######## inv_arbiter ########
inv_arbiter, routed clock nets over the placement:
Scale: 8 px per µm.
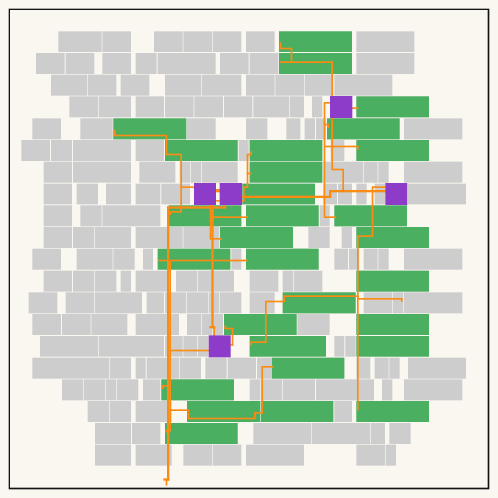

`src/rtl/inv_arb_pkg.sv`:
```
// inv_arb_pkg: shared constants and types for the round-robin inverter arbiter.
package inv_arb_pkg;
    localparam int N_REQ = 4;
    typedef enum logic [1:0] {IDLE, EXEC, RESP} state_t;
    typedef logic [1:0] id_t;
endpackage

```
`src/rtl/inv_arbiter_rr_pick.sv`:
```
// rr_pick: combinational round-robin selector, search starts at i_ptr and wraps 3 -> 0.
module rr_pick
    import inv_arb_pkg::*;
(
    input  logic [N_REQ-1:0] i_req,
    input  id_t              i_ptr,
    output logic             o_valid,
    output id_t              o_index,
    output logic [N_REQ-1:0] o_onehot
);
    id_t w_cand;
    always_comb begin
        o_valid = 1'b0;
        o_index = '0;
        w_cand  = '0;
        // Scan farthest-first so the candidate closest to i_ptr is written last and wins.
        for (int k = N_REQ - 1; k >= 0; k--) begin
            w_cand = i_ptr + id_t'(k);
            if (i_req[w_cand]) begin
                o_valid = 1'b1;
                o_index = w_cand;
            end
        end
        o_onehot = o_valid ? (N_REQ'(1) << o_index) : '0;
    end
endmodule

```
`src/rtl/inv_arbiter.sv`:
```
// inv_arbiter: four requesters share one bitwise inverter, granted round-robin,
// one transaction at a time (IDLE -> EXEC -> RESP).
module inv_arbiter
    import inv_arb_pkg::*;
#(
    parameter int WIDTH = 8
) (
    input  logic                   clk,
    input  logic                   rst,
    input  logic [N_REQ-1:0]       req,
    input  logic [N_REQ*WIDTH-1:0] req_data,
    output logic [N_REQ-1:0]       gnt,
    output logic                   out_valid,
    output logic [WIDTH-1:0]       out_data,
    output id_t                    out_id,
    input  logic                   out_ready
);
    state_t           r_state, w_next;
    id_t              r_ptr, r_win;
    logic [WIDTH-1:0] r_opnd;
    logic             w_valid, w_accept, w_release;
    id_t              w_idx;
    logic [N_REQ-1:0] w_onehot;

    rr_pick u_pick (
        .i_req    (req),
        .i_ptr    (r_ptr),
        .o_valid  (w_valid),
        .o_index  (w_idx),
        .o_onehot (w_onehot)
    );

    always_comb begin
        w_accept  = (r_state == IDLE) && w_valid;
        w_release = (r_state == RESP) && out_ready;
        w_next    = (r_state == IDLE) ? (w_valid ? EXEC : IDLE) :
                    (r_state == EXEC) ? RESP :
                    (out_ready ? IDLE : RESP);
    end

    always_ff @(posedge clk or posedge rst) begin
        if (rst) r_state <= IDLE;
        else     r_state <= w_next;
    end

    always_ff @(posedge clk or posedge rst) begin
        if (rst) begin
            gnt       <= '0;
            out_valid <= 1'b0;
            out_data  <= '0;
            out_id    <= '0;
            r_ptr     <= '0;
            r_win     <= '0;
            r_opnd    <= '0;
        end else begin
            gnt <= w_accept ? w_onehot : '0;
            if (w_accept) begin
                r_opnd <= req_data[int'(w_idx)*WIDTH +: WIDTH];
                r_win  <= w_idx;
            end
            if (r_state == EXEC) begin
                out_data  <= ~r_opnd;
                out_id    <= r_win;
                out_valid <= 1'b1;
            end else if (w_release) begin
                out_valid <= 1'b0;
                r_ptr     <= r_win + 2'd1;
            end
        end
    end
endmodule

```
`config.mk`:
```
export PLATFORM = sky130hd
export DESIGN_NAME = inv_arbiter
export DESIGN_NICKNAME = d
export VERILOG_FILES = /design/src/rtl/inv_arb_pkg.sv /design/src/rtl/inv_arbiter_rr_pick.sv /design/src/rtl/inv_arbiter.sv
export SDC_FILE = /design/constraint.sdc
export NUM_CORES = 1
export LEC_CHECK = 0
export ABC_CLOCK_PERIOD_IN_PS = 1750
export CORE_UTILIZATION = 43
export DETAILED_ROUTE_END_ITERATION = 6
export GPL_ROUTABILITY_DRIVEN = 0
export PLACE_DENSITY = 0.84
export SETUP_SLACK_MARGIN = 0.02
export SLEW_MARGIN = 20
export SYNTH_ARGS = -nofsm -noshare
export SYNTH_HDL_FRONTEND = slang
export SYNTH_SLANG_ARGS = --single-unit
```
`constraint.sdc`:
```
create_clock -name clk -period 1.75 [get_ports clk]
set_input_delay 0.35 -clock clk [delete_from_list [all_inputs] [get_ports clk]]
set_output_delay 0.35 -clock clk [all_outputs]
set_load 0.1 [all_outputs]
```
######## mmu_table_ctrl ########
## src/rtl/mmu_table_ctrl.sv

```systemverilog
// mmu_table_ctrl: page-table RAM controller for a user-mode MMU.
// It serves translation reads and supervisor writes of the frame table.
// The optional background clear engine is compiled in only when the
// macro MMU_TABLE_CLEAR_EN is defined. Without it, clr_busy is tied low
// and clr_req/clr_map are ignored.
// Handshake: a requester raises *_req with stable operands and holds it
// until the matching *_ack. The ack then stays high until the requester
// drops *_req, and the controller returns to IDLE on that edge.
module mmu_table_ctrl (
  input  logic        clk,
  input  logic        reset_n,
  input  logic        xlat_req,
  input  logic [3:0]  xlat_map,
  input  logic [11:0] xlat_page,
  output logic        xlat_ack,
  output logic [15:0] xlat_frame,
  input  logic        wr_req,
  input  logic [3:0]  wr_map,
  input  logic [11:0] wr_page,
  input  logic [15:0] wr_data,
  output logic        wr_ack,
  input  logic        clr_req,
  input  logic [3:0]  clr_map,
  output logic        clr_busy,
  output logic [15:0] ram_addr,
  output logic [15:0] ram_wdata,
  input  logic [15:0] ram_rdata,
  output logic        ram_oe_n,
  output logic        ram_we_n
);

`ifdef MMU_TABLE_CLEAR_EN
  typedef enum logic [2:0] {IDLE, RD, RD_DONE, WR, WR_DONE, CLR} state_t;
`else
  typedef enum logic [2:0] {IDLE, RD, RD_DONE, WR, WR_DONE} state_t;
`endif

  state_t      r_state;
  logic        r_xlat_ack;
  logic [15:0] r_xlat_frame;
  logic        r_wr_ack;
  logic [15:0] r_ram_addr;
  logic [15:0] r_ram_wdata;
  logic        r_ram_oe_n;
  logic        r_ram_we_n;

`ifdef MMU_TABLE_CLEAR_EN
  logic [3:0]  r_clr_map;
  logic [11:0] r_clr_cnt;
  logic        r_clr_busy;
  logic        w_clr_more;
  logic [11:0] w_clr_idx;

  // Next clear step to issue. While in CLR the step in flight is r_clr_cnt,
  // so the one after it is r_clr_cnt+1 and none remain after 0xFFF.
  always_comb begin
    w_clr_more = r_clr_busy;
    w_clr_idx  = r_clr_cnt;
    if (r_state == CLR) begin
      w_clr_more = (r_clr_cnt != 12'hFFF);
      w_clr_idx  = r_clr_cnt + 12'd1;
    end
  end

  assign clr_busy = r_clr_busy;
`else
  logic w_unused_clr;
  assign w_unused_clr = ^{clr_req, clr_map};
  assign clr_busy     = 1'b0;
`endif

  assign xlat_ack   = r_xlat_ack;
  assign xlat_frame = r_xlat_frame;
  assign wr_ack     = r_wr_ack;
  assign ram_addr   = r_ram_addr;
  assign ram_wdata  = r_ram_wdata;
  assign ram_oe_n   = r_ram_oe_n;
  assign ram_we_n   = r_ram_we_n;

  // Controller FSM with registered RAM strobes, acks and clear bookkeeping.
  always_ff @(posedge clk or negedge reset_n) begin
    if (!reset_n) begin
      r_state      <= IDLE;
      r_xlat_ack   <= 1'b0;
      r_xlat_frame <= 16'h0000;
      r_wr_ack     <= 1'b0;
      r_ram_addr   <= 16'h0000;
      r_ram_wdata  <= 16'h0000;
      r_ram_oe_n   <= 1'b1;
      r_ram_we_n   <= 1'b1;
`ifdef MMU_TABLE_CLEAR_EN
      r_clr_map    <= 4'h0;
      r_clr_cnt    <= 12'h000;
      r_clr_busy   <= 1'b0;
`endif
    end else begin
      case (r_state)
        RD: begin
          r_xlat_frame <= ram_rdata;
          r_xlat_ack   <= 1'b1;
          r_ram_oe_n   <= 1'b1;
          r_state      <= RD_DONE;
        end
        RD_DONE: begin
          if (!xlat_req) begin
            r_xlat_ack <= 1'b0;
            r_state    <= IDLE;
          end
        end
        WR: begin
          r_ram_we_n <= 1'b1;
          r_wr_ack   <= 1'b1;
          r_state    <= WR_DONE;
        end
        WR_DONE: begin
          if (!wr_req) begin
            r_wr_ack <= 1'b0;
            r_state  <= IDLE;
          end
        end
        default: begin
          // IDLE (and CLR, which re-arbitrates so clear steps run back to back)
          r_ram_oe_n <= 1'b1;
          r_ram_we_n <= 1'b1;
          r_state    <= IDLE;
          if (xlat_req) begin
            r_ram_addr <= {xlat_map, xlat_page};
            r_ram_oe_n <= 1'b0;
            r_state    <= RD;
          end else if (wr_req) begin
            r_ram_addr  <= {wr_map, wr_page};
            r_ram_wdata <= wr_data;
            r_ram_we_n  <= 1'b0;
            r_state     <= WR;
          end
`ifdef MMU_TABLE_CLEAR_EN
          else if (w_clr_more) begin
            r_ram_addr  <= {r_clr_map, w_clr_idx};
            r_ram_wdata <= 16'h0000;
            r_ram_we_n  <= 1'b0;
            r_state     <= CLR;
          end
`endif
        end
      endcase
`ifdef MMU_TABLE_CLEAR_EN
      // A finished step advances the counter; the last one ends the clear.
      if (r_state == CLR) begin
        if (r_clr_cnt == 12'hFFF) begin
          r_clr_busy <= 1'b0;
        end else begin
          r_clr_cnt <= r_clr_cnt + 12'd1;
        end
      end else if (clr_req && !r_clr_busy) begin
        r_clr_map  <= clr_map;
        r_clr_cnt  <= 12'h000;
        r_clr_busy <= 1'b1;
      end
`endif
    end
  end

endmodule

```

## config.mk

```make
export PLATFORM = sky130hd
export DESIGN_NAME = mmu_table_ctrl
export DESIGN_NICKNAME = d
export VERILOG_FILES = /design/src/rtl/mmu_table_ctrl.sv
export SDC_FILE = /design/constraint.sdc
export NUM_CORES = 1
export LEC_CHECK = 0
export CORE_MARGIN = 2
export CORE_UTILIZATION = 43
export DETAILED_ROUTE_END_ITERATION = 7
export GPL_ROUTABILITY_DRIVEN = 0
export PLACE_DENSITY = 0.9
export SLEW_MARGIN = 20
export SYNTH_ARGS = -nofsm -noshare
export SYNTH_HDL_FRONTEND = slang
export SYNTH_SLANG_ARGS = --single-unit
```

## constraint.sdc

```tcl
create_clock -name clk -period 2.74 [get_ports clk]
set_clock_uncertainty 0.05 [all_clocks]
set_input_delay 0.411 -clock clk [delete_from_list [all_inputs] [get_ports clk]]
set_output_delay 0.411 -clock clk [all_outputs]
set_load 0.01 [all_outputs]
```

######## event_blinker ########
## src/rtl/event_blinker_pkg.sv

```systemverilog
// Shared constants and types for the board-level event/LED helpers.
// Holds the blinker state encoding and the ms-to-cycles helper used by the debouncer too.
package event_blinker_pkg;

  localparam int unsigned CLK_HZ = 10_000_000;

  typedef enum logic [1:0] {
    ST_IDLE = 2'd0,
    ST_ON   = 2'd1,
    ST_OFF  = 2'd2
  } blink_state_e;

  function automatic int unsigned ms_to_cycles(input int unsigned ms);
    return (CLK_HZ / 1000) * ms;
  endfunction

  localparam int unsigned DEBOUNCE_CYCLES = ms_to_cycles(20);

endpackage

```

## src/rtl/event_blinker.sv

```systemverilog
// Turns single-cycle event strobes into visible LED blinks (ON then enforced OFF gap).
// Events arriving mid-blink are queued in a saturating counter and replayed back-to-back.
module event_blinker
  import event_blinker_pkg::*;
#(
  parameter int unsigned ON_CYCLES  = ms_to_cycles(200),
  parameter int unsigned OFF_CYCLES = ms_to_cycles(150),
  parameter int unsigned PEND_MAX   = 15
) (
  input  logic                            clk,
  input  logic                            rst,
  input  logic                            evt,
  output logic                            led,
  output logic                            busy,
  output logic [$clog2(PEND_MAX+1)-1:0]   pending,
  output logic                            ovf
);

  localparam int unsigned PEND_W  = $clog2(PEND_MAX + 1);
  localparam int unsigned TMR_MAX = (ON_CYCLES > OFF_CYCLES) ? ON_CYCLES : OFF_CYCLES;
  localparam int unsigned TMR_W   = $clog2(TMR_MAX + 1);

  localparam logic [TMR_W-1:0]  ON_LOAD  = TMR_W'(ON_CYCLES - 1);
  localparam logic [TMR_W-1:0]  OFF_LOAD = TMR_W'(OFF_CYCLES - 1);
  localparam logic [PEND_W-1:0] PEND_TOP = PEND_W'(PEND_MAX);

  blink_state_e      state_q, state_d;
  logic [TMR_W-1:0]  timer_q, timer_d;
  logic [PEND_W-1:0] pend_q,  pend_d;
  logic              led_q,   led_d;
  logic              busy_q,  busy_d;
  logic              ovf_q,   ovf_d;

  // State and registered outputs.
  always_ff @(posedge clk) begin
    if (rst) begin
      state_q <= ST_IDLE;
      timer_q <= '0;
      pend_q  <= '0;
      led_q   <= 1'b0;
      busy_q  <= 1'b0;
      ovf_q   <= 1'b0;
    end else begin
      state_q <= state_d;
      timer_q <= timer_d;
      pend_q  <= pend_d;
      led_q   <= led_d;
      busy_q  <= busy_d;
      ovf_q   <= ovf_d;
    end
  end

  // Next-state, shared timer and pending-queue update.
  always_comb begin
    state_d = state_q;
    timer_d = timer_q;
    pend_d  = pend_q;
    led_d   = led_q;
    ovf_d   = 1'b0;

    unique case (state_q)
      ST_IDLE: begin
        if (evt) begin
          state_d = ST_ON;
          timer_d = ON_LOAD;
          led_d   = 1'b1;
        end
      end

      ST_ON: begin
        if (timer_q == '0) begin
          state_d = ST_OFF;
          timer_d = OFF_LOAD;
          led_d   = 1'b0;
        end else begin
          timer_d = timer_q - TMR_W'(1);
        end
        if (evt) begin
          if (pend_q == PEND_TOP) ovf_d  = 1'b1;
          else                    pend_d = pend_q + PEND_W'(1);
        end
      end

      ST_OFF: begin
        if (timer_q == '0) begin
          // Restart: a new event alongside a queued one nets out to no change.
          if ((pend_q != '0) || evt) begin
            state_d = ST_ON;
            timer_d = ON_LOAD;
            led_d   = 1'b1;
            if ((pend_q != '0) && !evt) pend_d = pend_q - PEND_W'(1);
          end else begin
            state_d = ST_IDLE;
            led_d   = 1'b0;
          end
        end else begin
          timer_d = timer_q - TMR_W'(1);
          if (evt) begin
            if (pend_q == PEND_TOP) ovf_d  = 1'b1;
            else                    pend_d = pend_q + PEND_W'(1);
          end
        end
      end

      default: begin
        state_d = ST_IDLE;
        timer_d = '0;
        led_d   = 1'b0;
      end
    endcase

    busy_d = (state_d != ST_IDLE);
  end

  assign led     = led_q;
  assign busy    = busy_q;
  assign pending = pend_q;
  assign ovf     = ovf_q;

endmodule

```

## config.mk

```make
export PLATFORM = sky130hd
export DESIGN_NAME = event_blinker
export DESIGN_NICKNAME = d
export VERILOG_FILES = /design/src/rtl/event_blinker_pkg.sv /design/src/rtl/event_blinker.sv
export SDC_FILE = /design/constraint.sdc
export NUM_CORES = 1
export LEC_CHECK = 0
export ABC_AREA = 1
export CORE_MARGIN = 2
export CORE_UTILIZATION = 61
export CTS_BUF_LIST = sky130_fd_sc_hd__clkbuf_4
export DETAILED_ROUTE_END_ITERATION = 8
export GPL_ROUTABILITY_DRIVEN = 0
export GPL_TIMING_DRIVEN = 0
export HOLD_SLACK_MARGIN = 0.03
export MAX_ROUTING_LAYER = met4
export PLACE_DENSITY_LB_ADDON = 0.12
export SLEW_MARGIN = 25
export SYNTH_ARGS = -nofsm -noshare
export SYNTH_HDL_FRONTEND = slang
export SYNTH_SLANG_ARGS = --single-unit
```

## constraint.sdc

```tcl
create_clock -name clk -period 3 [get_ports clk]
set_input_delay 0.6 -clock clk [delete_from_list [all_inputs] [get_ports clk]]
set_output_delay 0.6 -clock clk [all_outputs]
set_load 0.05 [all_outputs]
```

######## audio_event_sequencer ########
## src/rtl/audio_pkg.sv

```systemverilog
// Shared constants, state type and melody ROM for the audio event sequencer.
// Note values are tone-generator prescalers for a 25 MHz clock.
package audio_pkg;

  localparam logic [9:0] DO   = 10'h175;
  localparam logic [9:0] RE   = 10'h14C;
  localparam logic [9:0] MI   = 10'h128;
  localparam logic [9:0] FA   = 10'h117;
  localparam logic [9:0] SOL  = 10'h0F9;
  localparam logic [9:0] LA   = 10'h0DD;
  localparam logic [9:0] SI   = 10'h0C5;
  localparam logic [9:0] REST = 10'h000;

  localparam int EV_ENTER  = 0;
  localparam int EV_HOLE   = 1;
  localparam int EV_BORDER = 2;
  localparam int EV_BALL   = 3;
  localparam int EV_KEYX   = 4;
  localparam int EV_KEYY   = 5;

  typedef enum logic [1:0] {
    IDLE = 2'd0,
    PLAY = 2'd1,
    GAP  = 2'd2
  } state_t;

  localparam int ROM_EVENTS = 6;
  localparam int ROM_NOTES  = 4;

  localparam logic [9:0] MELODY_ROM [ROM_EVENTS*ROM_NOTES] = '{
    DO,   MI,   SOL,  REST,
    LA,   FA,   RE,   REST,
    SI,   REST, REST, REST,
    FA,   REST, REST, REST,
    RE,   REST, REST, REST,
    MI,   REST, REST, REST
  };

  // Out-of-range events or note slots read as REST, which ends a melody.
  function automatic logic [9:0] melodyNote(input int ev, input int idx);
    if (ev < 0 || ev >= ROM_EVENTS || idx < 0 || idx >= ROM_NOTES)
      return REST;
    return MELODY_ROM[5'(ev * ROM_NOTES + idx)];
  endfunction

endpackage

```

## src/rtl/audio_priority_encoder.sv

```systemverilog
// Lowest-index-wins priority encoder.
// Produces a valid flag and the index of the lowest set request bit.
module audio_priority_encoder #(
  parameter int N  = 6,
  parameter int IW = (N > 1) ? $clog2(N) : 1
) (
  input  logic [N-1:0]  req,
  output logic          valid,
  output logic [IW-1:0] idx
);

  always_comb begin
    valid = |req;
    idx   = '0;
    for (int i = N - 1; i >= 0; i--) begin
      if (req[i]) idx = IW'(i);
    end
  end

endmodule

```

## src/rtl/audio_event_sequencer.sv

```systemverilog
// Latches sound requests, arbitrates by fixed priority and plays a
// per-event melody of timed notes separated by silent gaps.
module audio_event_sequencer
  import audio_pkg::*;
#(
  parameter int NUM_EVENTS = 6,
  parameter int PRESCALE_W = 10,
  parameter int MAX_NOTES  = 4,
  parameter int NOTE_TICKS = 2_500_000,
  parameter int GAP_TICKS  = 250_000,
  parameter int PREEMPT    = 1
) (
  input  logic                          clk,
  input  logic                          resetN,
  input  logic [NUM_EVENTS-1:0]         soundRequest,
  output logic [PRESCALE_W-1:0]         preScaleValue,
  output logic                          enableSound,
  output logic                          busy,
  output logic [$clog2(NUM_EVENTS)-1:0] activeEvent,
  output logic [NUM_EVENTS-1:0]         pendingMask
);

  localparam int EW   = $clog2(NUM_EVENTS);
  localparam int NW   = (MAX_NOTES > 1) ? $clog2(MAX_NOTES) : 1;
  localparam int TMAX = (NOTE_TICKS > GAP_TICKS) ? NOTE_TICKS : GAP_TICKS;
  localparam int CW   = $clog2(TMAX + 1);
  localparam int GAPL = (GAP_TICKS > 0) ? GAP_TICKS - 1 : 0;

  state_t                state;
  logic [NUM_EVENTS-1:0] pending;
  logic [NUM_EVENTS-1:0] cand;
  logic [NUM_EVENTS-1:0] grantMask;
  logic                  winValid;
  logic [EW-1:0]         winIdx;
  logic [NW-1:0]         noteIdx;
  logic [CW-1:0]         counter;
  logic                  grant;
  logic                  lastNote;
  logic [PRESCALE_W-1:0] firstNote;
  logic [PRESCALE_W-1:0] nextNote;

  audio_priority_encoder #(
    .N  (NUM_EVENTS),
    .IW (EW)
  ) uEnc (
    .req   (cand),
    .valid (winValid),
    .idx   (winIdx)
  );

  always_comb begin
    cand      = pending | soundRequest;
    firstNote = PRESCALE_W'(melodyNote(int'(winIdx), 0));
    nextNote  = PRESCALE_W'(melodyNote(int'(activeEvent), int'(noteIdx) + 1));
    lastNote  = (int'(noteIdx) == MAX_NOTES - 1) || (nextNote == '0);
    grant     = winValid &&
                ((state == IDLE) || ((PREEMPT != 0) && (winIdx < activeEvent)));
    grantMask = grant ? (NUM_EVENTS'(1) << winIdx) : '0;
  end

  assign busy        = (state != IDLE);
  assign pendingMask = pending;

  always_ff @(posedge clk or negedge resetN) begin
    if (!resetN) begin
      state         <= IDLE;
      pending       <= '0;
      noteIdx       <= '0;
      counter       <= '0;
      preScaleValue <= '0;
      enableSound   <= 1'b0;
      activeEvent   <= '0;
    end else begin
      pending <= cand & ~grantMask;
      if (grant) begin
        // A grant always restarts at note 0; preempted melodies are dropped.
        activeEvent <= winIdx;
        noteIdx     <= '0;
        counter     <= CW'(NOTE_TICKS - 1);
        if (firstNote != '0) begin
          state         <= PLAY;
          preScaleValue <= firstNote;
          enableSound   <= 1'b1;
        end else begin
          state         <= IDLE;
          preScaleValue <= '0;
          enableSound   <= 1'b0;
        end
      end else begin
        unique case (state)
          PLAY: begin
            if (counter != '0) begin
              counter <= counter - 1'b1;
            end else if (lastNote) begin
              state         <= IDLE;
              preScaleValue <= '0;
              enableSound   <= 1'b0;
            end else if (GAP_TICKS == 0) begin
              noteIdx       <= noteIdx + 1'b1;
              counter       <= CW'(NOTE_TICKS - 1);
              preScaleValue <= nextNote;
            end else begin
              state         <= GAP;
              counter       <= CW'(GAPL);
              preScaleValue <= '0;
              enableSound   <= 1'b0;
            end
          end
          GAP: begin
            if (counter != '0) begin
              counter <= counter - 1'b1;
            end else begin
              state         <= PLAY;
              noteIdx       <= noteIdx + 1'b1;
              counter       <= CW'(NOTE_TICKS - 1);
              preScaleValue <= nextNote;
              enableSound   <= 1'b1;
            end
          end
          default: ;
        endcase
      end
    end
  end

endmodule
```

## config.mk

```make
export PLATFORM = sky130hd
export DESIGN_NAME = audio_event_sequencer
export DESIGN_NICKNAME = d
export VERILOG_FILES = /design/src/rtl/audio_pkg.sv /design/src/rtl/audio_priority_encoder.sv /design/src/rtl/audio_event_sequencer.sv
export SDC_FILE = /design/constraint.sdc
export NUM_CORES = 1
export LEC_CHECK = 0
export ABC_AREA = 1
export CORE_ASPECT_RATIO = 0.8
export CORE_MARGIN = 2
export CORE_UTILIZATION = 50
export DETAILED_ROUTE_END_ITERATION = 8
export HOLD_SLACK_MARGIN = 0.02
export MAX_ROUTING_LAYER = met4
export PLACE_DENSITY = 0.73
export SYNTH_ARGS = -nofsm -noshare
export SYNTH_HDL_FRONTEND = slang
export SYNTH_SLANG_ARGS = --single-unit
```

## constraint.sdc

```tcl
create_clock -name clk -period 5.8 [get_ports clk]
set_clock_uncertainty 0.2 [all_clocks]
set_input_delay 0.87 -clock clk [delete_from_list [all_inputs] [get_ports clk]]
set_output_delay 0.87 -clock clk [all_outputs]
set_load 0.005 [all_outputs]
```

######## load_reg_sequencer ########
## src/rtl/load_reg_seq_pkg.sv

```systemverilog
// -----------------------------------------------------------------------------
// load_reg_seq_pkg
// Shared types and constants for the load-register sequencer:
//   state_t        sequencer FSM encoding (IDLE, LOAD, SHIFT, DONE)
//   DEFAULT_WIDTH  default width of the shared parallel-load register
//   req_id_t       requester identifier (0 or 1)
// -----------------------------------------------------------------------------
package load_reg_seq_pkg;

  localparam int DEFAULT_WIDTH = 8;

  typedef enum logic [1:0] {
    ST_IDLE  = 2'd0,
    ST_LOAD  = 2'd1,
    ST_SHIFT = 2'd2,
    ST_DONE  = 2'd3
  } state_t;

  typedef logic req_id_t;

endpackage

```

## src/rtl/load_reg_sequencer_arb.sv

```systemverilog
// -----------------------------------------------------------------------------
// rr_arb2
// Two-input round-robin arbiter, purely combinational.
//   req[1:0]  request vector
//   ptr       id of the requester served last; the other one wins a tie
//   en        grants are only issued while enabled
//   gnt[1:0]  one-hot grant (all zero when nothing is granted)
// The pointer register itself lives in the parent.
// -----------------------------------------------------------------------------
module rr_arb2 (
  input  logic [1:0] req,
  input  logic       ptr,
  input  logic       en,
  output logic [1:0] gnt
);

  always_comb begin
    // NOTE: default assignment first so every path drives gnt and no latch is inferred.
    gnt = 2'b00;
    if (en) begin
      case (req)
        2'b01:   gnt = 2'b01;
        2'b10:   gnt = 2'b10;
        2'b11:   gnt = ptr ? 2'b01 : 2'b10;
        default: gnt = 2'b00;
      endcase
    end
  end

endmodule

```

## src/rtl/load_reg_sequencer.sv

```systemverilog
// -----------------------------------------------------------------------------
// load_reg_sequencer
// Shares the parallel-load register between two requesters. A granted word is
// captured, strobed into the register for one cycle, then serialised LSB-first
// and followed by a one-cycle completion pulse.
//   clock, reset_n      clock and asynchronous active-low reset
//   req0/data0/ack0     requester 0 handshake (ack combinational in IDLE)
//   req1/data1/ack1     requester 1 handshake
//   load, reg_in        one-cycle parallel load strobe and word (LOAD state)
//   shift_en, ser_out   serial phase qualifier and current bit (SHIFT state)
//   busy                high in every state except IDLE
//   done                one-cycle completion pulse (DONE state)
//   owner               requester id of the current or last transfer
// -----------------------------------------------------------------------------
module load_reg_sequencer
  import load_reg_seq_pkg::*;
#(
  parameter int WIDTH = DEFAULT_WIDTH
) (
  input  logic             clock,
  input  logic             reset_n,
  input  logic             req0,
  input  logic [WIDTH-1:0] data0,
  output logic             ack0,
  input  logic             req1,
  input  logic [WIDTH-1:0] data1,
  output logic             ack1,
  output logic             load,
  output logic [WIDTH-1:0] reg_in,
  output logic             shift_en,
  output logic             ser_out,
  output logic             busy,
  output logic             done,
  output logic             owner
);

  localparam int CW = $clog2(WIDTH);
  localparam logic [CW-1:0] CNT_LAST = CW'(WIDTH - 1);

  state_t         state;
  logic [CW-1:0]  cnt;
  logic [WIDTH-1:0] word;
  req_id_t        ptr;
  req_id_t        owner_q;
  logic           primed;
  logic [1:0]     gnt;
  logic           arb_ptr;
  logic           hs;
  req_id_t        hs_id;

  // Until the first handshake after reset nobody has been served, yet the
  // pointer resets to 0. Presenting "last served = 1" to the arbiter in that
  // window makes requester 0 win the first tie.
  assign arb_ptr = primed ? ptr : 1'b1;

  rr_arb2 u_arb (
    .req (({req1, req0})),
    .ptr (arb_ptr),
    .en  ((state == ST_IDLE)),
    .gnt (gnt)
  );

  // A grant is only issued to an active request, so a grant is a handshake.
  assign hs    = |gnt;
  assign hs_id = gnt[1];

  always_ff @(posedge clock or negedge reset_n) begin
    if (!reset_n) begin
      state   <= ST_IDLE;
      cnt     <= '0;
      word    <= '0;
      ptr     <= 1'b0;
      owner_q <= 1'b0;
      primed  <= 1'b0;
    end else begin
      // NOTE: sequential state uses non-blocking assignments so every flop samples pre-edge values.
      case (state)
        ST_IDLE: begin
          if (hs) begin
            word    <= hs_id ? data1 : data0;
            owner_q <= hs_id;
            ptr     <= hs_id;
            primed  <= 1'b1;
            state   <= ST_LOAD;
          end
        end
        ST_LOAD: begin
          cnt   <= '0;
          state <= ST_SHIFT;
        end
        ST_SHIFT: begin
          if (cnt == CNT_LAST) begin
            cnt   <= '0;
            state <= ST_DONE;
          end else begin
            cnt <= cnt + 1'b1;
          end
        end
        ST_DONE: begin
          state <= ST_IDLE;
        end
        default: begin
          state <= ST_IDLE;
        end
      endcase
    end
  end

  // Everything except the acks is a decode of registered state.
  assign ack0     = gnt[0];
  assign ack1     = gnt[1];
  assign load     = (state == ST_LOAD);
  assign reg_in   = load ? word : '0;
  assign shift_en = (state == ST_SHIFT);
  assign ser_out  = shift_en & word[cnt];
  assign busy     = (state != ST_IDLE);
  assign done     = (state == ST_DONE);
  assign owner    = owner_q;

endmodule
```

## config.mk

```make
export PLATFORM = sky130hd
export DESIGN_NAME = load_reg_sequencer
export DESIGN_NICKNAME = d
export VERILOG_FILES = /design/src/rtl/load_reg_seq_pkg.sv /design/src/rtl/load_reg_sequencer_arb.sv /design/src/rtl/load_reg_sequencer.sv
export SDC_FILE = /design/constraint.sdc
export NUM_CORES = 1
export LEC_CHECK = 0
export CAP_MARGIN = 5
export CORE_MARGIN = 10
export CORE_UTILIZATION = 42
export CTS_BUF_LIST = sky130_fd_sc_hd__clkbuf_16
export DETAILED_ROUTE_END_ITERATION = 7
export HOLD_SLACK_MARGIN = 0.02
export PLACE_DENSITY = 0.79
export SLEW_MARGIN = 0
export SYNTH_ARGS = -nofsm -noshare
export SYNTH_HDL_FRONTEND = slang
export SYNTH_SLANG_ARGS = --single-unit
```

## constraint.sdc

```tcl
create_clock -name clock -period 1.7 [get_ports clock]
set_input_delay 0.17 -clock clock [delete_from_list [all_inputs] [get_ports clock]]
set_output_delay 0.17 -clock clock [all_outputs]
set_load 0.05 [all_outputs]
```


==> screenshots <==
Routed clock nets over the placement.
panel A
Scale: 8 px per µm.
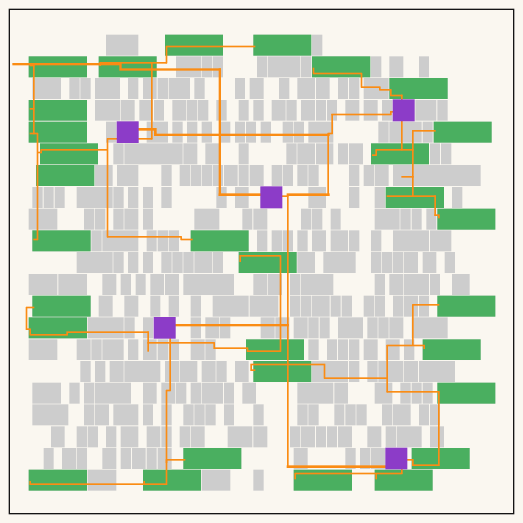
panel B
Scale: 4 px per µm.
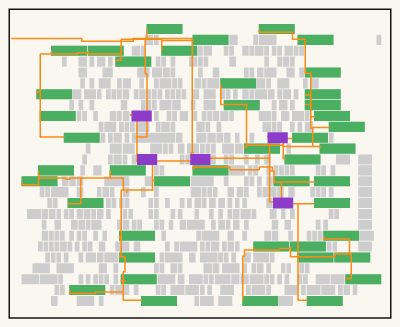
panel C
Scale: 8 px per µm.
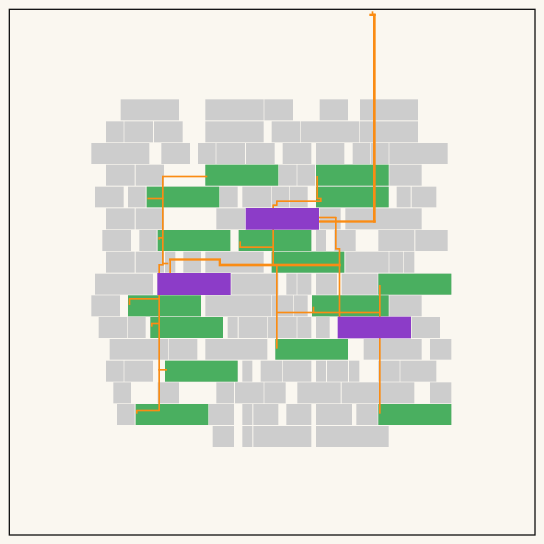
panel D
Scale: 6 px per µm.
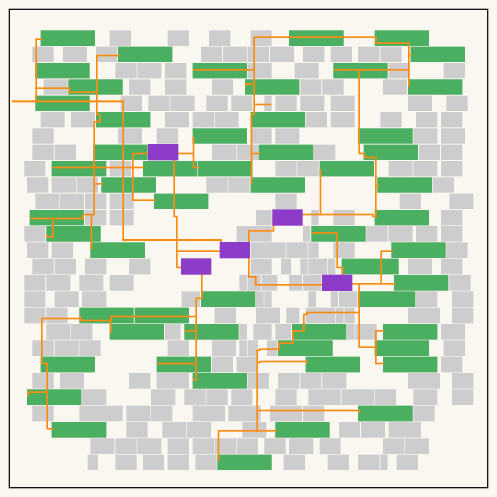
The one with the fewest sequential cells is panel C.
The one with the most sequential cells is panel D.
| picture | from |
|---|---|
| panel B | audio_event_sequencer |
| panel D | mmu_table_ctrl |
| panel C | load_reg_sequencer |
| panel A | event_blinker |

audio_event_sequencer, placed cells, one color a class:
Scale: 4 px per µm. Fill, decap, tap and diode cells in gray.
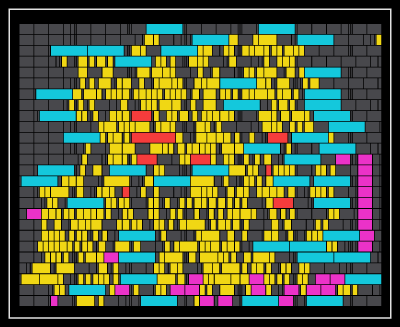
| color | class | cells | share of their area |
|---|---|---|---|
| magenta | remaining buffers and delay cells | 27 | 7.4% |
| yellow | remaining logic cells | 430 | 59% |
| red | clock drivers and dummy loads | 8 | 3.0% |
| cyan | registers | 44 | 31% |

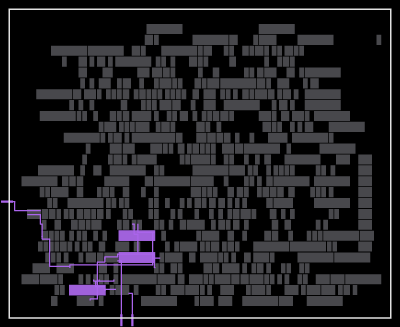
audio_event_sequencer: port wiring
Scale: 4 px per µm.
| color | port | direction | edge | end cells | buffers | wire |
|---|---|---|---|---|---|---|
| purple | activeEvent | output | 2 bottom, 1 left | 3 | 3 | 145 µm |

==> summary.txt, audio_event_sequencer <==
Implementation numbers.

- The run finished with clean final reports.
- The worst register-to-register path ends at state[0].
- The simple logic cell fraction of the synthesized area is 42.1%.
- The report lists the cells along the critical path as clkdlybuf4s50_1, nor2_1, inv_1, nor2_4, nand2_2, nor2_4, ha_1, a21oi_1, nand2_1, nand2_2, nand2_4, nand3_1, nand2_1, nand2_1, nand2_1.
- The pin count of the biggest net entering global routing is 55.
- The startpoint of the worst setup timing path is soundRequest[0].
- For the worst reg-to-reg path, the startpoint reported by OpenROAD is pendingMask[0].
- In this design, the stage delay of the slowest critical-path cell is 0.44 ns.
- For this run the aggregate overflow at the end of global routing stands at 0.
- The synthesis-to-layout area growth is 10.9%.
- After synthesis, the most frequently instantiated cells are sky130_fd_sc_hd__nand2_1, sky130_fd_sc_hd__nor2_1, sky130_fd_sc_hd__inv_1, sky130_fd_sc_hd__dfrtp_1, sky130_fd_sc_hd__nand3_1.
- The setup path with the least slack is of type input port to register.
- In the post-route analysis, the smallest setup slack over all paths is 1.68 ns.
- The post-route core utilization is 57.4%.
- The sequential cells in the finished layout cover a total of 1100 µm².
- The combinational group power is 1.05 mW.
- The flop share of the area is 29.9%.
- Sorting the synthesized cells by area gives the leading types as sky130_fd_sc_hd__dfrtp_1, sky130_fd_sc_hd__nand2_1, sky130_fd_sc_hd__nor2_1, sky130_fd_sc_hd__nand3_1, sky130_fd_sc_hd__inv_1.
- In this run the power density over the cells is 484 nW/µm².
- Non-clock inverters in the final layout number 56.
- The number of global-route vias before repair is 2842.
-- audio_event_sequencer: state kept, by name (all words and copies together) (netlist names) --
signal,flops
counter,22
activeEvent,3
noteIdx,2
state,2
preScaleValue,9
pendingMask,6
-- audio_event_sequencer: layer usage --
metal	part of all wire (%)	global-route usage, %
met5	0	-
met4	0.72	4.06
met3	4.6	3.24
met2	42	32.4
met1	53	36.5
-- audio_event_sequencer: critical path, delay by kind of cell --
family | cells | cell delay, ns
buffers and inverters | 2 | 0.51
AND/OR/NAND/NOR | 11 | 2.29
adder cells (fa/ha/maj) | 1 | 0.28
AND-OR/OR-AND | 1 | 0.15
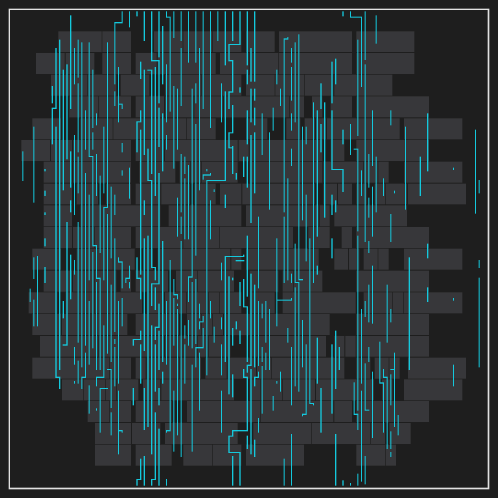
inv_arbiter: M2 wires
Scale: 8 px per µm. Cells faint in the background.
longest straight run: 41.1 µm
share of all routed wire: 55%

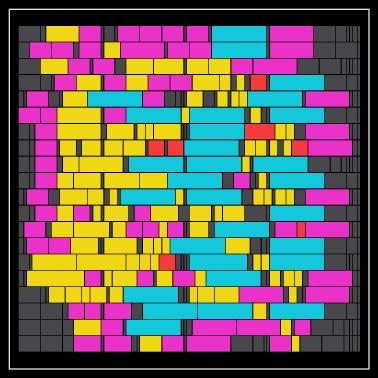
inv_arbiter: placed cells, one color a class
Scale: 6 px per µm. Fill, decap, tap and diode cells in gray.
| color | class | cells | share of their area |
|---|---|---|---|
| yellow | remaining logic cells | 98 | 34% |
| magenta | remaining buffers and delay cells | 65 | 33% |
| cyan | registers | 29 | 31% |
| red | clock drivers and dummy loads | 7 | 2.3% |

## Picture notes: 'routed clock nets over the placement' of inv_arbiter
[orange] clock wires | length: 313 µm
[green] flip-flops | count: 29
[purple] clock-net drivers | count: 5
routed clock nets: 6

==> summary.txt, inv_arbiter <==
Implementation numbers.

- The xor/xnor cell area share of the yosys netlist is 0.611%.
- The routed layout has 1321 vias.
- The reg-to-reg startpoint is r_ptr[1].
- The flop share of the area is 30.0%.
- The critical path endpoint has a required time of 1.96 ns.
- The total die size is 3570 µm².
- The slack of the worst reg-to-reg path is 0.007 ns.
- The maximum resistive drop on vdd is 1000 µV.
- The number of standard cells reported by yosys is 132.
- The total stage count of the critical path is 6.
- In this run the maximum-capacitance check reported violations numbering 0.
- The largest area contributor in the netlist is sky130_fd_sc_hd__dfrtp_1.
- Together, buffers and inverters on the worst path number 1.
- The flow ran to the end, and the final reports show no timing, DRC or antenna violations.
- The number of buffers outside the clock class in the layout is 65.
- The detailed-routed wire length on met3 is 170 µm.
- The report lists the cells along the critical path as a21o_1, a21oi_4, o22ai_2, and2_0, buf_4, a211oi_1.
- The highest clock frequency the design can meet is 0.574 GHz.
- According to the Yosys statistics, the synthesized design has a chip area of 1430 µm².
- The synthesized-area fraction occupied by adder cells is 0%.
- The cell class ranked first by area is multi-input combinational cells.
- The routing layer with the top usage in global route is met2.
- The cell depth of the worst flop-to-flop path is 6.
- The library cells used most frequently in the layout, excluding fill and tap cells, are sky130_fd_sc_hd__clkdlybuf4s50_1, sky130_fd_sc_hd__dfrtp_1, sky130_fd_sc_hd__buf_12.
- Per the placement report, the placed cell count is 231.
- The final global-route overflow total is 0.
- The number of hold violations in the final report is 0.
- The highest-delay cell along the critical path is sky130_fd_sc_hd__dfrtp_2.
- In the final run the clock tree shows a worst skew of 0.00741 ns.
- Of all flip-flops after synthesis, the portion carrying an async set or reset was 100%.
- Per the synth log, the flip-flop and latch total comes to 29.
[inv_arbiter: power breakdown]
part           internal, mW  switching, mW
logic                  1.14           1.81
registers             0.975          0.299
clock network         0.189          0.206
total                  2.31           2.32
[inv_arbiter: what timing repair did]
item | CTS | global route
pin swaps | 1 | 3
setup endpoints to repair | 4 | 8
gates resized | 4 | 30
cloned | 0 | 2
buffers inserted | 1 | 2
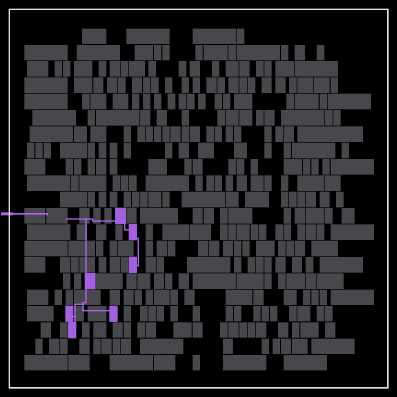
event_blinker: port wiring
Scale: 6 px per µm.
| color | port | direction | edge | end cells | buffers | wire |
|---|---|---|---|---|---|---|
| purple | evt | input | left | 7 | 1 | 57.8 µm |

==> summary.txt, event_blinker <==
Implementation numbers.

- The first-pass detailed-route iteration total is 4.
- The number of max-cap violations is 0.
- The floorplan report gives the top-level pin count as 10.
- Subtracting the final worst setup slack from the clock period gives 2.27 ns.
- The number of buffers and inverters on the critical path is 1.
- Total power normalized to cell area comes to 515 nW/µm².
- Headroom to the max-slew limit came out at 64.7%.
- For this sky-water flow run, the detailed-routed wirelength per cell is reported as 12.9 µm.
- For this run, global-route usage on met1 was measured as 33.7%.
- Net switching is 38.2% of the power.
- The power report puts the net switching power at 0.459 mW.
- The met1 wire length is 2.27 mm.
- The flip-flop and latch count after synthesis is 30.
- Per the OpenROAD power report, leakage power amounts to 1.10 nW.
- The latest clock arrival within the worst-skew pair is 0.35 ns.
- Synthesis produced a netlist whose cell count is 328.
- The total design power is 1.20 mW.
- The total die size is 3950 µm².
- The post-route utilization of the core is recorded as 69.8%.
- In the synthesized netlist, mux cells make up 0% of the area.
- The buffer levels on the longest clock path is 2.
- The DRC violation total left in the routed layout is recorded as 0.
- During synthesis, Yosys emitted a total of 0 warnings.
- In this run the most critical hold path is launched from timer_q[19].
- The flow ran to the end, and the final reports show no timing, DRC or antenna violations.
- The reg-to-reg startpoint is state_q[0].
- The total stage count of the critical path is 1.
- The horizontal die dimension reported for this design is 62.9 µm.
- The global-route track usage on met3 is 5.77%.
- The mean area per synthesized cell is 6.44 µm².
- The dominant kind of combinational cell is simple AND/OR/NAND/NOR gates.
event_blinker: worst min-delay path, delay by kind of cell (launching register included):
kind	cells	cell delay, ns
simple gates	2	0.13
flops	1	0.35
event_blinker: cell type report:
cell class | count | area (µm²)
Sequential cell | 30 | 601
Fill cell | 318 | 1010
Clock inverter | 3 | 40.0
Timing Repair Buffer | 8 | 80.1
Buffer | 5 | 27.5
Clock buffer | 5 | 37.5
Inverter | 39 | 146
Tap cell | 46 | 57.6
Multi-Input combinational cell | 254 | 1340
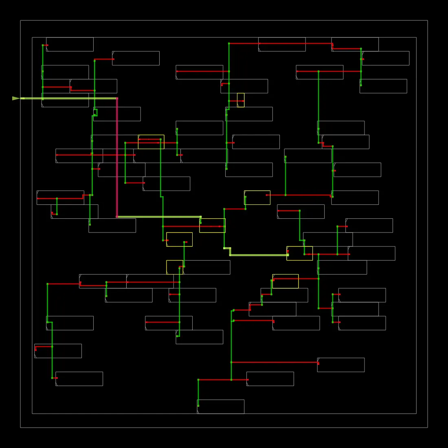
mmu_table_ctrl: clock nets
Insertion Delay late pin: 0.30 ns
number of sequential cells in the layout: 55

==> summary.txt, mmu_table_ctrl <==
Implementation numbers.

- The run finished with clean final reports.
- The maximum resistive drop on vdd is 547 µV.
- During placement, the flow inserted port buffers numbering 119.
- For the combinational group, total power comes out at 2.06 mW.
- Yosys reports the multiplexer fraction of the synthesized area as 32.0%.
- Summed over all nets, the half-perimeter wirelength after detailed placement is 4.07 mm.
- The summed negative setup slack over all endpoints is 0 ns.
- Per the final report, max-transition violations number 0.
- The number of global-route vias before repair came to 1889.
- The number of buffers created by CTS is 5.
- The worst setup path category is register to register.
- The arrival time at the worst endpoint is 2.20 ns.
- The layout report gives the register share of total cell area as 36.4%.
- After layout, the minimum clock period comes to 2.06 ns.
- The flip-flop and latch count after synthesis is 55.
- Dividing the synthesized area by the synthesized cell count gives 14.9 µm².
- The tally of clock buffers in the finished layout is 7.
- The finished layout holds 358 standard cells, fillers aside.
- The netlist uses 30 different library cells.
- Summing the sequential cell areas from Yosys gives 56.3% of the chip area.
- The highest clock frequency the design can meet is 0.485 GHz.
- The floorplan has 27 rows.
- The fraction of cell area in multi-input combinational cells is reported as 26.0%.
- Note that the worst hold path type here is input port to async pin.
- The footprint of the multi-input gates is 986 µm².
- TritonRoute output was used to compute an average wire per cell of 15.2 µm.
- For reference, full adder, half adder and majority cells occupy 0.409% of the area reported after synthesis.
- The final design instance area without fill is 3790 µm².
- For this run, the script counts the antenna cells in the layout as 0.
- In this design, the stage delay of the slowest critical-path cell is 0.58 ns.
## mmu_table_ctrl: flip-flops by register name, indices dropped and copies added, names as in the netlist
signal,count
r_state,3
ram_addr,16
ram_oe_n,1
ram_wdata,16
ram_we_n,1
wr_ack,1
xlat_ack,1
xlat_frame,16
## mmu_table_ctrl: metal layers
| layer | global-route usage, % | vias to the layer above | routed length (µm) |
|---|---|---|---|
| li1 | - | 818 | - |
| met2 | 32.3 | 56 | 2940 |
| met5 | 0 | - | 0 |
| met4 | 5.69 | 0 | 65 |
| met1 | 21.3 | 851 | 2160 |
| met3 | 5.43 | 6 | 275 |
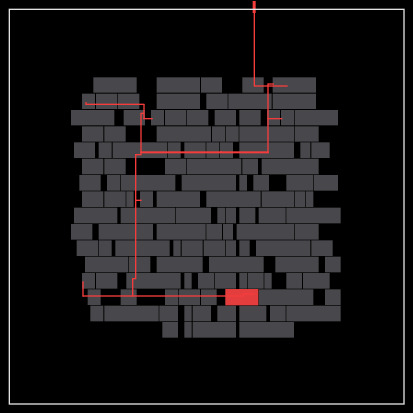
load_reg_sequencer: port wiring
Scale: 6 px per µm.
| color | port | direction | edge | end cells | buffers | wire |
|---|---|---|---|---|---|---|
| red | load | output | top | 1 | 1 | 132 µm |

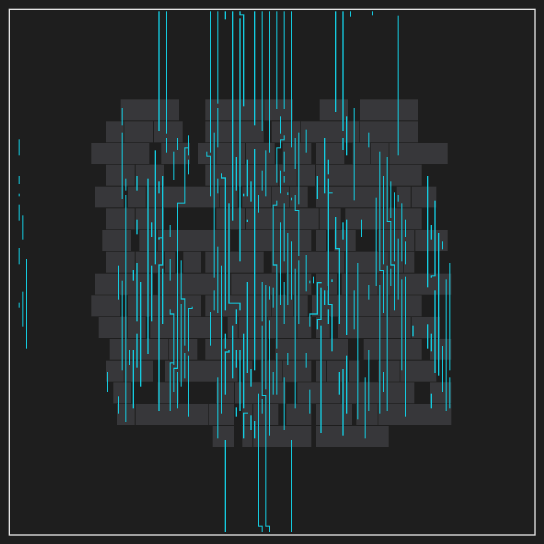
load_reg_sequencer: M2 wires
Scale: 8 px per µm. Cells faint in the background.
wire length on this layer: 1460 µm
share of all routed wire: 52%
main direction: vertical
nets with wire on the layer: 141
longest straight run: 30.3 µm

==> summary.txt, load_reg_sequencer <==
Implementation numbers.

- The final report lists the setup-violating endpoint count as 1.
- The final reports fail on negative setup slack.
- The synthesized netlist devotes 0% of its cell area to XOR and XNOR gates.
- The highest clock frequency the design can meet is 0.586 GHz.
- The detailed placer reported the number of placed instances as 142.
- The flow ran to the end, but the final reports show violations.
- Once detail routing completed, the nets flagged for antenna violations numbered 0.
- Between clock sinks in the finished design, the worst skew comes to 0.00181 ns.
- The total die size is 4290 µm².
- After clock tree synthesis, the setup repair step added 3 buffers.
- The count of flip-flops with a built-in enable after synthesis is 0.
- After layout, the worst setup slack is -0.00636 ns.
- The cell at the root of the clock tree is sky130_fd_sc_hd__clkbuf_16.
- The worst register-to-register path depth is 6.
- The startpoint of the worst setup timing path is cnt[1].
- The total number of vias is 809.
- Global routing consumed, on the met1 layer, 14.5% of the routing resources.
- The highest metal layer carrying signal wires in the routed design is met4.
- The net count of the finished layout is 152.
- The latest clock arrival within the worst-skew pair is 0.24 ns.
- Per the layout report, the design carries 45 non-clock buffers.
- After Yosys synthesis, full adders, half adders and majority gates account for 8.62% of the synthesized area.
- The number of nets handed over by synthesis was 102.
load_reg_sequencer: worst max-delay path: stages, from the launching register on:
cell and delay [ns]:
sky130_fd_sc_hd__dfrtp_1 0.40, sky130_fd_sc_hd__mux4_2 0.39, sky130_fd_sc_hd__nor2_4 0.04, sky130_fd_sc_hd__a311oi_4 0.26
sky130_fd_sc_hd__buf_6 0.19
load_reg_sequencer: flip-flops by register name (all words and copies together) (netlist names):
signal	cells
owner	1
primed	1
word	8
state	2
cnt	3

######## ps2_keyboard_rx ########
### config.mk
export PLATFORM = sky130hd
export DESIGN_NAME = ps2_keyboard_rx
export DESIGN_NICKNAME = d
export VERILOG_FILES = /design/src/rtl/ps2_keyboard_rx.sv
export SDC_FILE = /design/constraint.sdc
export NUM_CORES = 1
export LEC_CHECK = 0
export CAP_MARGIN = 10
export CELL_PAD_IN_SITES_DETAIL_PLACEMENT = 2
export CELL_PAD_IN_SITES_GLOBAL_PLACEMENT = 2
export CORE_MARGIN = 8
export CORE_UTILIZATION = 34
export DETAILED_ROUTE_END_ITERATION = 10
export GPL_TIMING_DRIVEN = 0
export HOLD_SLACK_MARGIN = 0.02
export PLACE_DENSITY_LB_ADDON = 0.1
export SETUP_SLACK_MARGIN = 0.1
export SKIP_LAST_GASP = 1
export SLEW_MARGIN = 40
export SYNTH_ARGS = -nofsm -noshare
export SYNTH_HDL_FRONTEND = slang
export SYNTH_SLANG_ARGS = --single-unit
### constraint.sdc
create_clock -name clk -period 1.9 [get_ports clk]
set_clock_uncertainty 0.1 [all_clocks]
set_input_delay 0.38 -clock clk [delete_from_list [all_inputs] [get_ports clk]]
set_output_delay 0.38 -clock clk [all_outputs]
set_load 0.03 [all_outputs]
### src/rtl/ps2_keyboard_rx.sv
// PS/2 keyboard receiver: synchronises and filters the PS/2 pins, deserialises
// 11-bit device-to-host frames and publishes good bytes with a rolling sequence count.
module ps2_keyboard_rx #(
   parameter int FILT_LEN       = 8,
   parameter int TIMEOUT_CYCLES = 50000
) (
   input  logic       clk,
   input  logic       reset,
   input  logic       ps2_clk,
   input  logic       ps2_dat,
   output logic [7:0] scan_code,
   output logic [7:0] code_seq,
   output logic       code_valid,
   output logic       frame_err
);

   localparam int FW = $clog2(FILT_LEN + 1);
   localparam int TW = $clog2(TIMEOUT_CYCLES + 1);

   typedef enum logic [1:0] {IDLE, DATA, PARITY, STOP} state_t;

   logic          clk_meta, clk_sync;
   logic          dat_meta, dat_sync;
   logic          filt_clk;
   logic [FW-1:0] filt_cnt;
   logic          fall;
   state_t        state;
   logic [2:0]    bit_cnt;
   logic [7:0]    shreg;
   logic          par_ok;
   logic [TW-1:0] tcnt;

   always_ff @(posedge clk or posedge reset) begin
      if (reset) begin
         clk_meta <= 1'b1;
         clk_sync <= 1'b1;
         dat_meta <= 1'b1;
         dat_sync <= 1'b1;
      end else begin
         clk_meta <= ps2_clk;
         clk_sync <= clk_meta;
         dat_meta <= ps2_dat;
         dat_sync <= dat_meta;
      end
   end

   // A new level is accepted on its FILT_LEN-th consecutive sample; the strobe
   // is raised in the same edge that commits a 1->0 change.
   always_ff @(posedge clk or posedge reset) begin
      if (reset) begin
         filt_clk <= 1'b1;
         filt_cnt <= '0;
         fall     <= 1'b0;
      end else if (clk_sync == filt_clk) begin
         filt_cnt <= '0;
         fall     <= 1'b0;
      end else if (filt_cnt == FW'(FILT_LEN - 1)) begin
         filt_clk <= clk_sync;
         filt_cnt <= '0;
         fall     <= filt_clk;
      end else begin
         filt_cnt <= filt_cnt + 1'b1;
         fall     <= 1'b0;
      end
   end

   always_ff @(posedge clk or posedge reset) begin
      if (reset) begin
         state      <= IDLE;
         bit_cnt    <= '0;
         shreg      <= '0;
         par_ok     <= 1'b0;
         tcnt       <= '0;
         scan_code  <= '0;
         code_seq   <= '0;
         code_valid <= 1'b0;
         frame_err  <= 1'b0;
      end else begin
         code_valid <= 1'b0;
         frame_err  <= 1'b0;
         if (fall) begin
            // A strobe always wins over a simultaneous timeout.
            tcnt <= '0;
            case (state)
               IDLE: begin
                  if (!dat_sync) begin
                     state   <= DATA;
                     bit_cnt <= '0;
                  end
               end
               DATA: begin
                  shreg   <= {dat_sync, shreg[7:1]};
                  bit_cnt <= bit_cnt + 1'b1;
                  if (bit_cnt == 3'd7)
                     state <= PARITY;
               end
               PARITY: begin
                  par_ok <= (^shreg) ^ dat_sync;
                  state  <= STOP;
               end
               STOP: begin
                  if (dat_sync && par_ok) begin
                     scan_code  <= shreg;
                     code_seq   <= code_seq + 1'b1;
                     code_valid <= 1'b1;
                  end else begin
                     frame_err  <= 1'b1;
                  end
                  state <= IDLE;
               end
               default: state <= IDLE;
            endcase
         end else if (state == IDLE) begin
            tcnt <= '0;
         end else if (tcnt == TW'(TIMEOUT_CYCLES - 1)) begin
            state     <= IDLE;
            frame_err <= 1'b1;
            tcnt      <= '0;
         end else begin
            tcnt <= tcnt + 1'b1;
         end
      end
   end

endmodule

######## wsled_multi_serializer ########
$ cat src/rtl/wsled_multi_serializer.sv
// wsled_multi_serializer
// Multi-channel WS2812-family LED line driver. A single pixel stream, tagged
// with a channel number, is steered into one holding register per channel.
// Each channel then serialises its pixels MSB first onto its own
// single-wire output. A '1' bit is high for T1H clocks and a '0' bit is high
// for T0H clocks; every bit lasts T_BIT clocks. After the pixel marked last,
// the line is held low for T_RST clocks so the LEDs latch the frame.
//
// Ports
//   clk            in   system clock
//   reset_n        in   synchronous, active-low reset
//   in_valid       in   pixel word valid
//   in_ready       out  holding register of in_channel is free
//                       (always 1 for out-of-range channels, 0 in reset)
//   in_data        in   PIXEL_BITS pixel word, sent MSB first
//   in_channel     in   CW-bit target channel
//   in_last        in   final pixel of a frame on that channel
//   wsled_out      out  CHANNELS LED data lines (logical level ^ INVERT)
//   busy           out  CHANNELS channel is sending, waiting or latching
//   underrun       out  CHANNELS sticky mid-frame starvation flags
//   underrun_clear in   one-cycle pulse clearing all underrun flags
module wsled_multi_serializer #(
  parameter int CHANNELS = 4,
  parameter int PIXEL_BITS = 24,
  parameter int T_BIT = 63,
  parameter int T0H = 20,
  parameter int T1H = 40,
  parameter int T_RST = 15000,
  parameter logic [CHANNELS-1:0] INVERT = '0,
  localparam int CW = (CHANNELS > 1) ? $clog2(CHANNELS) : 1
) (
  input  logic                  clk,
  input  logic                  reset_n,
  input  logic                  in_valid,
  output logic                  in_ready,
  input  logic [PIXEL_BITS-1:0] in_data,
  input  logic [CW-1:0]         in_channel,
  input  logic                  in_last,
  output logic [CHANNELS-1:0]   wsled_out,
  output logic [CHANNELS-1:0]   busy,
  output logic [CHANNELS-1:0]   underrun,
  input  logic                  underrun_clear
);

  typedef enum logic [1:0] {
    IDLE  = 2'd0,
    SEND  = 2'd1,
    WAIT  = 2'd2,
    LATCH = 2'd3
  } state_t;

  logic [CHANNELS-1:0] sel_s;
  logic [CHANNELS-1:0] full_s;

  // An out-of-range channel matches no select line, so it reads as ready
  // and the word is silently dropped.
  assign in_ready = reset_n & ~|(sel_s & full_s);

  for (genvar i = 0; i < CHANNELS; i++) begin : g_ch
    state_t                state_r;
    logic [PIXEL_BITS-1:0] hold_data_r;
    logic                  hold_last_r;
    logic                  hold_full_r;
    logic [PIXEL_BITS-1:0] shift_r;
    logic                  cur_last_r;
    logic [5:0]            bit_cnt_r;
    logic [15:0]           timer_r;
    logic                  line_r;
    logic                  busy_r;
    logic                  underrun_r;
    logic                  wr_s;
    logic                  bit_end_s;
    logic                  pixel_done_s;
    logic                  load_s;
    logic                  enter_wait_s;
    logic [15:0]           high_time_s;

    assign sel_s[i]  = (in_channel == CW'(i));
    assign full_s[i] = hold_full_r;
    assign wr_s      = in_valid & in_ready & sel_s[i];

    assign bit_end_s    = (state_r == SEND) && (timer_r == 16'(T_BIT - 1));
    assign pixel_done_s = bit_end_s && (bit_cnt_r == 6'(PIXEL_BITS - 1));
    // Holding register is consumed from IDLE/WAIT, or at the final edge of a
    // non-last pixel so the next pixel follows with no gap.
    assign load_s = hold_full_r & ((state_r == IDLE) | (state_r == WAIT) |
                                   (pixel_done_s & ~cur_last_r));
    assign enter_wait_s = pixel_done_s & ~cur_last_r & ~hold_full_r;
    assign high_time_s  = shift_r[PIXEL_BITS-1] ? 16'(T1H) : 16'(T0H);

    // Holding register fill/drain and the sticky underrun flag.
    always_ff @(posedge clk) begin
      if (!reset_n) begin
        hold_full_r <= 1'b0;
        hold_data_r <= '0;
        hold_last_r <= 1'b0;
        underrun_r  <= 1'b0;
      end else begin
        if (wr_s) begin
          hold_full_r <= 1'b1;
          hold_data_r <= in_data;
          hold_last_r <= in_last;
        end else if (load_s) begin
          hold_full_r <= 1'b0;
        end
        // A new starvation event wins over a simultaneous clear.
        if (enter_wait_s) begin
          underrun_r <= 1'b1;
        end else if (underrun_clear) begin
          underrun_r <= 1'b0;
        end
      end
    end

    // Channel state machine with registered line and busy outputs.
    always_ff @(posedge clk) begin
      if (!reset_n) begin
        state_r    <= IDLE;
        shift_r    <= '0;
        cur_last_r <= 1'b0;
        bit_cnt_r  <= 6'd0;
        timer_r    <= 16'd0;
        line_r     <= INVERT[i];
        busy_r     <= 1'b0;
      end else begin
        case (state_r)
          IDLE: begin
            line_r <= INVERT[i];
            if (hold_full_r) begin
              shift_r    <= hold_data_r;
              cur_last_r <= hold_last_r;
              bit_cnt_r  <= 6'd0;
              timer_r    <= 16'd0;
              busy_r     <= 1'b1;
              state_r    <= SEND;
            end
          end
          SEND: begin
            // The line register lags the timer by one clock, which is why
            // the first high level appears two edges after the handshake.
            line_r <= (timer_r < high_time_s) ^ INVERT[i];
            if (bit_end_s) begin
              timer_r <= 16'd0;
              if (pixel_done_s) begin
                bit_cnt_r <= 6'd0;
                if (cur_last_r) begin
                  state_r <= LATCH;
                end else if (hold_full_r) begin
                  shift_r    <= hold_data_r;
                  cur_last_r <= hold_last_r;
                end else begin
                  state_r <= WAIT;
                end
              end else begin
                bit_cnt_r <= bit_cnt_r + 6'd1;
                shift_r   <= {shift_r[PIXEL_BITS-2:0], 1'b0};
              end
            end else begin
              timer_r <= timer_r + 16'd1;
            end
          end
          WAIT: begin
            line_r <= INVERT[i];
            if (hold_full_r) begin
              shift_r    <= hold_data_r;
              cur_last_r <= hold_last_r;
              bit_cnt_r  <= 6'd0;
              timer_r    <= 16'd0;
              state_r    <= SEND;
            end
          end
          LATCH: begin
            // Entered on the edge that starts the last bit's final low clock;
            // counting to T_RST yields exactly T_RST further low clocks.
            line_r <= INVERT[i];
            if (timer_r == 16'(T_RST)) begin
              timer_r <= 16'd0;
              busy_r  <= 1'b0;
              state_r <= IDLE;
            end else begin
              timer_r <= timer_r + 16'd1;
            end
          end
          default: begin
            line_r  <= INVERT[i];
            busy_r  <= 1'b0;
            timer_r <= 16'd0;
            state_r <= IDLE;
          end
        endcase
      end
    end

    assign wsled_out[i] = line_r;
    assign busy[i]      = busy_r;
    assign underrun[i]  = underrun_r;
  end

endmodule

$ cat config.mk
export PLATFORM = sky130hd
export DESIGN_NAME = wsled_multi_serializer
export DESIGN_NICKNAME = d
export VERILOG_FILES = /design/src/rtl/wsled_multi_serializer.sv
export SDC_FILE = /design/constraint.sdc
export NUM_CORES = 1
export LEC_CHECK = 0
export ABC_AREA = 0
export CORE_MARGIN = 4
export CORE_UTILIZATION = 30
export CTS_BUF_LIST = sky130_fd_sc_hd__clkbuf_8 sky130_fd_sc_hd__clkbuf_16
export CTS_CLUSTER_SIZE = 16
export DETAILED_ROUTE_END_ITERATION = 10
export MAX_ROUTING_LAYER = met4
export REMOVE_ABC_BUFFERS = 1
export SLEW_MARGIN = 20
export SYNTH_ARGS = -nofsm -noshare
export SYNTH_HDL_FRONTEND = slang
export SYNTH_SLANG_ARGS = --single-unit
$ cat constraint.sdc
create_clock -name clk -period 5.7 [get_ports clk]
set_clock_uncertainty 0.15 [all_clocks]
set_input_delay 0.855 -clock clk [delete_from_list [all_inputs] [get_ports clk]]
set_output_delay 0.855 -clock clk [all_outputs]
set_load 0.05 [all_outputs]
######## tape_block_sequencer ########
$ cat config.mk
export PLATFORM = sky130hd
export DESIGN_NAME = tape_block_sequencer
export DESIGN_NICKNAME = d
export VERILOG_FILES = /design/src/rtl/tape_block_sequencer.sv
export SDC_FILE = /design/constraint.sdc
export NUM_CORES = 1
export LEC_CHECK = 0
export ABC_AREA = 1
export CORE_MARGIN = 3
export CORE_UTILIZATION = 25
export CTS_CLUSTER_DIAMETER = 30
export DETAILED_ROUTE_END_ITERATION = 6
export PLACE_DENSITY = 0.45
export SLEW_MARGIN = 10
export SYNTH_ARGS = -nofsm -noshare
export SYNTH_HDL_FRONTEND = slang
export SYNTH_SLANG_ARGS = --single-unit
export TNS_END_PERCENT = 30
$ cat constraint.sdc
create_clock -name clk -period 2.1 [get_ports clk]
set_input_delay 0.42 -clock clk [delete_from_list [all_inputs] [get_ports clk]]
set_output_delay 0.42 -clock clk [all_outputs]
set_load 0.005 [all_outputs]
$ cat src/rtl/tape_block_sequencer.sv
// ZX Spectrum ROM-format tape block sequencer: turns a byte stream into pilot,
// sync, data-bit and pause pulse-length commands for a downstream pulse engine.
module tape_block_sequencer #(
    parameter int PILOT_LEN     = 2168,
    parameter int PILOT_HDR_CNT = 8063,
    parameter int PILOT_DAT_CNT = 3223,
    parameter int SYNC1_LEN     = 667,
    parameter int SYNC2_LEN     = 735,
    parameter int BIT0_LEN      = 855,
    parameter int BIT1_LEN      = 1710,
    parameter int PAUSE_LEN     = 3500000
) (
    input  logic        clk,
    input  logic        reset_n,
    input  logic        start,
    input  logic        abort,
    input  logic [15:0] blk_len,
    input  logic [7:0]  byte_data,
    input  logic        byte_valid,
    output logic        byte_ready,
    output logic [23:0] pulse_len,
    output logic        pulse_hold,
    output logic        pulse_valid,
    input  logic        pulse_ready,
    output logic        busy,
    output logic        done,
    output logic        err
);

    typedef enum logic [2:0] {
        IDLE,
        FETCH,
        PILOT,
        SYNC1,
        SYNC2,
        DATA,
        PAUSE
    } state_t;

    state_t      state_q, state_d;
    logic [15:0] bytes_left_q, bytes_left_d;
    logic [12:0] pilot_cnt_q, pilot_cnt_d;
    logic [2:0]  bit_idx_q, bit_idx_d;
    logic        half_q, half_d;
    logic        first_q, first_d;
    logic [7:0]  shift_q, shift_d;
    logic        byte_ready_q, byte_ready_d;
    logic [23:0] pulse_len_q, pulse_len_d;
    logic        pulse_hold_q, pulse_hold_d;
    logic        pulse_valid_q, pulse_valid_d;
    logic        busy_q, busy_d;
    logic        done_q, done_d;
    logic        err_q, err_d;

    logic        pulse_xfer;
    logic        byte_xfer;
    logic [2:0]  next_idx;

    function automatic logic [23:0] bit_len(input logic b);
        return b ? 24'(BIT1_LEN) : 24'(BIT0_LEN);
    endfunction

    assign pulse_xfer = pulse_valid_q & pulse_ready;
    assign byte_xfer  = byte_ready_q & byte_valid;
    assign next_idx   = bit_idx_q - 3'd1;

    always_comb begin
        state_d       = state_q;
        bytes_left_d  = bytes_left_q;
        pilot_cnt_d   = pilot_cnt_q;
        bit_idx_d     = bit_idx_q;
        half_d        = half_q;
        first_d       = first_q;
        shift_d       = shift_q;
        byte_ready_d  = byte_ready_q;
        pulse_len_d   = pulse_len_q;
        pulse_hold_d  = pulse_hold_q;
        pulse_valid_d = pulse_valid_q;
        busy_d        = busy_q;
        done_d        = 1'b0;
        err_d         = 1'b0;

        // Abort overrides everything, including a start in the same cycle.
        if (abort) begin
            state_d       = IDLE;
            byte_ready_d  = 1'b0;
            pulse_valid_d = 1'b0;
            pulse_hold_d  = 1'b0;
            pulse_len_d   = 24'd0;
            busy_d        = 1'b0;
        end else begin
            case (state_q)
                IDLE: begin
                    if (start) begin
                        if (blk_len != 16'd0) begin
                            bytes_left_d = blk_len;
                            first_d      = 1'b1;
                            busy_d       = 1'b1;
                            byte_ready_d = 1'b1;
                            state_d      = FETCH;
                        end else begin
                            err_d = 1'b1;
                        end
                    end
                end
                FETCH: begin
                    if (byte_xfer) begin
                        byte_ready_d  = 1'b0;
                        shift_d       = byte_data;
                        bytes_left_d  = bytes_left_q - 16'd1;
                        pulse_valid_d = 1'b1;
                        pulse_hold_d  = 1'b0;
                        if (first_q) begin
                            // The flag byte picks header or data pilot length.
                            first_d     = 1'b0;
                            pilot_cnt_d = byte_data[7] ? 13'(PILOT_DAT_CNT) : 13'(PILOT_HDR_CNT);
                            pulse_len_d = 24'(PILOT_LEN);
                            state_d     = PILOT;
                        end else begin
                            bit_idx_d   = 3'd7;
                            half_d      = 1'b0;
                            pulse_len_d = bit_len(byte_data[7]);
                            state_d     = DATA;
                        end
                    end
                end
                PILOT: begin
                    if (pulse_xfer) begin
                        pilot_cnt_d = (pilot_cnt_q != 13'd0) ? pilot_cnt_q - 13'd1 : 13'd0;
                        if (pilot_cnt_q <= 13'd1) begin
                            pulse_len_d = 24'(SYNC1_LEN);
                            state_d     = SYNC1;
                        end
                    end
                end
                SYNC1: begin
                    if (pulse_xfer) begin
                        pulse_len_d = 24'(SYNC2_LEN);
                        state_d     = SYNC2;
                    end
                end
                SYNC2: begin
                    if (pulse_xfer) begin
                        bit_idx_d   = 3'd7;
                        half_d      = 1'b0;
                        pulse_len_d = bit_len(shift_q[7]);
                        state_d     = DATA;
                    end
                end
                DATA: begin
                    if (pulse_xfer) begin
                        if (!half_q) begin
                            half_d = 1'b1;
                        end else begin
                            half_d = 1'b0;
                            if (bit_idx_q != 3'd0) begin
                                bit_idx_d   = next_idx;
                                pulse_len_d = bit_len(shift_q[next_idx]);
                            end else if (bytes_left_q != 16'd0) begin
                                pulse_valid_d = 1'b0;
                                byte_ready_d  = 1'b1;
                                state_d       = FETCH;
                            end else begin
                                pulse_len_d  = 24'(PAUSE_LEN);
                                pulse_hold_d = 1'b1;
                                state_d      = PAUSE;
                            end
                        end
                    end
                end
                PAUSE: begin
                    if (pulse_xfer) begin
                        pulse_valid_d = 1'b0;
                        pulse_hold_d  = 1'b0;
                        busy_d        = 1'b0;
                        done_d        = 1'b1;
                        state_d       = IDLE;
                    end
                end
                default: begin
                    state_d       = IDLE;
                    byte_ready_d  = 1'b0;
                    pulse_valid_d = 1'b0;
                    busy_d        = 1'b0;
                end
            endcase
        end
    end

    always_ff @(posedge clk or negedge reset_n) begin
        if (!reset_n) begin
            state_q       <= IDLE;
            bytes_left_q  <= 16'd0;
            pilot_cnt_q   <= 13'd0;
            bit_idx_q     <= 3'd0;
            half_q        <= 1'b0;
            first_q       <= 1'b0;
            shift_q       <= 8'd0;
            byte_ready_q  <= 1'b0;
            pulse_len_q   <= 24'd0;
            pulse_hold_q  <= 1'b0;
            pulse_valid_q <= 1'b0;
            busy_q        <= 1'b0;
            done_q        <= 1'b0;
            err_q         <= 1'b0;
        end else begin
            state_q       <= state_d;
            bytes_left_q  <= bytes_left_d;
            pilot_cnt_q   <= pilot_cnt_d;
            bit_idx_q     <= bit_idx_d;
            half_q        <= half_d;
            first_q       <= first_d;
            shift_q       <= shift_d;
            byte_ready_q  <= byte_ready_d;
            pulse_len_q   <= pulse_len_d;
            pulse_hold_q  <= pulse_hold_d;
            pulse_valid_q <= pulse_valid_d;
            busy_q        <= busy_d;
            done_q        <= done_d;
            err_q         <= err_d;
        end
    end

    assign byte_ready  = byte_ready_q;
    assign pulse_len   = pulse_len_q;
    assign pulse_hold  = pulse_hold_q;
    assign pulse_valid = pulse_valid_q;
    assign busy        = busy_q;
    assign done        = done_q;
    assign err         = err_q;

endmodule


==> gallery <==
M2 wires.
image #1
Scale: 4 px per µm. Cells faint in the background.
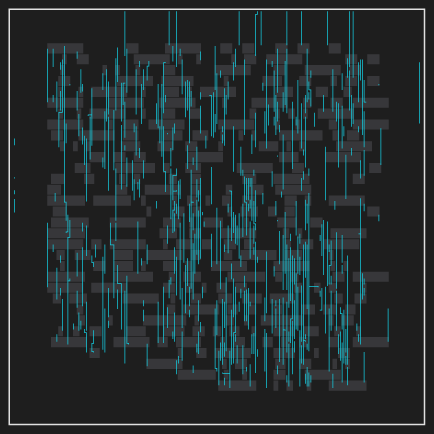
image #2
Scale: 2 px per µm. Cells faint in the background.
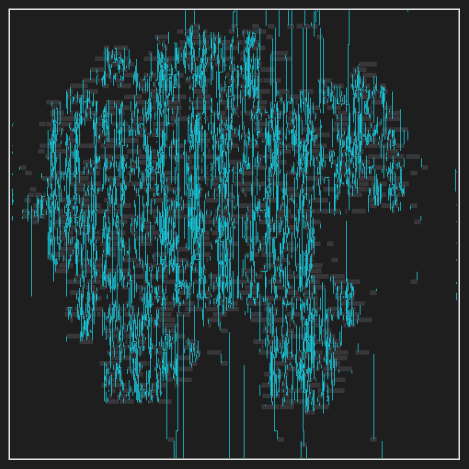
image #3
Scale: 3 px per µm. Cells faint in the background.
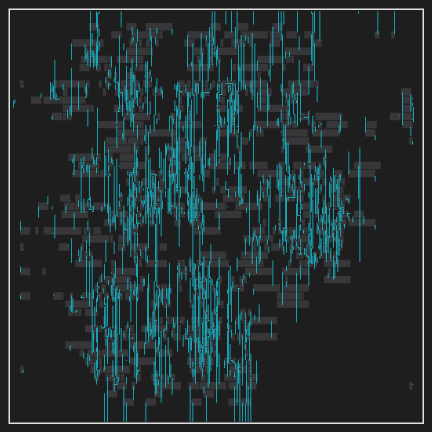
- ps2_keyboard_rx = image #1
- tape_block_sequencer = image #3
- wsled_multi_serializer = image #2
- smallest die: image #1

Key to image #2:
wire length on this layer: 16500 µm
longest straight run: 71.6 µm
share of all routed wire: 45%
nets with wire on the layer: 1360

wsled_multi_serializer, routed clock nets over the placement:
Scale: 2 px per µm.
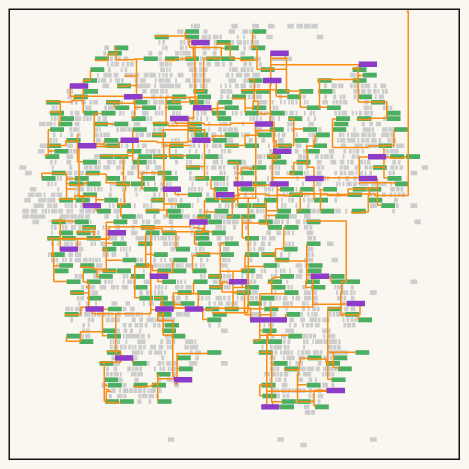
[purple] clock-net drivers | count: 37
[orange] clock wires | length: 4250 µm
[green] flip-flops | count: 312
routed clock nets: 38

==> summary.txt, wsled_multi_serializer <==
Implementation numbers.

- The latest clock arrival within the worst-skew pair is 0.52 ns.
- The final global-route overflow total is 0.
- Counting instances in the post-synthesis netlist gives the leading cell types as sky130_fd_sc_hd__dfxtp_1, sky130_fd_sc_hd__nand2_1, sky130_fd_sc_hd__a21oi_1, sky130_fd_sc_hd__clkbuf_1, sky130_fd_sc_hd__nor3_1.
- The flow ran to the end, and the final reports show no timing, DRC or antenna violations.
- The synthesis-to-layout area growth is 15.2%.
- The tally of non-filler cells in the final layout is 2276.
- In the finished layout, the clock tree contains a buffer count of 47.
- The combinational group power is 0.258 mW.
- The warning tally printed by Yosys for this design is 0.
- Per the CTS log, the buffer count on the longest clock path is 3.
- The number of antenna diodes in the final layout is 0.
- The number of hold-repair buffers added at the cts stage is 0.
- Looking at the clock tree report, the H-tree level count equals 2.
- After synthesis the netlist holds a flip-flop and latch count of 312.
- The synthesized netlist devotes 21.0% of its cell area to simple gates.
- The number of tap instances is 600.
- In this run the biggest area consumer among cell types represents 44.5% of the synthesized area.
- The worst slack at placement is 1.75 ns.
- On the final layout, the worst hold slack is 0.302 ns.
==> wsled_multi_serializer: final timing paths <==
path / startpoint / end / cells after the start
worst max-delay path: in_channel[0] / in_ready / 4
worst min-delay path: g_ch[1].underrun_r / g_ch[1].underrun_r / 2
worst max register to register: g_ch[0].timer_r[8] / g_ch[0].shift_r[3] / 5
worst min register to register: g_ch[1].underrun_r / g_ch[1].underrun_r / 2
==> wsled_multi_serializer: metal layers <==
metal / GRT usage (%) / routed length (µm)
met5: - / 0
met4: 3.64 / 730
met3: 2.75 / 1820
met2: 22.3 / 16500
met1: 20.1 / 18000
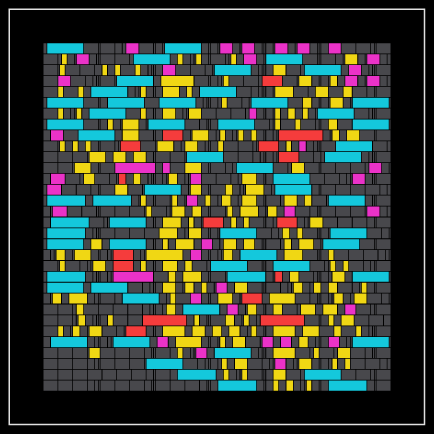
ps2_keyboard_rx: placed cells, one color a class
Scale: 4 px per µm. Fill, decap, tap and diode cells in gray.
| color | class | cells | share of their area |
|---|---|---|---|
| red | clock drivers and dummy loads | 16 | 7.7% |
| yellow | remaining logic cells | 172 | 36% |
| cyan | registers | 58 | 45% |
| magenta | remaining buffers and delay cells | 41 | 11% |

==> summary.txt, ps2_keyboard_rx <==
Implementation numbers.

- The flow ran to the end, and the final reports show no timing, DRC or antenna violations.
- The highest-delay cell along the critical path is sky130_fd_sc_hd__or4_4.
- Per the area breakdown, the dominant cell category is flip-flops and latches.
- met1 track demand over resource after global routing is 16.0%.
- Setup slack on the worst path after placement came out at -0.207 ns.
- The global-route track usage on met3 is 3.82%.
- Dividing total power by cell area gives a power density of 847 nW/µm².
- From the final report, the count of setup violators was given as 0.
- In this run, synthesis inferred 0 flip-flops with an integrated enable.
- Per the final layout report, the fraction of cells sized above drive strength 1 comes to 25.1%.
- The number of buffers created by CTS is 9.
- The register containing the most flip-flops in the final layout is tcnt.
- In this run, placement finished with an instance count of 359.
- Input and output buffers added on the ports amount to 21.
- The flop count is 58.
- The routability congestion estimate from global placement is 0.699.
- The via-per-instance ratio is 4.88.
- The clock tree from TritonCTS is done.
- The number of nets with antenna violations after detailed routing is 0.
- CTS saw 58 sinks.
- The met2 capacity usage during global routing is 20.3%.
==> ps2_keyboard_rx: cell families (layout without fill, tap and decap cells) <==
group	Yosys count	count (layout)	share of synthesized area, %
simple gates	102	102	19.5
buf+inv	11	64	1.59
xor+xnor	28	28	9.97
compound gates	15	15	3.80
flops	58	58	56.1
fa+ha+maj	10	10	4.81
mux	10	10	4.29
==> ps2_keyboard_rx: repair_timing <==
item | CTS | global route
gates resized | 27 | 20
buffers inserted | 9 | 5
pin swaps | 5 | 5
setup endpoints to repair | 34 | 27
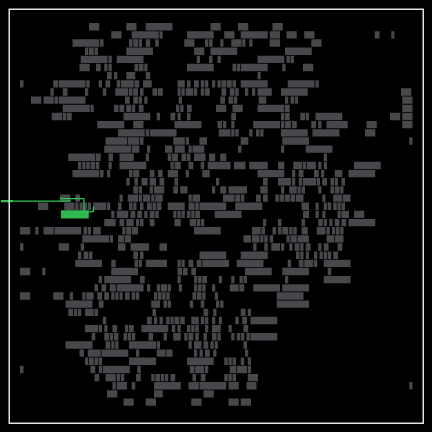
tape_block_sequencer: port wiring
Scale: 3 px per µm.
| color | port | direction | edge | end cells | buffers | wire |
|---|---|---|---|---|---|---|
| green | byte_ready | output | left | 1 | 1 | 37.2 µm |

==> summary.txt, tape_block_sequencer <==
Implementation numbers.

- The latest clock arrival within the worst-skew pair is 0.34 ns.
- The half-perimeter wire length after detailed placement is 9.35 mm.
- The script computed a power per unit cell area of 1380 nW/µm².
- The number of antenna violations at the first check in global routing is 0.
- Timing analysis after detailed placement gives a worst setup slack of -0.0962 ns.
- Dividing the detail-routed via count by the number of cells gives 4.55.
- The post-route core utilization is 32.6%.
- The reg-to-reg startpoint is bit_idx_q[0].
- The cell with the most instances after synthesis is sky130_fd_sc_hd__nand2_1.
- The post-synthesis compound-gate area fraction is 11.8%.
- Setup repair after global routing left no endpoint under its margin.
- The tightest min-delay check is of the input port to async pin type.
- The standby leakage power is 2.59 nW.
- The clock passes through at most 2 buffers.
- In the final report, the number of endpoints failing setup comes to 0.
- For this run, global-route usage on met1 was measured as 18.1%.
- The layout inverter count without the clock tree is 76.
- The number of buffers created by CTS is 9.
- The total number of vias is 4101.
- Dividing the detail-routed wire length by the instance count gives 13.4 µm.
- The run finished with clean final reports.
[tape_block_sequencer: sequential cells by signal, indices dropped and copies added, names as in the netlist]
name and flops:
pulse_valid 1, half_q 1, done 1, first_q 1, pulse_len 13, busy 1
state_q 3, pilot_cnt_q 13, byte_ready 1, shift_q 8, pulse_hold 1, err 1
bytes_left_q 16, bit_idx_q 3
[tape_block_sequencer: report_power, final]
group | internal [mW] | switching, mW
registers | 1.73 | 0.412
logic | 1.46 | 2.45
clock network | 0.980 | 0.541
total | 4.17 | 3.40

######## fwd_hazard_unit_flat ########
fwd_hazard_unit_flat, placed cells, one color a class:
Scale: 6 px per µm. Fill, decap, tap and diode cells in gray.
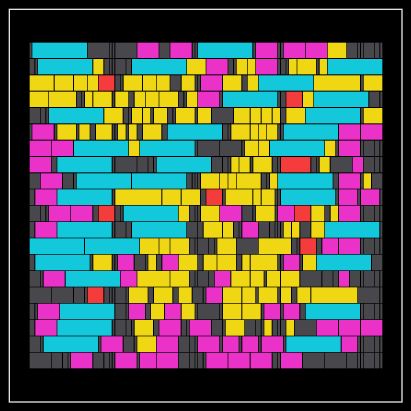

==> config.mk <==
export PLATFORM = sky130hd
export DESIGN_NAME = fwd_hazard_unit_flat
export DESIGN_NICKNAME = d
export VERILOG_FILES = /design/src/rtl/fwd_hazard_unit_if.sv /design/src/rtl/fwd_hazard_unit.sv /design/src/flat_wrapper.sv
export SDC_FILE = /design/constraint.sdc
export NUM_CORES = 1
export LEC_CHECK = 0
export CORE_MARGIN = 3
export CORE_UTILIZATION = 50
export CTS_BUF_LIST = sky130_fd_sc_hd__clkbuf_4 sky130_fd_sc_hd__clkbuf_8
export DETAILED_ROUTE_END_ITERATION = 8
export MAX_ROUTING_LAYER = met4
export PLACE_DENSITY = 0.83
export REMOVE_ABC_BUFFERS = 1
export SLEW_MARGIN = 25
export SYNTH_ARGS = -nofsm -noshare
export SYNTH_HDL_FRONTEND = slang
export SYNTH_SLANG_ARGS = --single-unit
==> constraint.sdc <==
create_clock -name clk -period 3.2 [get_ports clk]
set_clock_uncertainty 0.1 [all_clocks]
set_input_delay 0.64 -clock clk [delete_from_list [all_inputs] [get_ports clk]]
set_output_delay 0.64 -clock clk [all_outputs]
set_load 0.02 [all_outputs]
==> src/rtl/fwd_hazard_unit_if.sv <==
// Bundle between the ID/EX pipeline control and the forwarding/hazard unit.
// The master drives the decoded ID fields; the slave returns the selects and the stall controls.
interface fwd_hazard_unit_if #(
    parameter int REG_W = 5,
    parameter int CNT_W = 16
);
    logic             id_valid;
    logic [REG_W-1:0] id_Rn;
    logic [REG_W-1:0] id_Rm;
    logic             id_useRn;
    logic             id_useRm;
    logic [REG_W-1:0] id_Rd;
    logic             id_RegWrite;
    logic             id_MemRead;
    logic             id_setflags;
    logic             id_readflags;
    logic             flush;
    logic [1:0]       forwardA;
    logic [1:0]       forwardB;
    logic             stall;
    logic             pc_write;
    logic             ifid_write;
    logic             idex_bubble;
    logic [CNT_W-1:0] stall_count;

    modport master (
        output id_valid, id_Rn, id_Rm, id_useRn, id_useRm, id_Rd,
               id_RegWrite, id_MemRead, id_setflags, id_readflags, flush,
        input  forwardA, forwardB, stall, pc_write, ifid_write, idex_bubble, stall_count
    );

    modport slave (
        input  id_valid, id_Rn, id_Rm, id_useRn, id_useRm, id_Rd,
               id_RegWrite, id_MemRead, id_setflags, id_readflags, flush,
        output forwardA, forwardB, stall, pc_write, ifid_write, idex_bubble, stall_count
    );
endinterface

==> src/rtl/fwd_hazard_unit.sv <==
// Forwarding-select and load-use / flag-use hazard control for the execute stage.
// Keeps its own Rd/control shadow of the EX and MEM stages; WB needs none (write-first regfile).
module fwd_hazard_unit #(
    parameter int REG_W = 5,
    parameter int XZR   = 31,
    parameter int CNT_W = 16
) (
    input logic              clk,
    input logic              rst_n,
    fwd_hazard_unit_if.slave hz_if
);
    localparam logic [REG_W-1:0] XZR_IDX = REG_W'(XZR);

    logic             ex_valid_q, ex_regwrite_q, ex_memread_q, ex_setflags_q;
    logic [REG_W-1:0] ex_rd_q;
    logic             mem_valid_q, mem_regwrite_q;
    logic [REG_W-1:0] mem_rd_q;
    logic [1:0]       fwd_a_q, fwd_b_q, fwd_a_d, fwd_b_d;
    logic [CNT_W-1:0] stall_cnt_q, stall_cnt_d;
    logic             src_a_ok, src_b_ok;
    logic             load_use, flag_haz, stall, idex_bubble;

    // EX holds the younger producer, so it is checked first; loads in EX cannot forward yet.
    function automatic logic [1:0] fwd_sel(input logic ok, input logic [REG_W-1:0] src);
        if (ok && ex_valid_q && ex_regwrite_q && !ex_memread_q && ex_rd_q == src)
            return 2'b01;
        else if (ok && mem_valid_q && mem_regwrite_q && mem_rd_q == src)
            return 2'b10;
        else
            return 2'b00;
    endfunction

    always_comb begin
        src_a_ok = hz_if.id_valid && hz_if.id_useRn && (hz_if.id_Rn != XZR_IDX);
        src_b_ok = hz_if.id_valid && hz_if.id_useRm && (hz_if.id_Rm != XZR_IDX);
        fwd_a_d  = fwd_sel(src_a_ok, hz_if.id_Rn);
        fwd_b_d  = fwd_sel(src_b_ok, hz_if.id_Rm);

        load_use = ex_valid_q && ex_memread_q && ex_regwrite_q && (ex_rd_q != XZR_IDX) &&
                   ((src_a_ok && hz_if.id_Rn == ex_rd_q) || (src_b_ok && hz_if.id_Rm == ex_rd_q));
        flag_haz = hz_if.id_valid && hz_if.id_readflags && ex_valid_q && ex_setflags_q;

        // A taken branch kills the ID instruction, so any hazard it had is moot.
        stall       = !hz_if.flush && (load_use || flag_haz);
        idex_bubble = stall || hz_if.flush;

        stall_cnt_d = stall_cnt_q;
        if (stall && stall_cnt_q != {CNT_W{1'b1}})
            stall_cnt_d = stall_cnt_q + CNT_W'(1);
    end

    always_ff @(posedge clk or negedge rst_n) begin
        if (!rst_n) begin
            ex_valid_q     <= 1'b0;
            ex_regwrite_q  <= 1'b0;
            ex_memread_q   <= 1'b0;
            ex_setflags_q  <= 1'b0;
            ex_rd_q        <= '0;
            mem_valid_q    <= 1'b0;
            mem_regwrite_q <= 1'b0;
            mem_rd_q       <= '0;
            fwd_a_q        <= 2'b00;
            fwd_b_q        <= 2'b00;
            stall_cnt_q    <= '0;
        end else begin
            ex_valid_q     <= hz_if.id_valid && !idex_bubble;
            ex_regwrite_q  <= hz_if.id_RegWrite;
            ex_memread_q   <= hz_if.id_MemRead;
            ex_setflags_q  <= hz_if.id_setflags;
            ex_rd_q        <= hz_if.id_Rd;
            mem_valid_q    <= ex_valid_q;
            mem_regwrite_q <= ex_regwrite_q;
            mem_rd_q       <= ex_rd_q;
            fwd_a_q        <= idex_bubble ? 2'b00 : fwd_a_d;
            fwd_b_q        <= idex_bubble ? 2'b00 : fwd_b_d;
            stall_cnt_q    <= stall_cnt_d;
        end
    end

    assign hz_if.forwardA    = fwd_a_q;
    assign hz_if.forwardB    = fwd_b_q;
    assign hz_if.stall       = stall;
    assign hz_if.pc_write    = !stall;
    assign hz_if.ifid_write  = !stall;
    assign hz_if.idex_bubble = idex_bubble;
    assign hz_if.stall_count = stall_cnt_q;
endmodule

==> src/flat_wrapper.sv <==
// flat-port wrapper written by rule: the top's interface ports become plain ports
module fwd_hazard_unit_flat 
#(
    parameter int REG_W = 5,
    parameter int XZR   = 31,
    parameter int CNT_W = 16
)
  (clk, rst_n, hz_if_id_valid, hz_if_id_Rn, hz_if_id_Rm, hz_if_id_useRn, hz_if_id_useRm, hz_if_id_Rd, hz_if_id_RegWrite, hz_if_id_MemRead, hz_if_id_setflags, hz_if_id_readflags, hz_if_flush, hz_if_forwardA, hz_if_forwardB, hz_if_stall, hz_if_pc_write, hz_if_ifid_write, hz_if_idex_bubble, hz_if_stall_count);
  fwd_hazard_unit_if #(.REG_W(REG_W), .CNT_W(CNT_W)) hz_if_i ();
  input logic clk;
  input logic rst_n;
  input wire logic [$bits(hz_if_i.id_valid)-1:0] hz_if_id_valid;
  input wire logic [$bits(hz_if_i.id_Rn)-1:0] hz_if_id_Rn;
  input wire logic [$bits(hz_if_i.id_Rm)-1:0] hz_if_id_Rm;
  input wire logic [$bits(hz_if_i.id_useRn)-1:0] hz_if_id_useRn;
  input wire logic [$bits(hz_if_i.id_useRm)-1:0] hz_if_id_useRm;
  input wire logic [$bits(hz_if_i.id_Rd)-1:0] hz_if_id_Rd;
  input wire logic [$bits(hz_if_i.id_RegWrite)-1:0] hz_if_id_RegWrite;
  input wire logic [$bits(hz_if_i.id_MemRead)-1:0] hz_if_id_MemRead;
  input wire logic [$bits(hz_if_i.id_setflags)-1:0] hz_if_id_setflags;
  input wire logic [$bits(hz_if_i.id_readflags)-1:0] hz_if_id_readflags;
  input wire logic [$bits(hz_if_i.flush)-1:0] hz_if_flush;
  output wire logic [$bits(hz_if_i.forwardA)-1:0] hz_if_forwardA;
  output wire logic [$bits(hz_if_i.forwardB)-1:0] hz_if_forwardB;
  output wire logic [$bits(hz_if_i.stall)-1:0] hz_if_stall;
  output wire logic [$bits(hz_if_i.pc_write)-1:0] hz_if_pc_write;
  output wire logic [$bits(hz_if_i.ifid_write)-1:0] hz_if_ifid_write;
  output wire logic [$bits(hz_if_i.idex_bubble)-1:0] hz_if_idex_bubble;
  output wire logic [$bits(hz_if_i.stall_count)-1:0] hz_if_stall_count;
  assign hz_if_i.id_valid = hz_if_id_valid;
  assign hz_if_i.id_Rn = hz_if_id_Rn;
  assign hz_if_i.id_Rm = hz_if_id_Rm;
  assign hz_if_i.id_useRn = hz_if_id_useRn;
  assign hz_if_i.id_useRm = hz_if_id_useRm;
  assign hz_if_i.id_Rd = hz_if_id_Rd;
  assign hz_if_i.id_RegWrite = hz_if_id_RegWrite;
  assign hz_if_i.id_MemRead = hz_if_id_MemRead;
  assign hz_if_i.id_setflags = hz_if_id_setflags;
  assign hz_if_i.id_readflags = hz_if_id_readflags;
  assign hz_if_i.flush = hz_if_flush;
  assign hz_if_forwardA = hz_if_i.forwardA;
  assign hz_if_forwardB = hz_if_i.forwardB;
  assign hz_if_stall = hz_if_i.stall;
  assign hz_if_pc_write = hz_if_i.pc_write;
  assign hz_if_ifid_write = hz_if_i.ifid_write;
  assign hz_if_idex_bubble = hz_if_i.idex_bubble;
  assign hz_if_stall_count = hz_if_i.stall_count;
  fwd_hazard_unit #(.REG_W(REG_W), .XZR(XZR), .CNT_W(CNT_W)) u_core (.clk(clk), .rst_n(rst_n), .hz_if(hz_if_i));
endmodule
######## vga_timing_controller ########
## config.mk

```make
export PLATFORM = sky130hd
export DESIGN_NAME = vga_timing_controller
export DESIGN_NICKNAME = d
export VERILOG_FILES = /design/src/rtl/vga_timing_controller.sv
export SDC_FILE = /design/constraint.sdc
export NUM_CORES = 1
export LEC_CHECK = 0
export CAP_MARGIN = 40
export CORE_AREA = 3 3 65 67
export DETAILED_ROUTE_END_ITERATION = 6
export DIE_AREA = 0 0 68 70
export PLACE_DENSITY = 0.71
export SETUP_SLACK_MARGIN = 0.02
export SLEW_MARGIN = 20
export SYNTH_ARGS = -nofsm -noshare
export SYNTH_HDL_FRONTEND = slang
export SYNTH_SLANG_ARGS = --single-unit
```

## constraint.sdc

```tcl
create_clock -name Clk -period 1.9 [get_ports Clk]
set_input_delay 0.38 -clock Clk [delete_from_list [all_inputs] [get_ports Clk]]
set_output_delay 0.38 -clock Clk [all_outputs]
set_load 0.05 [all_outputs]
```

## src/rtl/vga_timing_controller.sv

```systemverilog
// VGA raster sequencer: pixel-tick divider, horizontal/vertical counters and
// region FSMs, with registered sync/blanking outputs aligned to pixel_x/pixel_y.
module vga_timing_controller #(
  parameter int CLK_DIV  = 2,
  parameter int H_ACTIVE = 640,
  parameter int H_FP     = 16,
  parameter int H_SYNC   = 96,
  parameter int H_BP     = 48,
  parameter int V_ACTIVE = 480,
  parameter int V_FP     = 10,
  parameter int V_SYNC   = 2,
  parameter int V_BP     = 33,
  parameter int SYNC_POL = 0
) (
  input  logic       Clk,
  input  logic       reset,
  input  logic       enable,
  output logic       pixel_tick,
  output logic [9:0] pixel_x,
  output logic [9:0] pixel_y,
  output logic       hsync,
  output logic       vsync,
  output logic       video_on,
  output logic       line_end,
  output logic       frame_end
);

  localparam int H_TOTAL = H_ACTIVE + H_FP + H_SYNC + H_BP;
  localparam int V_TOTAL = V_ACTIVE + V_FP + V_SYNC + V_BP;
  localparam int DIV_W   = (CLK_DIV > 1) ? $clog2(CLK_DIV) : 1;

  localparam logic [DIV_W-1:0] DIV_LAST = DIV_W'(CLK_DIV - 1);
  localparam logic [9:0] H_ACT_LAST  = 10'(H_ACTIVE - 1);
  localparam logic [9:0] H_FP_LAST   = 10'(H_ACTIVE + H_FP - 1);
  localparam logic [9:0] H_SYNC_LAST = 10'(H_ACTIVE + H_FP + H_SYNC - 1);
  localparam logic [9:0] H_LAST      = 10'(H_TOTAL - 1);
  localparam logic [9:0] V_ACT_LAST  = 10'(V_ACTIVE - 1);
  localparam logic [9:0] V_FP_LAST   = 10'(V_ACTIVE + V_FP - 1);
  localparam logic [9:0] V_SYNC_LAST = 10'(V_ACTIVE + V_FP + V_SYNC - 1);
  localparam logic [9:0] V_LAST      = 10'(V_TOTAL - 1);
  localparam logic       SYNC_ON     = (SYNC_POL != 0);

  typedef enum logic [1:0] {HACT, HFP, HSYNC, HBP} h_state_t;
  typedef enum logic [1:0] {VACT, VFP, VSYNC, VBP} v_state_t;

  logic [DIV_W-1:0] r_div;
  logic             r_tick;
  logic [9:0]       r_x;
  logic [9:0]       r_y;
  logic             r_hsync;
  logic             r_vsync;
  logic             r_video_on;
  h_state_t         r_hst;
  h_state_t         w_hst_nxt;
  v_state_t         r_vst;
  v_state_t         w_vst_nxt;
  logic             w_line_end;
  logic [9:0]       w_x_nxt;
  logic [9:0]       w_y_nxt;

  assign w_line_end = r_tick & (r_x == H_LAST);
  assign w_x_nxt    = (r_x == H_LAST) ? 10'd0 : r_x + 10'd1;
  assign w_y_nxt    = (r_y == V_LAST) ? 10'd0 : r_y + 10'd1;

  // Divider and counters; enable=0 parks everything at the origin.
  always_ff @(posedge Clk or negedge reset) begin
    if (!reset) begin
      r_div  <= '0;
      r_tick <= 1'b0;
      r_x    <= 10'd0;
      r_y    <= 10'd0;
    end else if (!enable) begin
      r_div  <= '0;
      r_tick <= 1'b0;
      r_x    <= 10'd0;
      r_y    <= 10'd0;
    end else begin
      r_div  <= (r_div == DIV_LAST) ? '0 : r_div + DIV_W'(1);
      r_tick <= (r_div == DIV_LAST);
      if (r_tick) begin
        r_x <= w_x_nxt;
        if (r_x == H_LAST) r_y <= w_y_nxt;
      end
    end
  end

  always_ff @(posedge Clk or negedge reset) begin
    if (!reset) begin
      r_hst <= HACT;
      r_vst <= VACT;
    end else begin
      r_hst <= w_hst_nxt;
      r_vst <= w_vst_nxt;
    end
  end

  // Each FSM moves on the tick that carries its counter across a region edge.
  always_comb begin
    w_hst_nxt = r_hst;
    if (!enable) begin
      w_hst_nxt = HACT;
    end else if (r_tick) begin
      case (r_hst)
        HACT:    if (r_x == H_ACT_LAST)  w_hst_nxt = HFP;
        HFP:     if (r_x == H_FP_LAST)   w_hst_nxt = HSYNC;
        HSYNC:   if (r_x == H_SYNC_LAST) w_hst_nxt = HBP;
        HBP:     if (r_x == H_LAST)      w_hst_nxt = HACT;
        default: w_hst_nxt = HACT;
      endcase
    end
  end

  always_comb begin
    w_vst_nxt = r_vst;
    if (!enable) begin
      w_vst_nxt = VACT;
    end else if (w_line_end) begin
      case (r_vst)
        VACT:    if (r_y == V_ACT_LAST)  w_vst_nxt = VFP;
        VFP:     if (r_y == V_FP_LAST)   w_vst_nxt = VSYNC;
        VSYNC:   if (r_y == V_SYNC_LAST) w_vst_nxt = VBP;
        VBP:     if (r_y == V_LAST)      w_vst_nxt = VACT;
        default: w_vst_nxt = VACT;
      endcase
    end
  end

  // Decoded from next state so the flags land in the same cycle as the counts.
  always_ff @(posedge Clk or negedge reset) begin
    if (!reset) begin
      r_hsync    <= ~SYNC_ON;
      r_vsync    <= ~SYNC_ON;
      r_video_on <= 1'b0;
    end else begin
      r_hsync    <= (w_hst_nxt == HSYNC) ? SYNC_ON : ~SYNC_ON;
      r_vsync    <= (w_vst_nxt == VSYNC) ? SYNC_ON : ~SYNC_ON;
      r_video_on <= enable & (w_hst_nxt == HACT) & (w_vst_nxt == VACT);
    end
  end

  assign pixel_tick = r_tick;
  assign pixel_x    = r_x;
  assign pixel_y    = r_y;
  assign hsync      = r_hsync;
  assign vsync      = r_vsync;
  assign video_on   = r_video_on;
  assign line_end   = w_line_end;
  assign frame_end  = w_line_end & (r_y == V_LAST);

endmodule
```

######## cache_port_arbiter ########
File: src/rtl/cache_arb_pkg.sv
// Shared types for the cache datapath port arbiter: FSM states and datapath owner.
// No logic here; imported by the arbiter and its watchdog.
package cache_arb_pkg;

  typedef enum logic [1:0] {
    IDLE     = 2'd0,
    CPU_BUSY = 2'd1,
    SNP_BUSY = 2'd2,
    RELEASE  = 2'd3
  } arb_state_e;

  typedef enum logic {
    OWN_CPU = 1'b0,
    OWN_SNP = 1'b1
  } arb_owner_e;

endpackage

File: src/rtl/arb_watchdog.sv
// Grant watchdog: counts cycles while a grant is held, zeroed whenever no grant is active.
// Latency: expired is combinational from the count; no backpressure, pure observer.
module arb_watchdog #(
  parameter int TIMEOUT_CYCLES = 256,
  parameter int CNT_W          = 8
) (
  input  logic clk,
  input  logic reset,
  input  logic active,
  output logic expired
);

  localparam logic [CNT_W-1:0] LIMIT = CNT_W'(TIMEOUT_CYCLES - 1);

  logic [CNT_W-1:0] cnt;

  // The arbiter always passes through RELEASE between grants, so dropping
  // 'active' is enough to guarantee a zero count on every new grant.
  always_ff @(posedge clk) begin
    if (reset || !active) begin
      cnt <= '0;
    end else begin
      cnt <= cnt + 1'b1;
    end
  end

  assign expired = active && (cnt == LIMIT);

endmodule

File: src/rtl/cache_port_arbiter.sv
// Arbitrates the cache datapath between CPU requests and ACE snoops; readies combinational in IDLE, grant 1 cycle after accept.
// Backpressure: one owner at a time, held until done, then one RELEASE cycle; watchdog via CACHE_ARB_TIMEOUT_EN.
module cache_port_arbiter
  import cache_arb_pkg::*;
#(
  parameter int STREAK_MAX     = 4,
  parameter int TIMEOUT_CYCLES = 256,
  parameter int CNT_W          = 8
) (
  input  logic clk,
  input  logic reset,
  input  logic cpu_req_valid,
  output logic cpu_req_ready,
  input  logic cpu_done,
  input  logic snp_req_valid,
  output logic snp_req_ready,
  input  logic snp_done,
  output logic grant_cpu,
  output logic grant_snp,
  output logic dp_sel,
  output logic busy,
  output logic timeout_err
);

  localparam logic [CNT_W-1:0] STREAK_LIM = CNT_W'(STREAK_MAX);

  if (TIMEOUT_CYCLES < 2) begin : g_bad_timeout
    $error("TIMEOUT_CYCLES must be at least 2");
  end

  arb_state_e       state_q, state_d;
  arb_owner_e       owner_q;
  logic [CNT_W-1:0] streak_cnt;
  logic             cpu_win, snp_win;
  logic             owner_done;
  logic             wd_expired;

  // Snoops normally win; a saturated streak hands one slot to the waiting CPU.
  always_comb begin
    cpu_win = cpu_req_valid && (!snp_req_valid || (streak_cnt == STREAK_LIM));
    snp_win = snp_req_valid && !cpu_win;
  end

  assign cpu_req_ready = (state_q == IDLE) && !reset && cpu_win;
  assign snp_req_ready = (state_q == IDLE) && !reset && snp_win;

  assign owner_done = ((state_q == CPU_BUSY) && cpu_done) ||
                      ((state_q == SNP_BUSY) && snp_done);

  always_comb begin
    state_d = state_q;
    case (state_q)
      IDLE: begin
        if (cpu_req_ready) begin
          state_d = CPU_BUSY;
        end else if (snp_req_ready) begin
          state_d = SNP_BUSY;
        end
      end
      CPU_BUSY, SNP_BUSY: begin
        if (owner_done || wd_expired) begin
          state_d = RELEASE;
        end
      end
      RELEASE: state_d = IDLE;
      default: state_d = IDLE;
    endcase
  end

  always_ff @(posedge clk) begin
    if (reset) begin
      state_q    <= IDLE;
      grant_cpu  <= 1'b0;
      grant_snp  <= 1'b0;
      owner_q    <= OWN_CPU;
      streak_cnt <= '0;
    end else begin
      state_q   <= state_d;
      grant_cpu <= (state_d == CPU_BUSY);
      grant_snp <= (state_d == SNP_BUSY);
      if (cpu_req_ready) begin
        owner_q    <= OWN_CPU;
        streak_cnt <= '0;
      end else if (snp_req_ready) begin
        owner_q <= OWN_SNP;
        if (!cpu_req_valid) begin
          streak_cnt <= '0;
        end else if (streak_cnt != STREAK_LIM) begin
          streak_cnt <= streak_cnt + 1'b1;
        end
      end
    end
  end

  assign dp_sel = (owner_q == OWN_SNP);
  assign busy   = (state_q != IDLE);

`ifdef CACHE_ARB_TIMEOUT_EN
  arb_watchdog #(
    .TIMEOUT_CYCLES(TIMEOUT_CYCLES),
    .CNT_W         (CNT_W)
  ) u_watchdog (
    .clk    (clk),
    .reset  (reset),
    .active (grant_cpu || grant_snp),
    .expired(wd_expired)
  );

  // A done arriving on the expiry cycle is a normal release, not an error.
  always_ff @(posedge clk) begin
    if (reset) begin
      timeout_err <= 1'b0;
    end else begin
      timeout_err <= wd_expired && !owner_done;
    end
  end
`else
  assign wd_expired  = 1'b0;
  assign timeout_err = 1'b0;
`endif

endmodule
File: config.mk
export PLATFORM = sky130hd
export DESIGN_NAME = cache_port_arbiter
export DESIGN_NICKNAME = d
export VERILOG_FILES = /design/src/rtl/cache_arb_pkg.sv /design/src/rtl/arb_watchdog.sv /design/src/rtl/cache_port_arbiter.sv
export SDC_FILE = /design/constraint.sdc
export NUM_CORES = 1
export LEC_CHECK = 0
export CORE_MARGIN = 2
export CORE_UTILIZATION = 45
export CTS_CLUSTER_SIZE = 12
export DETAILED_ROUTE_END_ITERATION = 10
export GPL_TIMING_DRIVEN = 0
export PLACE_DENSITY = 0.75
export SYNTH_ARGS = -nofsm -noshare
export SYNTH_HDL_FRONTEND = slang
export SYNTH_SLANG_ARGS = --single-unit
File: constraint.sdc
create_clock -name clk -period 1.4 [get_ports clk]
set_clock_uncertainty 0.1 [all_clocks]
set_input_delay 0.28 -clock clk [delete_from_list [all_inputs] [get_ports clk]]
set_output_delay 0.28 -clock clk [all_outputs]
set_load 0.02 [all_outputs]
######## reg_access_master ########
File: src/rtl/reg_access_master.sv
// Initiator for the single-register write/read port: one host command at a time, one response each.
// Optional REG_WRITE_VERIFY_EN: every write is read back and a mismatch is flagged on rsp_err.
module reg_access_master #(
  parameter int unsigned DATA_W = 16,
  parameter int unsigned RD_LAT = 0
) (
  input  logic              clk,
  input  logic              reset,
  input  logic              cmd_valid,
  output logic              cmd_ready,
  input  logic              cmd_write,
  input  logic [DATA_W-1:0] cmd_wdata,
  output logic              rsp_valid,
  input  logic              rsp_ready,
  output logic [DATA_W-1:0] rsp_rdata,
  output logic              rsp_err,
  output logic              reg_write_enable,
  output logic [DATA_W-1:0] reg_write_data,
  output logic              reg_read_enable,
  input  logic [DATA_W-1:0] reg_read_data,
  output logic              busy,
  output logic [7:0]        txn_count
);

  localparam int unsigned CNT_W = 4;
  localparam int unsigned TXN_W = 8;
  localparam logic [CNT_W-1:0] RD_LAT_C = CNT_W'(RD_LAT);

  typedef enum logic [1:0] {ST_IDLE, ST_WR, ST_RD, ST_RSP} state_t;

  state_t           state;
  state_t           next_state;
  logic [CNT_W-1:0] rd_cnt;
  logic             rd_done;
  logic             cmd_ready_nxt;
  logic             rsp_valid_nxt;
  logic             wen_nxt;
  logic             ren_nxt;
  logic             busy_nxt;
`ifdef REG_WRITE_VERIFY_EN
  logic             cmd_write_q;
`endif

  assign rd_done = (rd_cnt == '0);

  // State register; outputs are registered from the decoded next state.
  always_ff @(posedge clk or posedge reset) begin
    if (reset) begin
      state            <= ST_IDLE;
      cmd_ready        <= 1'b1;
      rsp_valid        <= 1'b0;
      reg_write_enable <= 1'b0;
      reg_read_enable  <= 1'b0;
      busy             <= 1'b0;
    end else begin
      state            <= next_state;
      cmd_ready        <= cmd_ready_nxt;
      rsp_valid        <= rsp_valid_nxt;
      reg_write_enable <= wen_nxt;
      reg_read_enable  <= ren_nxt;
      busy             <= busy_nxt;
    end
  end

  // Next-state logic.
  always_comb begin
    next_state = state;
    case (state)
      ST_IDLE: begin
        if (cmd_valid && cmd_ready) next_state = cmd_write ? ST_WR : ST_RD;
      end
`ifdef REG_WRITE_VERIFY_EN
      ST_WR:   next_state = ST_RD;
`else
      ST_WR:   next_state = ST_RSP;
`endif
      ST_RD:   if (rd_done) next_state = ST_RSP;
      ST_RSP:  if (rsp_ready) next_state = ST_IDLE;
      default: next_state = ST_IDLE;
    endcase
  end

  // Output decode of the state being entered.
  always_comb begin
    cmd_ready_nxt = 1'b0;
    rsp_valid_nxt = 1'b0;
    wen_nxt       = 1'b0;
    ren_nxt       = 1'b0;
    busy_nxt      = (next_state != ST_IDLE);
    case (next_state)
      ST_IDLE: cmd_ready_nxt = 1'b1;
      ST_WR:   wen_nxt       = 1'b1;
      ST_RD:   ren_nxt       = 1'b1;
      ST_RSP:  rsp_valid_nxt = 1'b1;
      default: cmd_ready_nxt = 1'b0;
    endcase
  end

  // Command latch, read-latency counter, response capture and transaction counter.
  always_ff @(posedge clk or posedge reset) begin
    if (reset) begin
      rd_cnt         <= '0;
      reg_write_data <= '0;
      rsp_rdata      <= '0;
      rsp_err        <= 1'b0;
      txn_count      <= '0;
`ifdef REG_WRITE_VERIFY_EN
      cmd_write_q    <= 1'b0;
`endif
    end else begin
      // reg_write_data doubles as the write-data latch so it holds between writes
      if (state == ST_IDLE && cmd_valid && cmd_ready) begin
`ifdef REG_WRITE_VERIFY_EN
        cmd_write_q <= cmd_write;
`endif
        if (cmd_write) reg_write_data <= cmd_wdata;
      end

      if (next_state == ST_RD && state != ST_RD) begin
        rd_cnt <= RD_LAT_C;
      end else if (state == ST_RD && !rd_done) begin
        rd_cnt <= rd_cnt - CNT_W'(1);
      end

      if (state == ST_WR && next_state == ST_RSP) begin
        rsp_rdata <= reg_write_data;
        rsp_err   <= 1'b0;
      end

      if (state == ST_RD && rd_done) begin
        rsp_rdata <= reg_read_data;
`ifdef REG_WRITE_VERIFY_EN
        rsp_err   <= cmd_write_q && (reg_read_data != reg_write_data);
`else
        rsp_err   <= 1'b0;
`endif
      end

      if (state == ST_RSP && rsp_ready) txn_count <= txn_count + TXN_W'(1);
    end
  end

endmodule

File: config.mk
export PLATFORM = sky130hd
export DESIGN_NAME = reg_access_master
export DESIGN_NICKNAME = d
export VERILOG_FILES = /design/src/rtl/reg_access_master.sv
export SDC_FILE = /design/constraint.sdc
export NUM_CORES = 1
export LEC_CHECK = 0
export ABC_CLOCK_PERIOD_IN_PS = 1400
export CORE_MARGIN = 1
export CORE_UTILIZATION = 40
export DETAILED_ROUTE_END_ITERATION = 8
export PLACE_DENSITY = 0.73
export SKIP_LAST_GASP = 1
export SLEW_MARGIN = 15
export SYNTH_ARGS = -nofsm -noshare
export SYNTH_HDL_FRONTEND = slang
export SYNTH_SLANG_ARGS = --single-unit
File: constraint.sdc
create_clock -name clk -period 1.4 [get_ports clk]
set_input_delay 0.14 -clock clk [delete_from_list [all_inputs] [get_ports clk]]
set_output_delay 0.14 -clock clk [all_outputs]
set_load 0.005 [all_outputs]
reg_access_master, port wiring:
Scale: 4 px per µm.
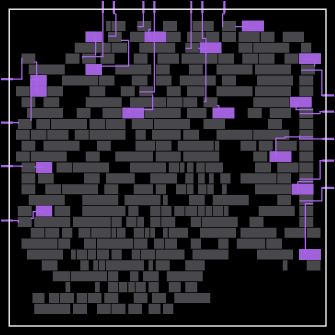
| color | port | direction | edge | end cells | buffers | wire |
|---|---|---|---|---|---|---|
| purple | reg_read_data | input | 7 top, 5 right, 4 left | 16 | 16 | 267 µm |

==> summary.txt, reg_access_master <==
Implementation numbers.

- The leakage power in the latest report is 1.71 nW.
- The root buffer cell chosen for the clock tree is sky130_fd_sc_hd__clkbuf_8.
- The post-route worst setup slack is -0.109 ns.
- STA classifies the critical path endpoint as a register.
- The finished cells cover 3670 µm².
- The required time of the critical path is 1.59 ns.
- The clock group share of total power is 14.6%.
- The fraction of final cell area spent on non-clock buffers in this run is 30.8%.
- The register cell area after layout is 1280 µm².
- The synthesized netlist handed to floorplanning was reported with a cell count of 167.
- Counting distinct cell types in the post-synthesis netlist gives 33.
- The completed layout was analyzed and its total power is 7.40 mW.
- For the clock group, total power comes out at 1.08 mW.
- The switching power summed over all nets is 2.13 mW.
- The average routed wire per standard cell is 15.2 µm.
- The synthesized-area fraction occupied by adder cells is 1.06%.
- The run finished, with violations left.
- The synthesized netlist has a Yosys-reported chip area of 2360 µm².
- TritonCTS built the clock tree.
- The internal power of the cells totals 5.27 mW.
- Note that the worst hold path type here is input port to async pin.
- The half-perimeter wire length after detailed placement is 3.67 mm.
- The synthesis report lists the Yosys warning total as 0.
- The cell with the most instances after synthesis is sky130_fd_sc_hd__dfrtp_1.
- The placement summary gives the final routability congestion estimate as 0.777.
- The checks that failed: negative setup slack.
- The final number of setup-violating endpoints is 32.
- The cell family with the largest share of critical-path delay is flip-flops.
- The proportion of synthesized flip-flops having asynchronous set or reset is 100%.
- The capture point of the critical path was reported as rsp_rdata[3].
- The count of cells in the finished layout, fillers not included, comes to 351.
- Wire segments on met2 add up to 2.72 mm in the final route.
- The worst VDD IR drop from the latest analysis is 1080 µV.
- In the post-route report, total wirelength is listed as 5.34 mm.
- The number of global-route vias before repair is 1716.
- Post-CTS repair changed the size of 13 cells.
- Counting every sink on the clock net gives 51.
- Looking at the power breakdown, combinational cells take 51.2% of the total.
- The total inserted antenna cells is 0.
- The post-placement cell area is 3390 µm².
## reg_access_master: flip-flops by register name, summed over array words and instances, names as in the netlist
register,count
busy,1
cmd_ready,1
rd_cnt,4
reg_read_enable,1
reg_write_data,16
reg_write_enable,1
rsp_rdata,16
rsp_valid,1
state,2
txn_count,8
## reg_access_master: layout by cell type (no fill, tap or decap), drive strengths merged, types with 4 or more instances in the layout
cell and instances:
a21oi 5, nand2 6, buf 31, clkbuf 7, dfrtp 50, clkdlybuf4s50 78
inv 7, xor2 4, nand4 5, nor2 4, mux2 49
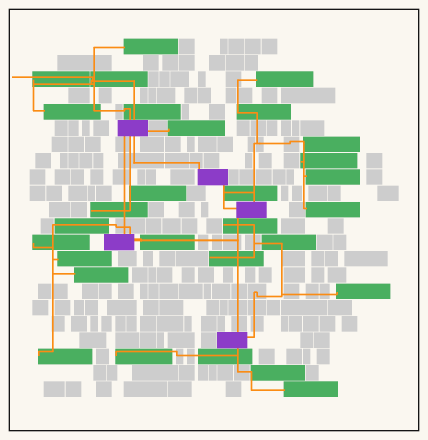
vga_timing_controller: routed clock nets over the placement
Scale: 6 px per µm.
[purple] clock-net drivers | count: 5
[orange] clock wires | length: 391 µm
[green] flip-flops | count: 29
flops lie: widely spread
routed clock nets: 6

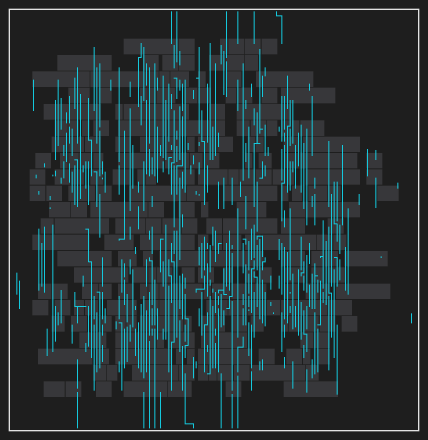
vga_timing_controller: M2 wires
Scale: 6 px per µm. Cells faint in the background.
longest straight run: 21.4 µm
main direction: vertical
wire length on this layer: 2170 µm
nets with wire on the layer: 220

==> summary.txt, vga_timing_controller <==
Implementation numbers.

- In this design, the stage delay of the slowest critical-path cell is 0.54 ns.
- The worst setup path is launched from a register.
- The total inserted antenna cells is 0.
- Per the summary, power density relative to cell area is 498 nW/µm².
- The layout inverter count without the clock tree is 10.
- The tally of clock buffers in the finished layout is 8.
- The critical path goes through nand4b_1, or4_4, inv_6, and2_4, buf_12.
- The proportion of synthesized flip-flops having asynchronous set or reset is 100%.
- Counting flops with a built-in enable in the synthesized netlist gives 0.
- The startpoint of the worst setup timing path is pixel_x[7].
- The post-route worst setup slack is -0.283 ns.
- The footprint of the multi-input gates is 937 µm².
- The clock tree synthesis step divided the H-tree into 2 levels.
- The worst-case max-slew headroom was logged as 67.5%.
- The fraction of layout instances using a drive strength above 1 is 40.3%.
- For this run, global-route usage on met3 was measured as 3.70%.
- Sequential cells placed in the final layout were counted as 29.
- The clock-pin slew reported for the worst setup and hold paths after clock tree synthesis is 0.06 ns.
- In this run the remaining antenna-violating nets after routing total 0.
- According to the timing report, the data required time at the worst endpoint equals 1.52 ns.
- The switching part of the total power is 22.1%.
- The final design instance area without fill is 2430 µm².
- The final number of setup-violating endpoints is 11.
- The summed negative setup slack over all endpoints is -1.68 ns.
- The synthesis run shows the most used standard cells to be sky130_fd_sc_hd__dfrtp_1, sky130_fd_sc_hd__nand2_1, sky130_fd_sc_hd__o21ai_0, sky130_fd_sc_hd__inv_1.
- The flow ran to the end, but the final reports show violations.
- The placement report lists the number of port buffers as 28.
- The setup clock skew after layout is 0.0100 ns.
- The highest clock frequency the design can meet is 0.458 GHz.
- The largest area contributor in the netlist is sky130_fd_sc_hd__dfrtp_1.
- The synthesis-to-layout area growth is 46.3%.
- For this run, the total global-route usage over all layers was measured as 19.6%.
- The final reports fail on negative setup slack.
- The floorplan step set the die height to 70 µm.
[vga_timing_controller: cell families (layout without fill, tap and decap cells)]
| family | Yosys count | after routing | synth area share, % |
|---|---|---|---|
| buf+inv | 18 | 84 | 4.66 |
| xor+xnor | 6 | 6 | 3.16 |
| fa+ha+maj | 4 | 4 | 3.01 |
| flops | 29 | 29 | 43.8 |
| simple gates | 78 | 78 | 28.5 |
| mux | 2 | 2 | 1.28 |
| compound gates | 40 | 40 | 15.6 |
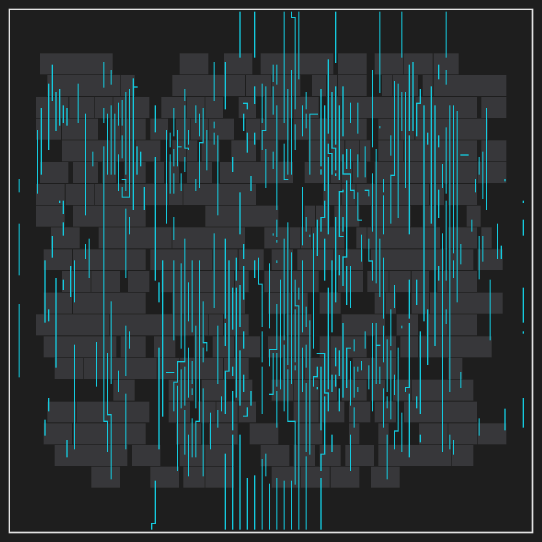
fwd_hazard_unit_flat: M2 wires
Scale: 8 px per µm. Cells faint in the background.
nets with wire on the layer: 229
longest straight run: 35.7 µm
share of all routed wire: 49%
main direction: vertical

Notes on 'placed cells, one color a class' of fwd_hazard_unit_flat above:
| color | class | cells | share of their area |
|---|---|---|---|
| magenta | remaining buffers and delay cells | 65 | 25% |
| yellow | remaining logic cells | 119 | 35% |
| cyan | registers | 36 | 37% |
| red | clock drivers and dummy loads | 8 | 2.7% |

==> summary.txt, fwd_hazard_unit_flat <==
Implementation numbers.

- The minimum hold slack is 0.347 ns.
- The clock-pin slew reported for the worst setup and hold paths after clock tree synthesis is 0.11 ns.
- The share of synthesized area spent on multiplexers is 0.642%.
- The number of buffers added on ports is 48.
- Summed over the clock group, the power is 0.270 mW.
- The number of nets with antenna violations after detailed routing is 0.
- Ranked by instance count, the synthesized netlist is headed by sky130_fd_sc_hd__dfrtp_1, sky130_fd_sc_hd__xnor2_1, sky130_fd_sc_hd__xor2_1, sky130_fd_sc_hd__nand3_1, sky130_fd_sc_hd__nand2_1.
- The reg-to-reg startpoint is u_core.hz_if.stall_count[0].
- In the global route stage, met3 resource usage came out at 7.35%.
- The synthesis-to-layout area growth is 41.3%.
- The capturing element type of the critical path is an output pin.
- The arrival time at the worst endpoint is 2.36 ns.
- Yosys reports that the leading cell type by area covers 51.4% of the netlist area.
- Per the timing report, the most critical flop-to-flop path finishes at u_core.hz_if.stall_count[1].
- The layout inverter count without the clock tree is 3.
- The post-route core utilization is 77.3%.
- For this run, the detailed router reports a per-instance via density of 5.45.
- The clock group share of total power is 28.6%.
- The first global-routing pass estimated 6.98 mm of wire.
- The finished cells cover 2480 µm².
- The run finished with clean final reports.
- The routed wire length is 4.31 mm.
- The die span in x is 65.2 µm.
- The layout report gives the register share of total cell area as 36.4%.
==> fwd_hazard_unit_flat: sequential cells by signal (all words and copies together), names as in the netlist <==
signal,cells
u_core.ex_regwrite_q,1
u_core.ex_memread_q,1
u_core.mem_regwrite_q,1
u_core.mem_valid_q,1
u_core.hz_if.forwardB,2
u_core.ex_valid_q,1
u_core.hz_if.stall_count,16
u_core.ex_rd_q,5
u_core.ex_setflags_q,1
u_core.hz_if.forwardA,2
u_core.mem_rd_q,5
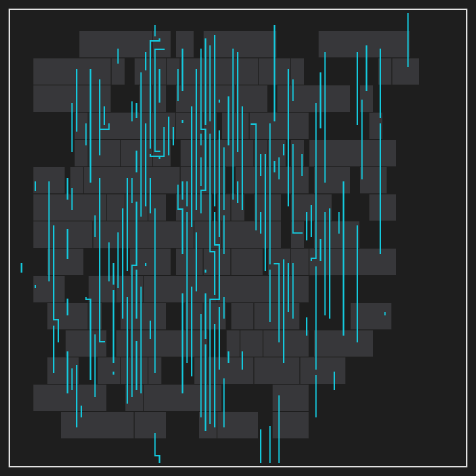
cache_port_arbiter: M2 wires
Scale: 10 px per µm. Cells faint in the background.
longest straight run: 17.0 µm
main direction: vertical
nets with wire on the layer: 99
wire length on this layer: 875 µm
share of all routed wire: 49%

==> summary.txt, cache_port_arbiter <==
Implementation numbers.

- The number of tap instances is 17.
- Setup slack on the critical path of the routed design comes to -0.435 ns.
- The final layout report lists a filler cell count of 120.
- Setup slack on the worst reg-to-reg path comes out at -0.31 ns.
- The placement report lists the number of port buffers as 11.
- The flow ran to the end, but the final reports show violations.
- Summing over every cut layer, the via total after detailed routing is 670.
- The number of standard cells reported by yosys is 83.
- For reference, the final report shows the hold violation count at 0.
- In this run the worst setup path begins at streak_cnt[1].
- The kind of launch point of the worst setup path is a register.
- For the final routed database, the setup TNS stands at -4.24 ns.
- Of the synthesized area, sequential elements account for 33.4%.
- The cell depth of the worst flop-to-flop path is 8.
- By area the synthesized netlist is led by sky130_fd_sc_hd__dfxtp_1, sky130_fd_sc_hd__ha_1, sky130_fd_sc_hd__xnor2_1, sky130_fd_sc_hd__nor2_1, sky130_fd_sc_hd__inv_1.
- By instance count after routing, the leading logic cell types are sky130_fd_sc_hd__nor2_1, sky130_fd_sc_hd__buf_4, sky130_fd_sc_hd__dfxtp_1, sky130_fd_sc_hd__xnor2_1.
- On met2, the global router reports a usage of 32.1%.
- Among all stages on the critical path, the maximum delay recorded is 0.35 ns.
- The checks that failed: negative setup slack.
- Synthesis produced a netlist whose cell count is 83.
- In this run the VDD rail shows a maximum IR drop of 759 µV.
- The pin count of the biggest net entering global routing is 9.
- The total area inside the core boundary comes to 1670 µm².
- The last timing report of the flow puts the setup violation total at 16.
-- cache_port_arbiter: kinds of logic (layout without fill, tap and decap cells) --
kind of cell | after synthesis | in the layout | synth area share [%]
muxes | 1 | 1 | 1.29
and+or+nand+nor | 33 | 33 | 26.4
other | 1 | 1 | 0.482
AOI/OAI and AO/OA | 15 | 15 | 17.7
xor gates and xnor gates | 6 | 6 | 6.75
DFF | 13 | 13 | 33.4
buffers and inverters | 8 | 32 | 4.34
adders and majority gates | 6 | 6 | 9.65

==> layout pictures side by side <==
Placed cells, one color a class.
shot_01.png
Scale: 8 px per µm. Fill, decap, tap and diode cells in gray.
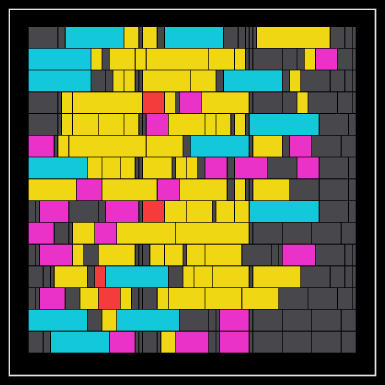
shot_02.png
Scale: 4 px per µm. Fill, decap, tap and diode cells in gray.
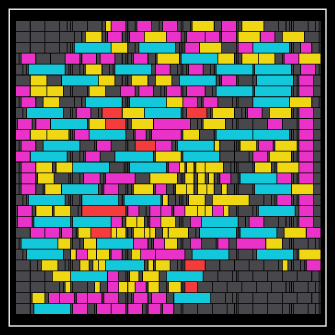
shot_03.png
Scale: 6 px per µm. Fill, decap, tap and diode cells in gray.
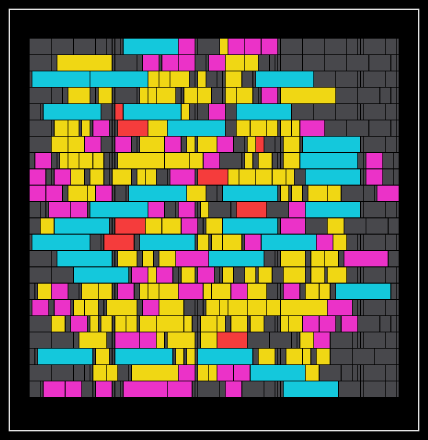
- shot_01.png = cache_port_arbiter
- shot_02.png = reg_access_master
- shot_03.png = vga_timing_controller

Key to shot_02.png:
| color | class | cells | share of their area |
|---|---|---|---|
| red | clock drivers and dummy loads | 8 | 3.4% |
| magenta | remaining buffers and delay cells | 113 | 32% |
| yellow | remaining logic cells | 107 | 29% |
| cyan | registers | 51 | 36% |



## Gallery

Clock nets.
picture 1
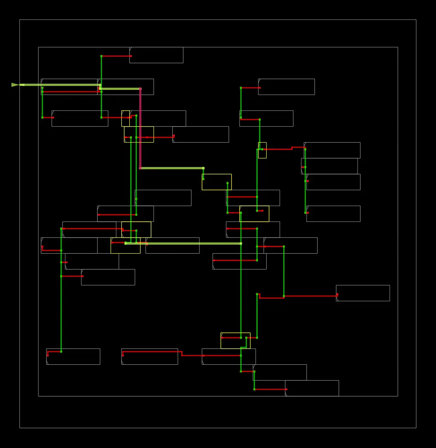
picture 2
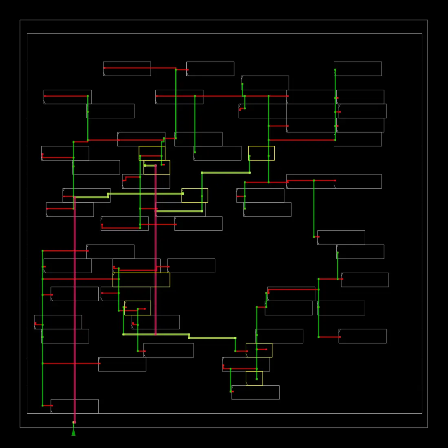
picture 3
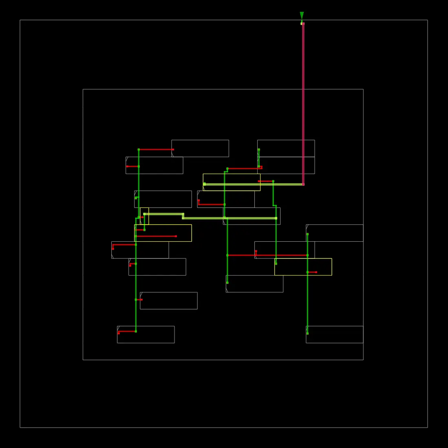
picture 4
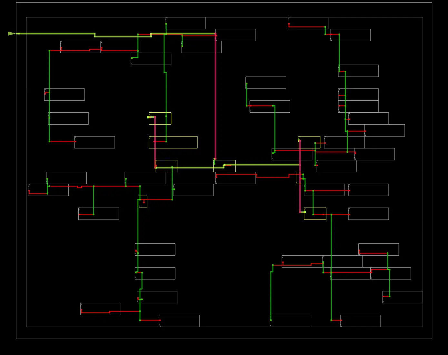
picture 5
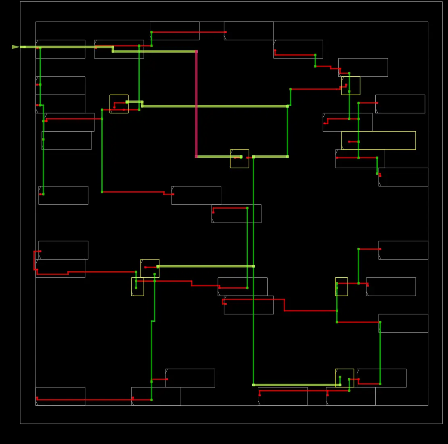
picture 6
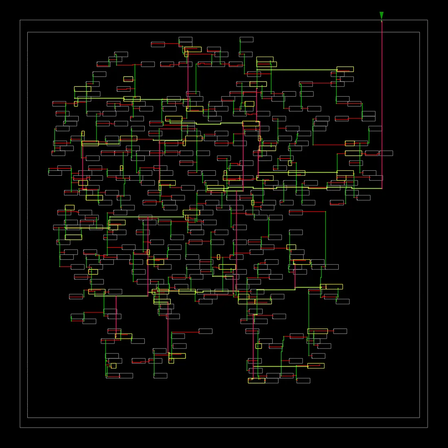
- most clock buffers: picture 6
- most sequential cells: picture 6
picture 2: reg_access_master
picture 1: vga_timing_controller
picture 3: load_reg_sequencer
picture 5: event_blinker
picture 6: wsled_multi_serializer
picture 4: audio_event_sequencer


==> screenshots <==
Placed cells, one color a class.
(a)
Scale: 6 px per µm. Fill, decap, tap and diode cells in gray.
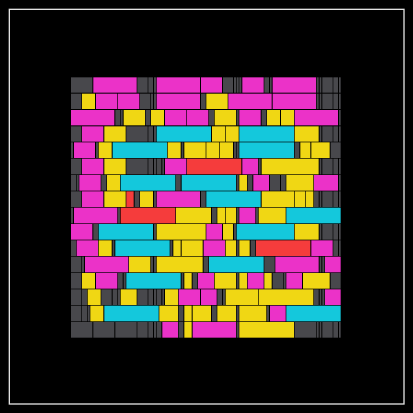
(b)
Scale: 4 px per µm. Fill, decap, tap and diode cells in gray.
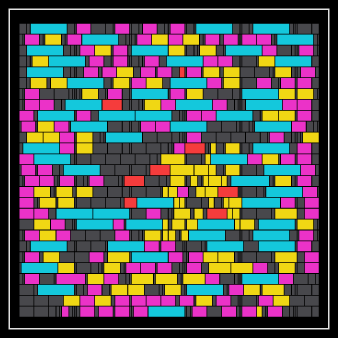
(c)
Scale: 1.5 px per µm. Fill, decap, tap and diode cells in gray.
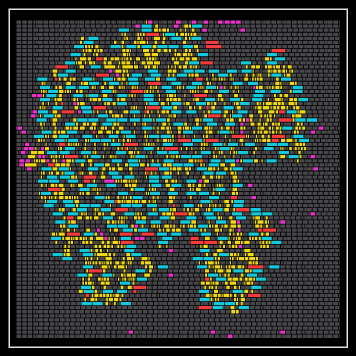
(d)
Scale: 6 px per µm. Fill, decap, tap and diode cells in gray.
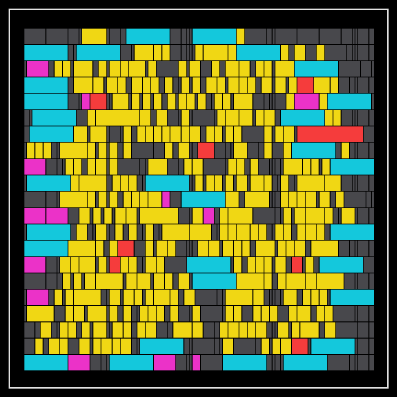
(e)
Scale: 3 px per µm. Fill, decap, tap and diode cells in gray.
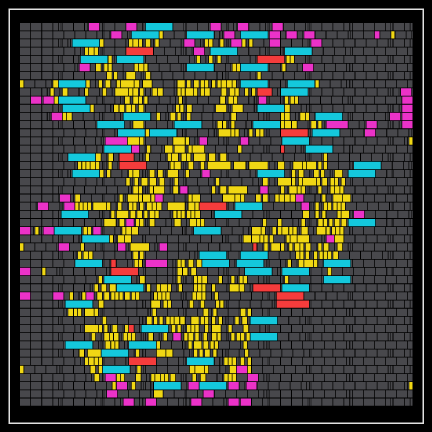
| from | picture |
|---|---|
| tape_block_sequencer | (e) |
| wsled_multi_serializer | (c) |
| load_reg_sequencer | (a) |
| mmu_table_ctrl | (b) |
| event_blinker | (d) |

Key to (c):
| color | class | cells | share of their area |
|---|---|---|---|
| yellow | remaining logic cells | 1231 | 47% |
| red | clock drivers and dummy loads | 67 | 8.0% |
| magenta | remaining buffers and delay cells | 66 | 4.0% |
| cyan | registers | 312 | 41% |

Power and IR drop assume default switching activity.
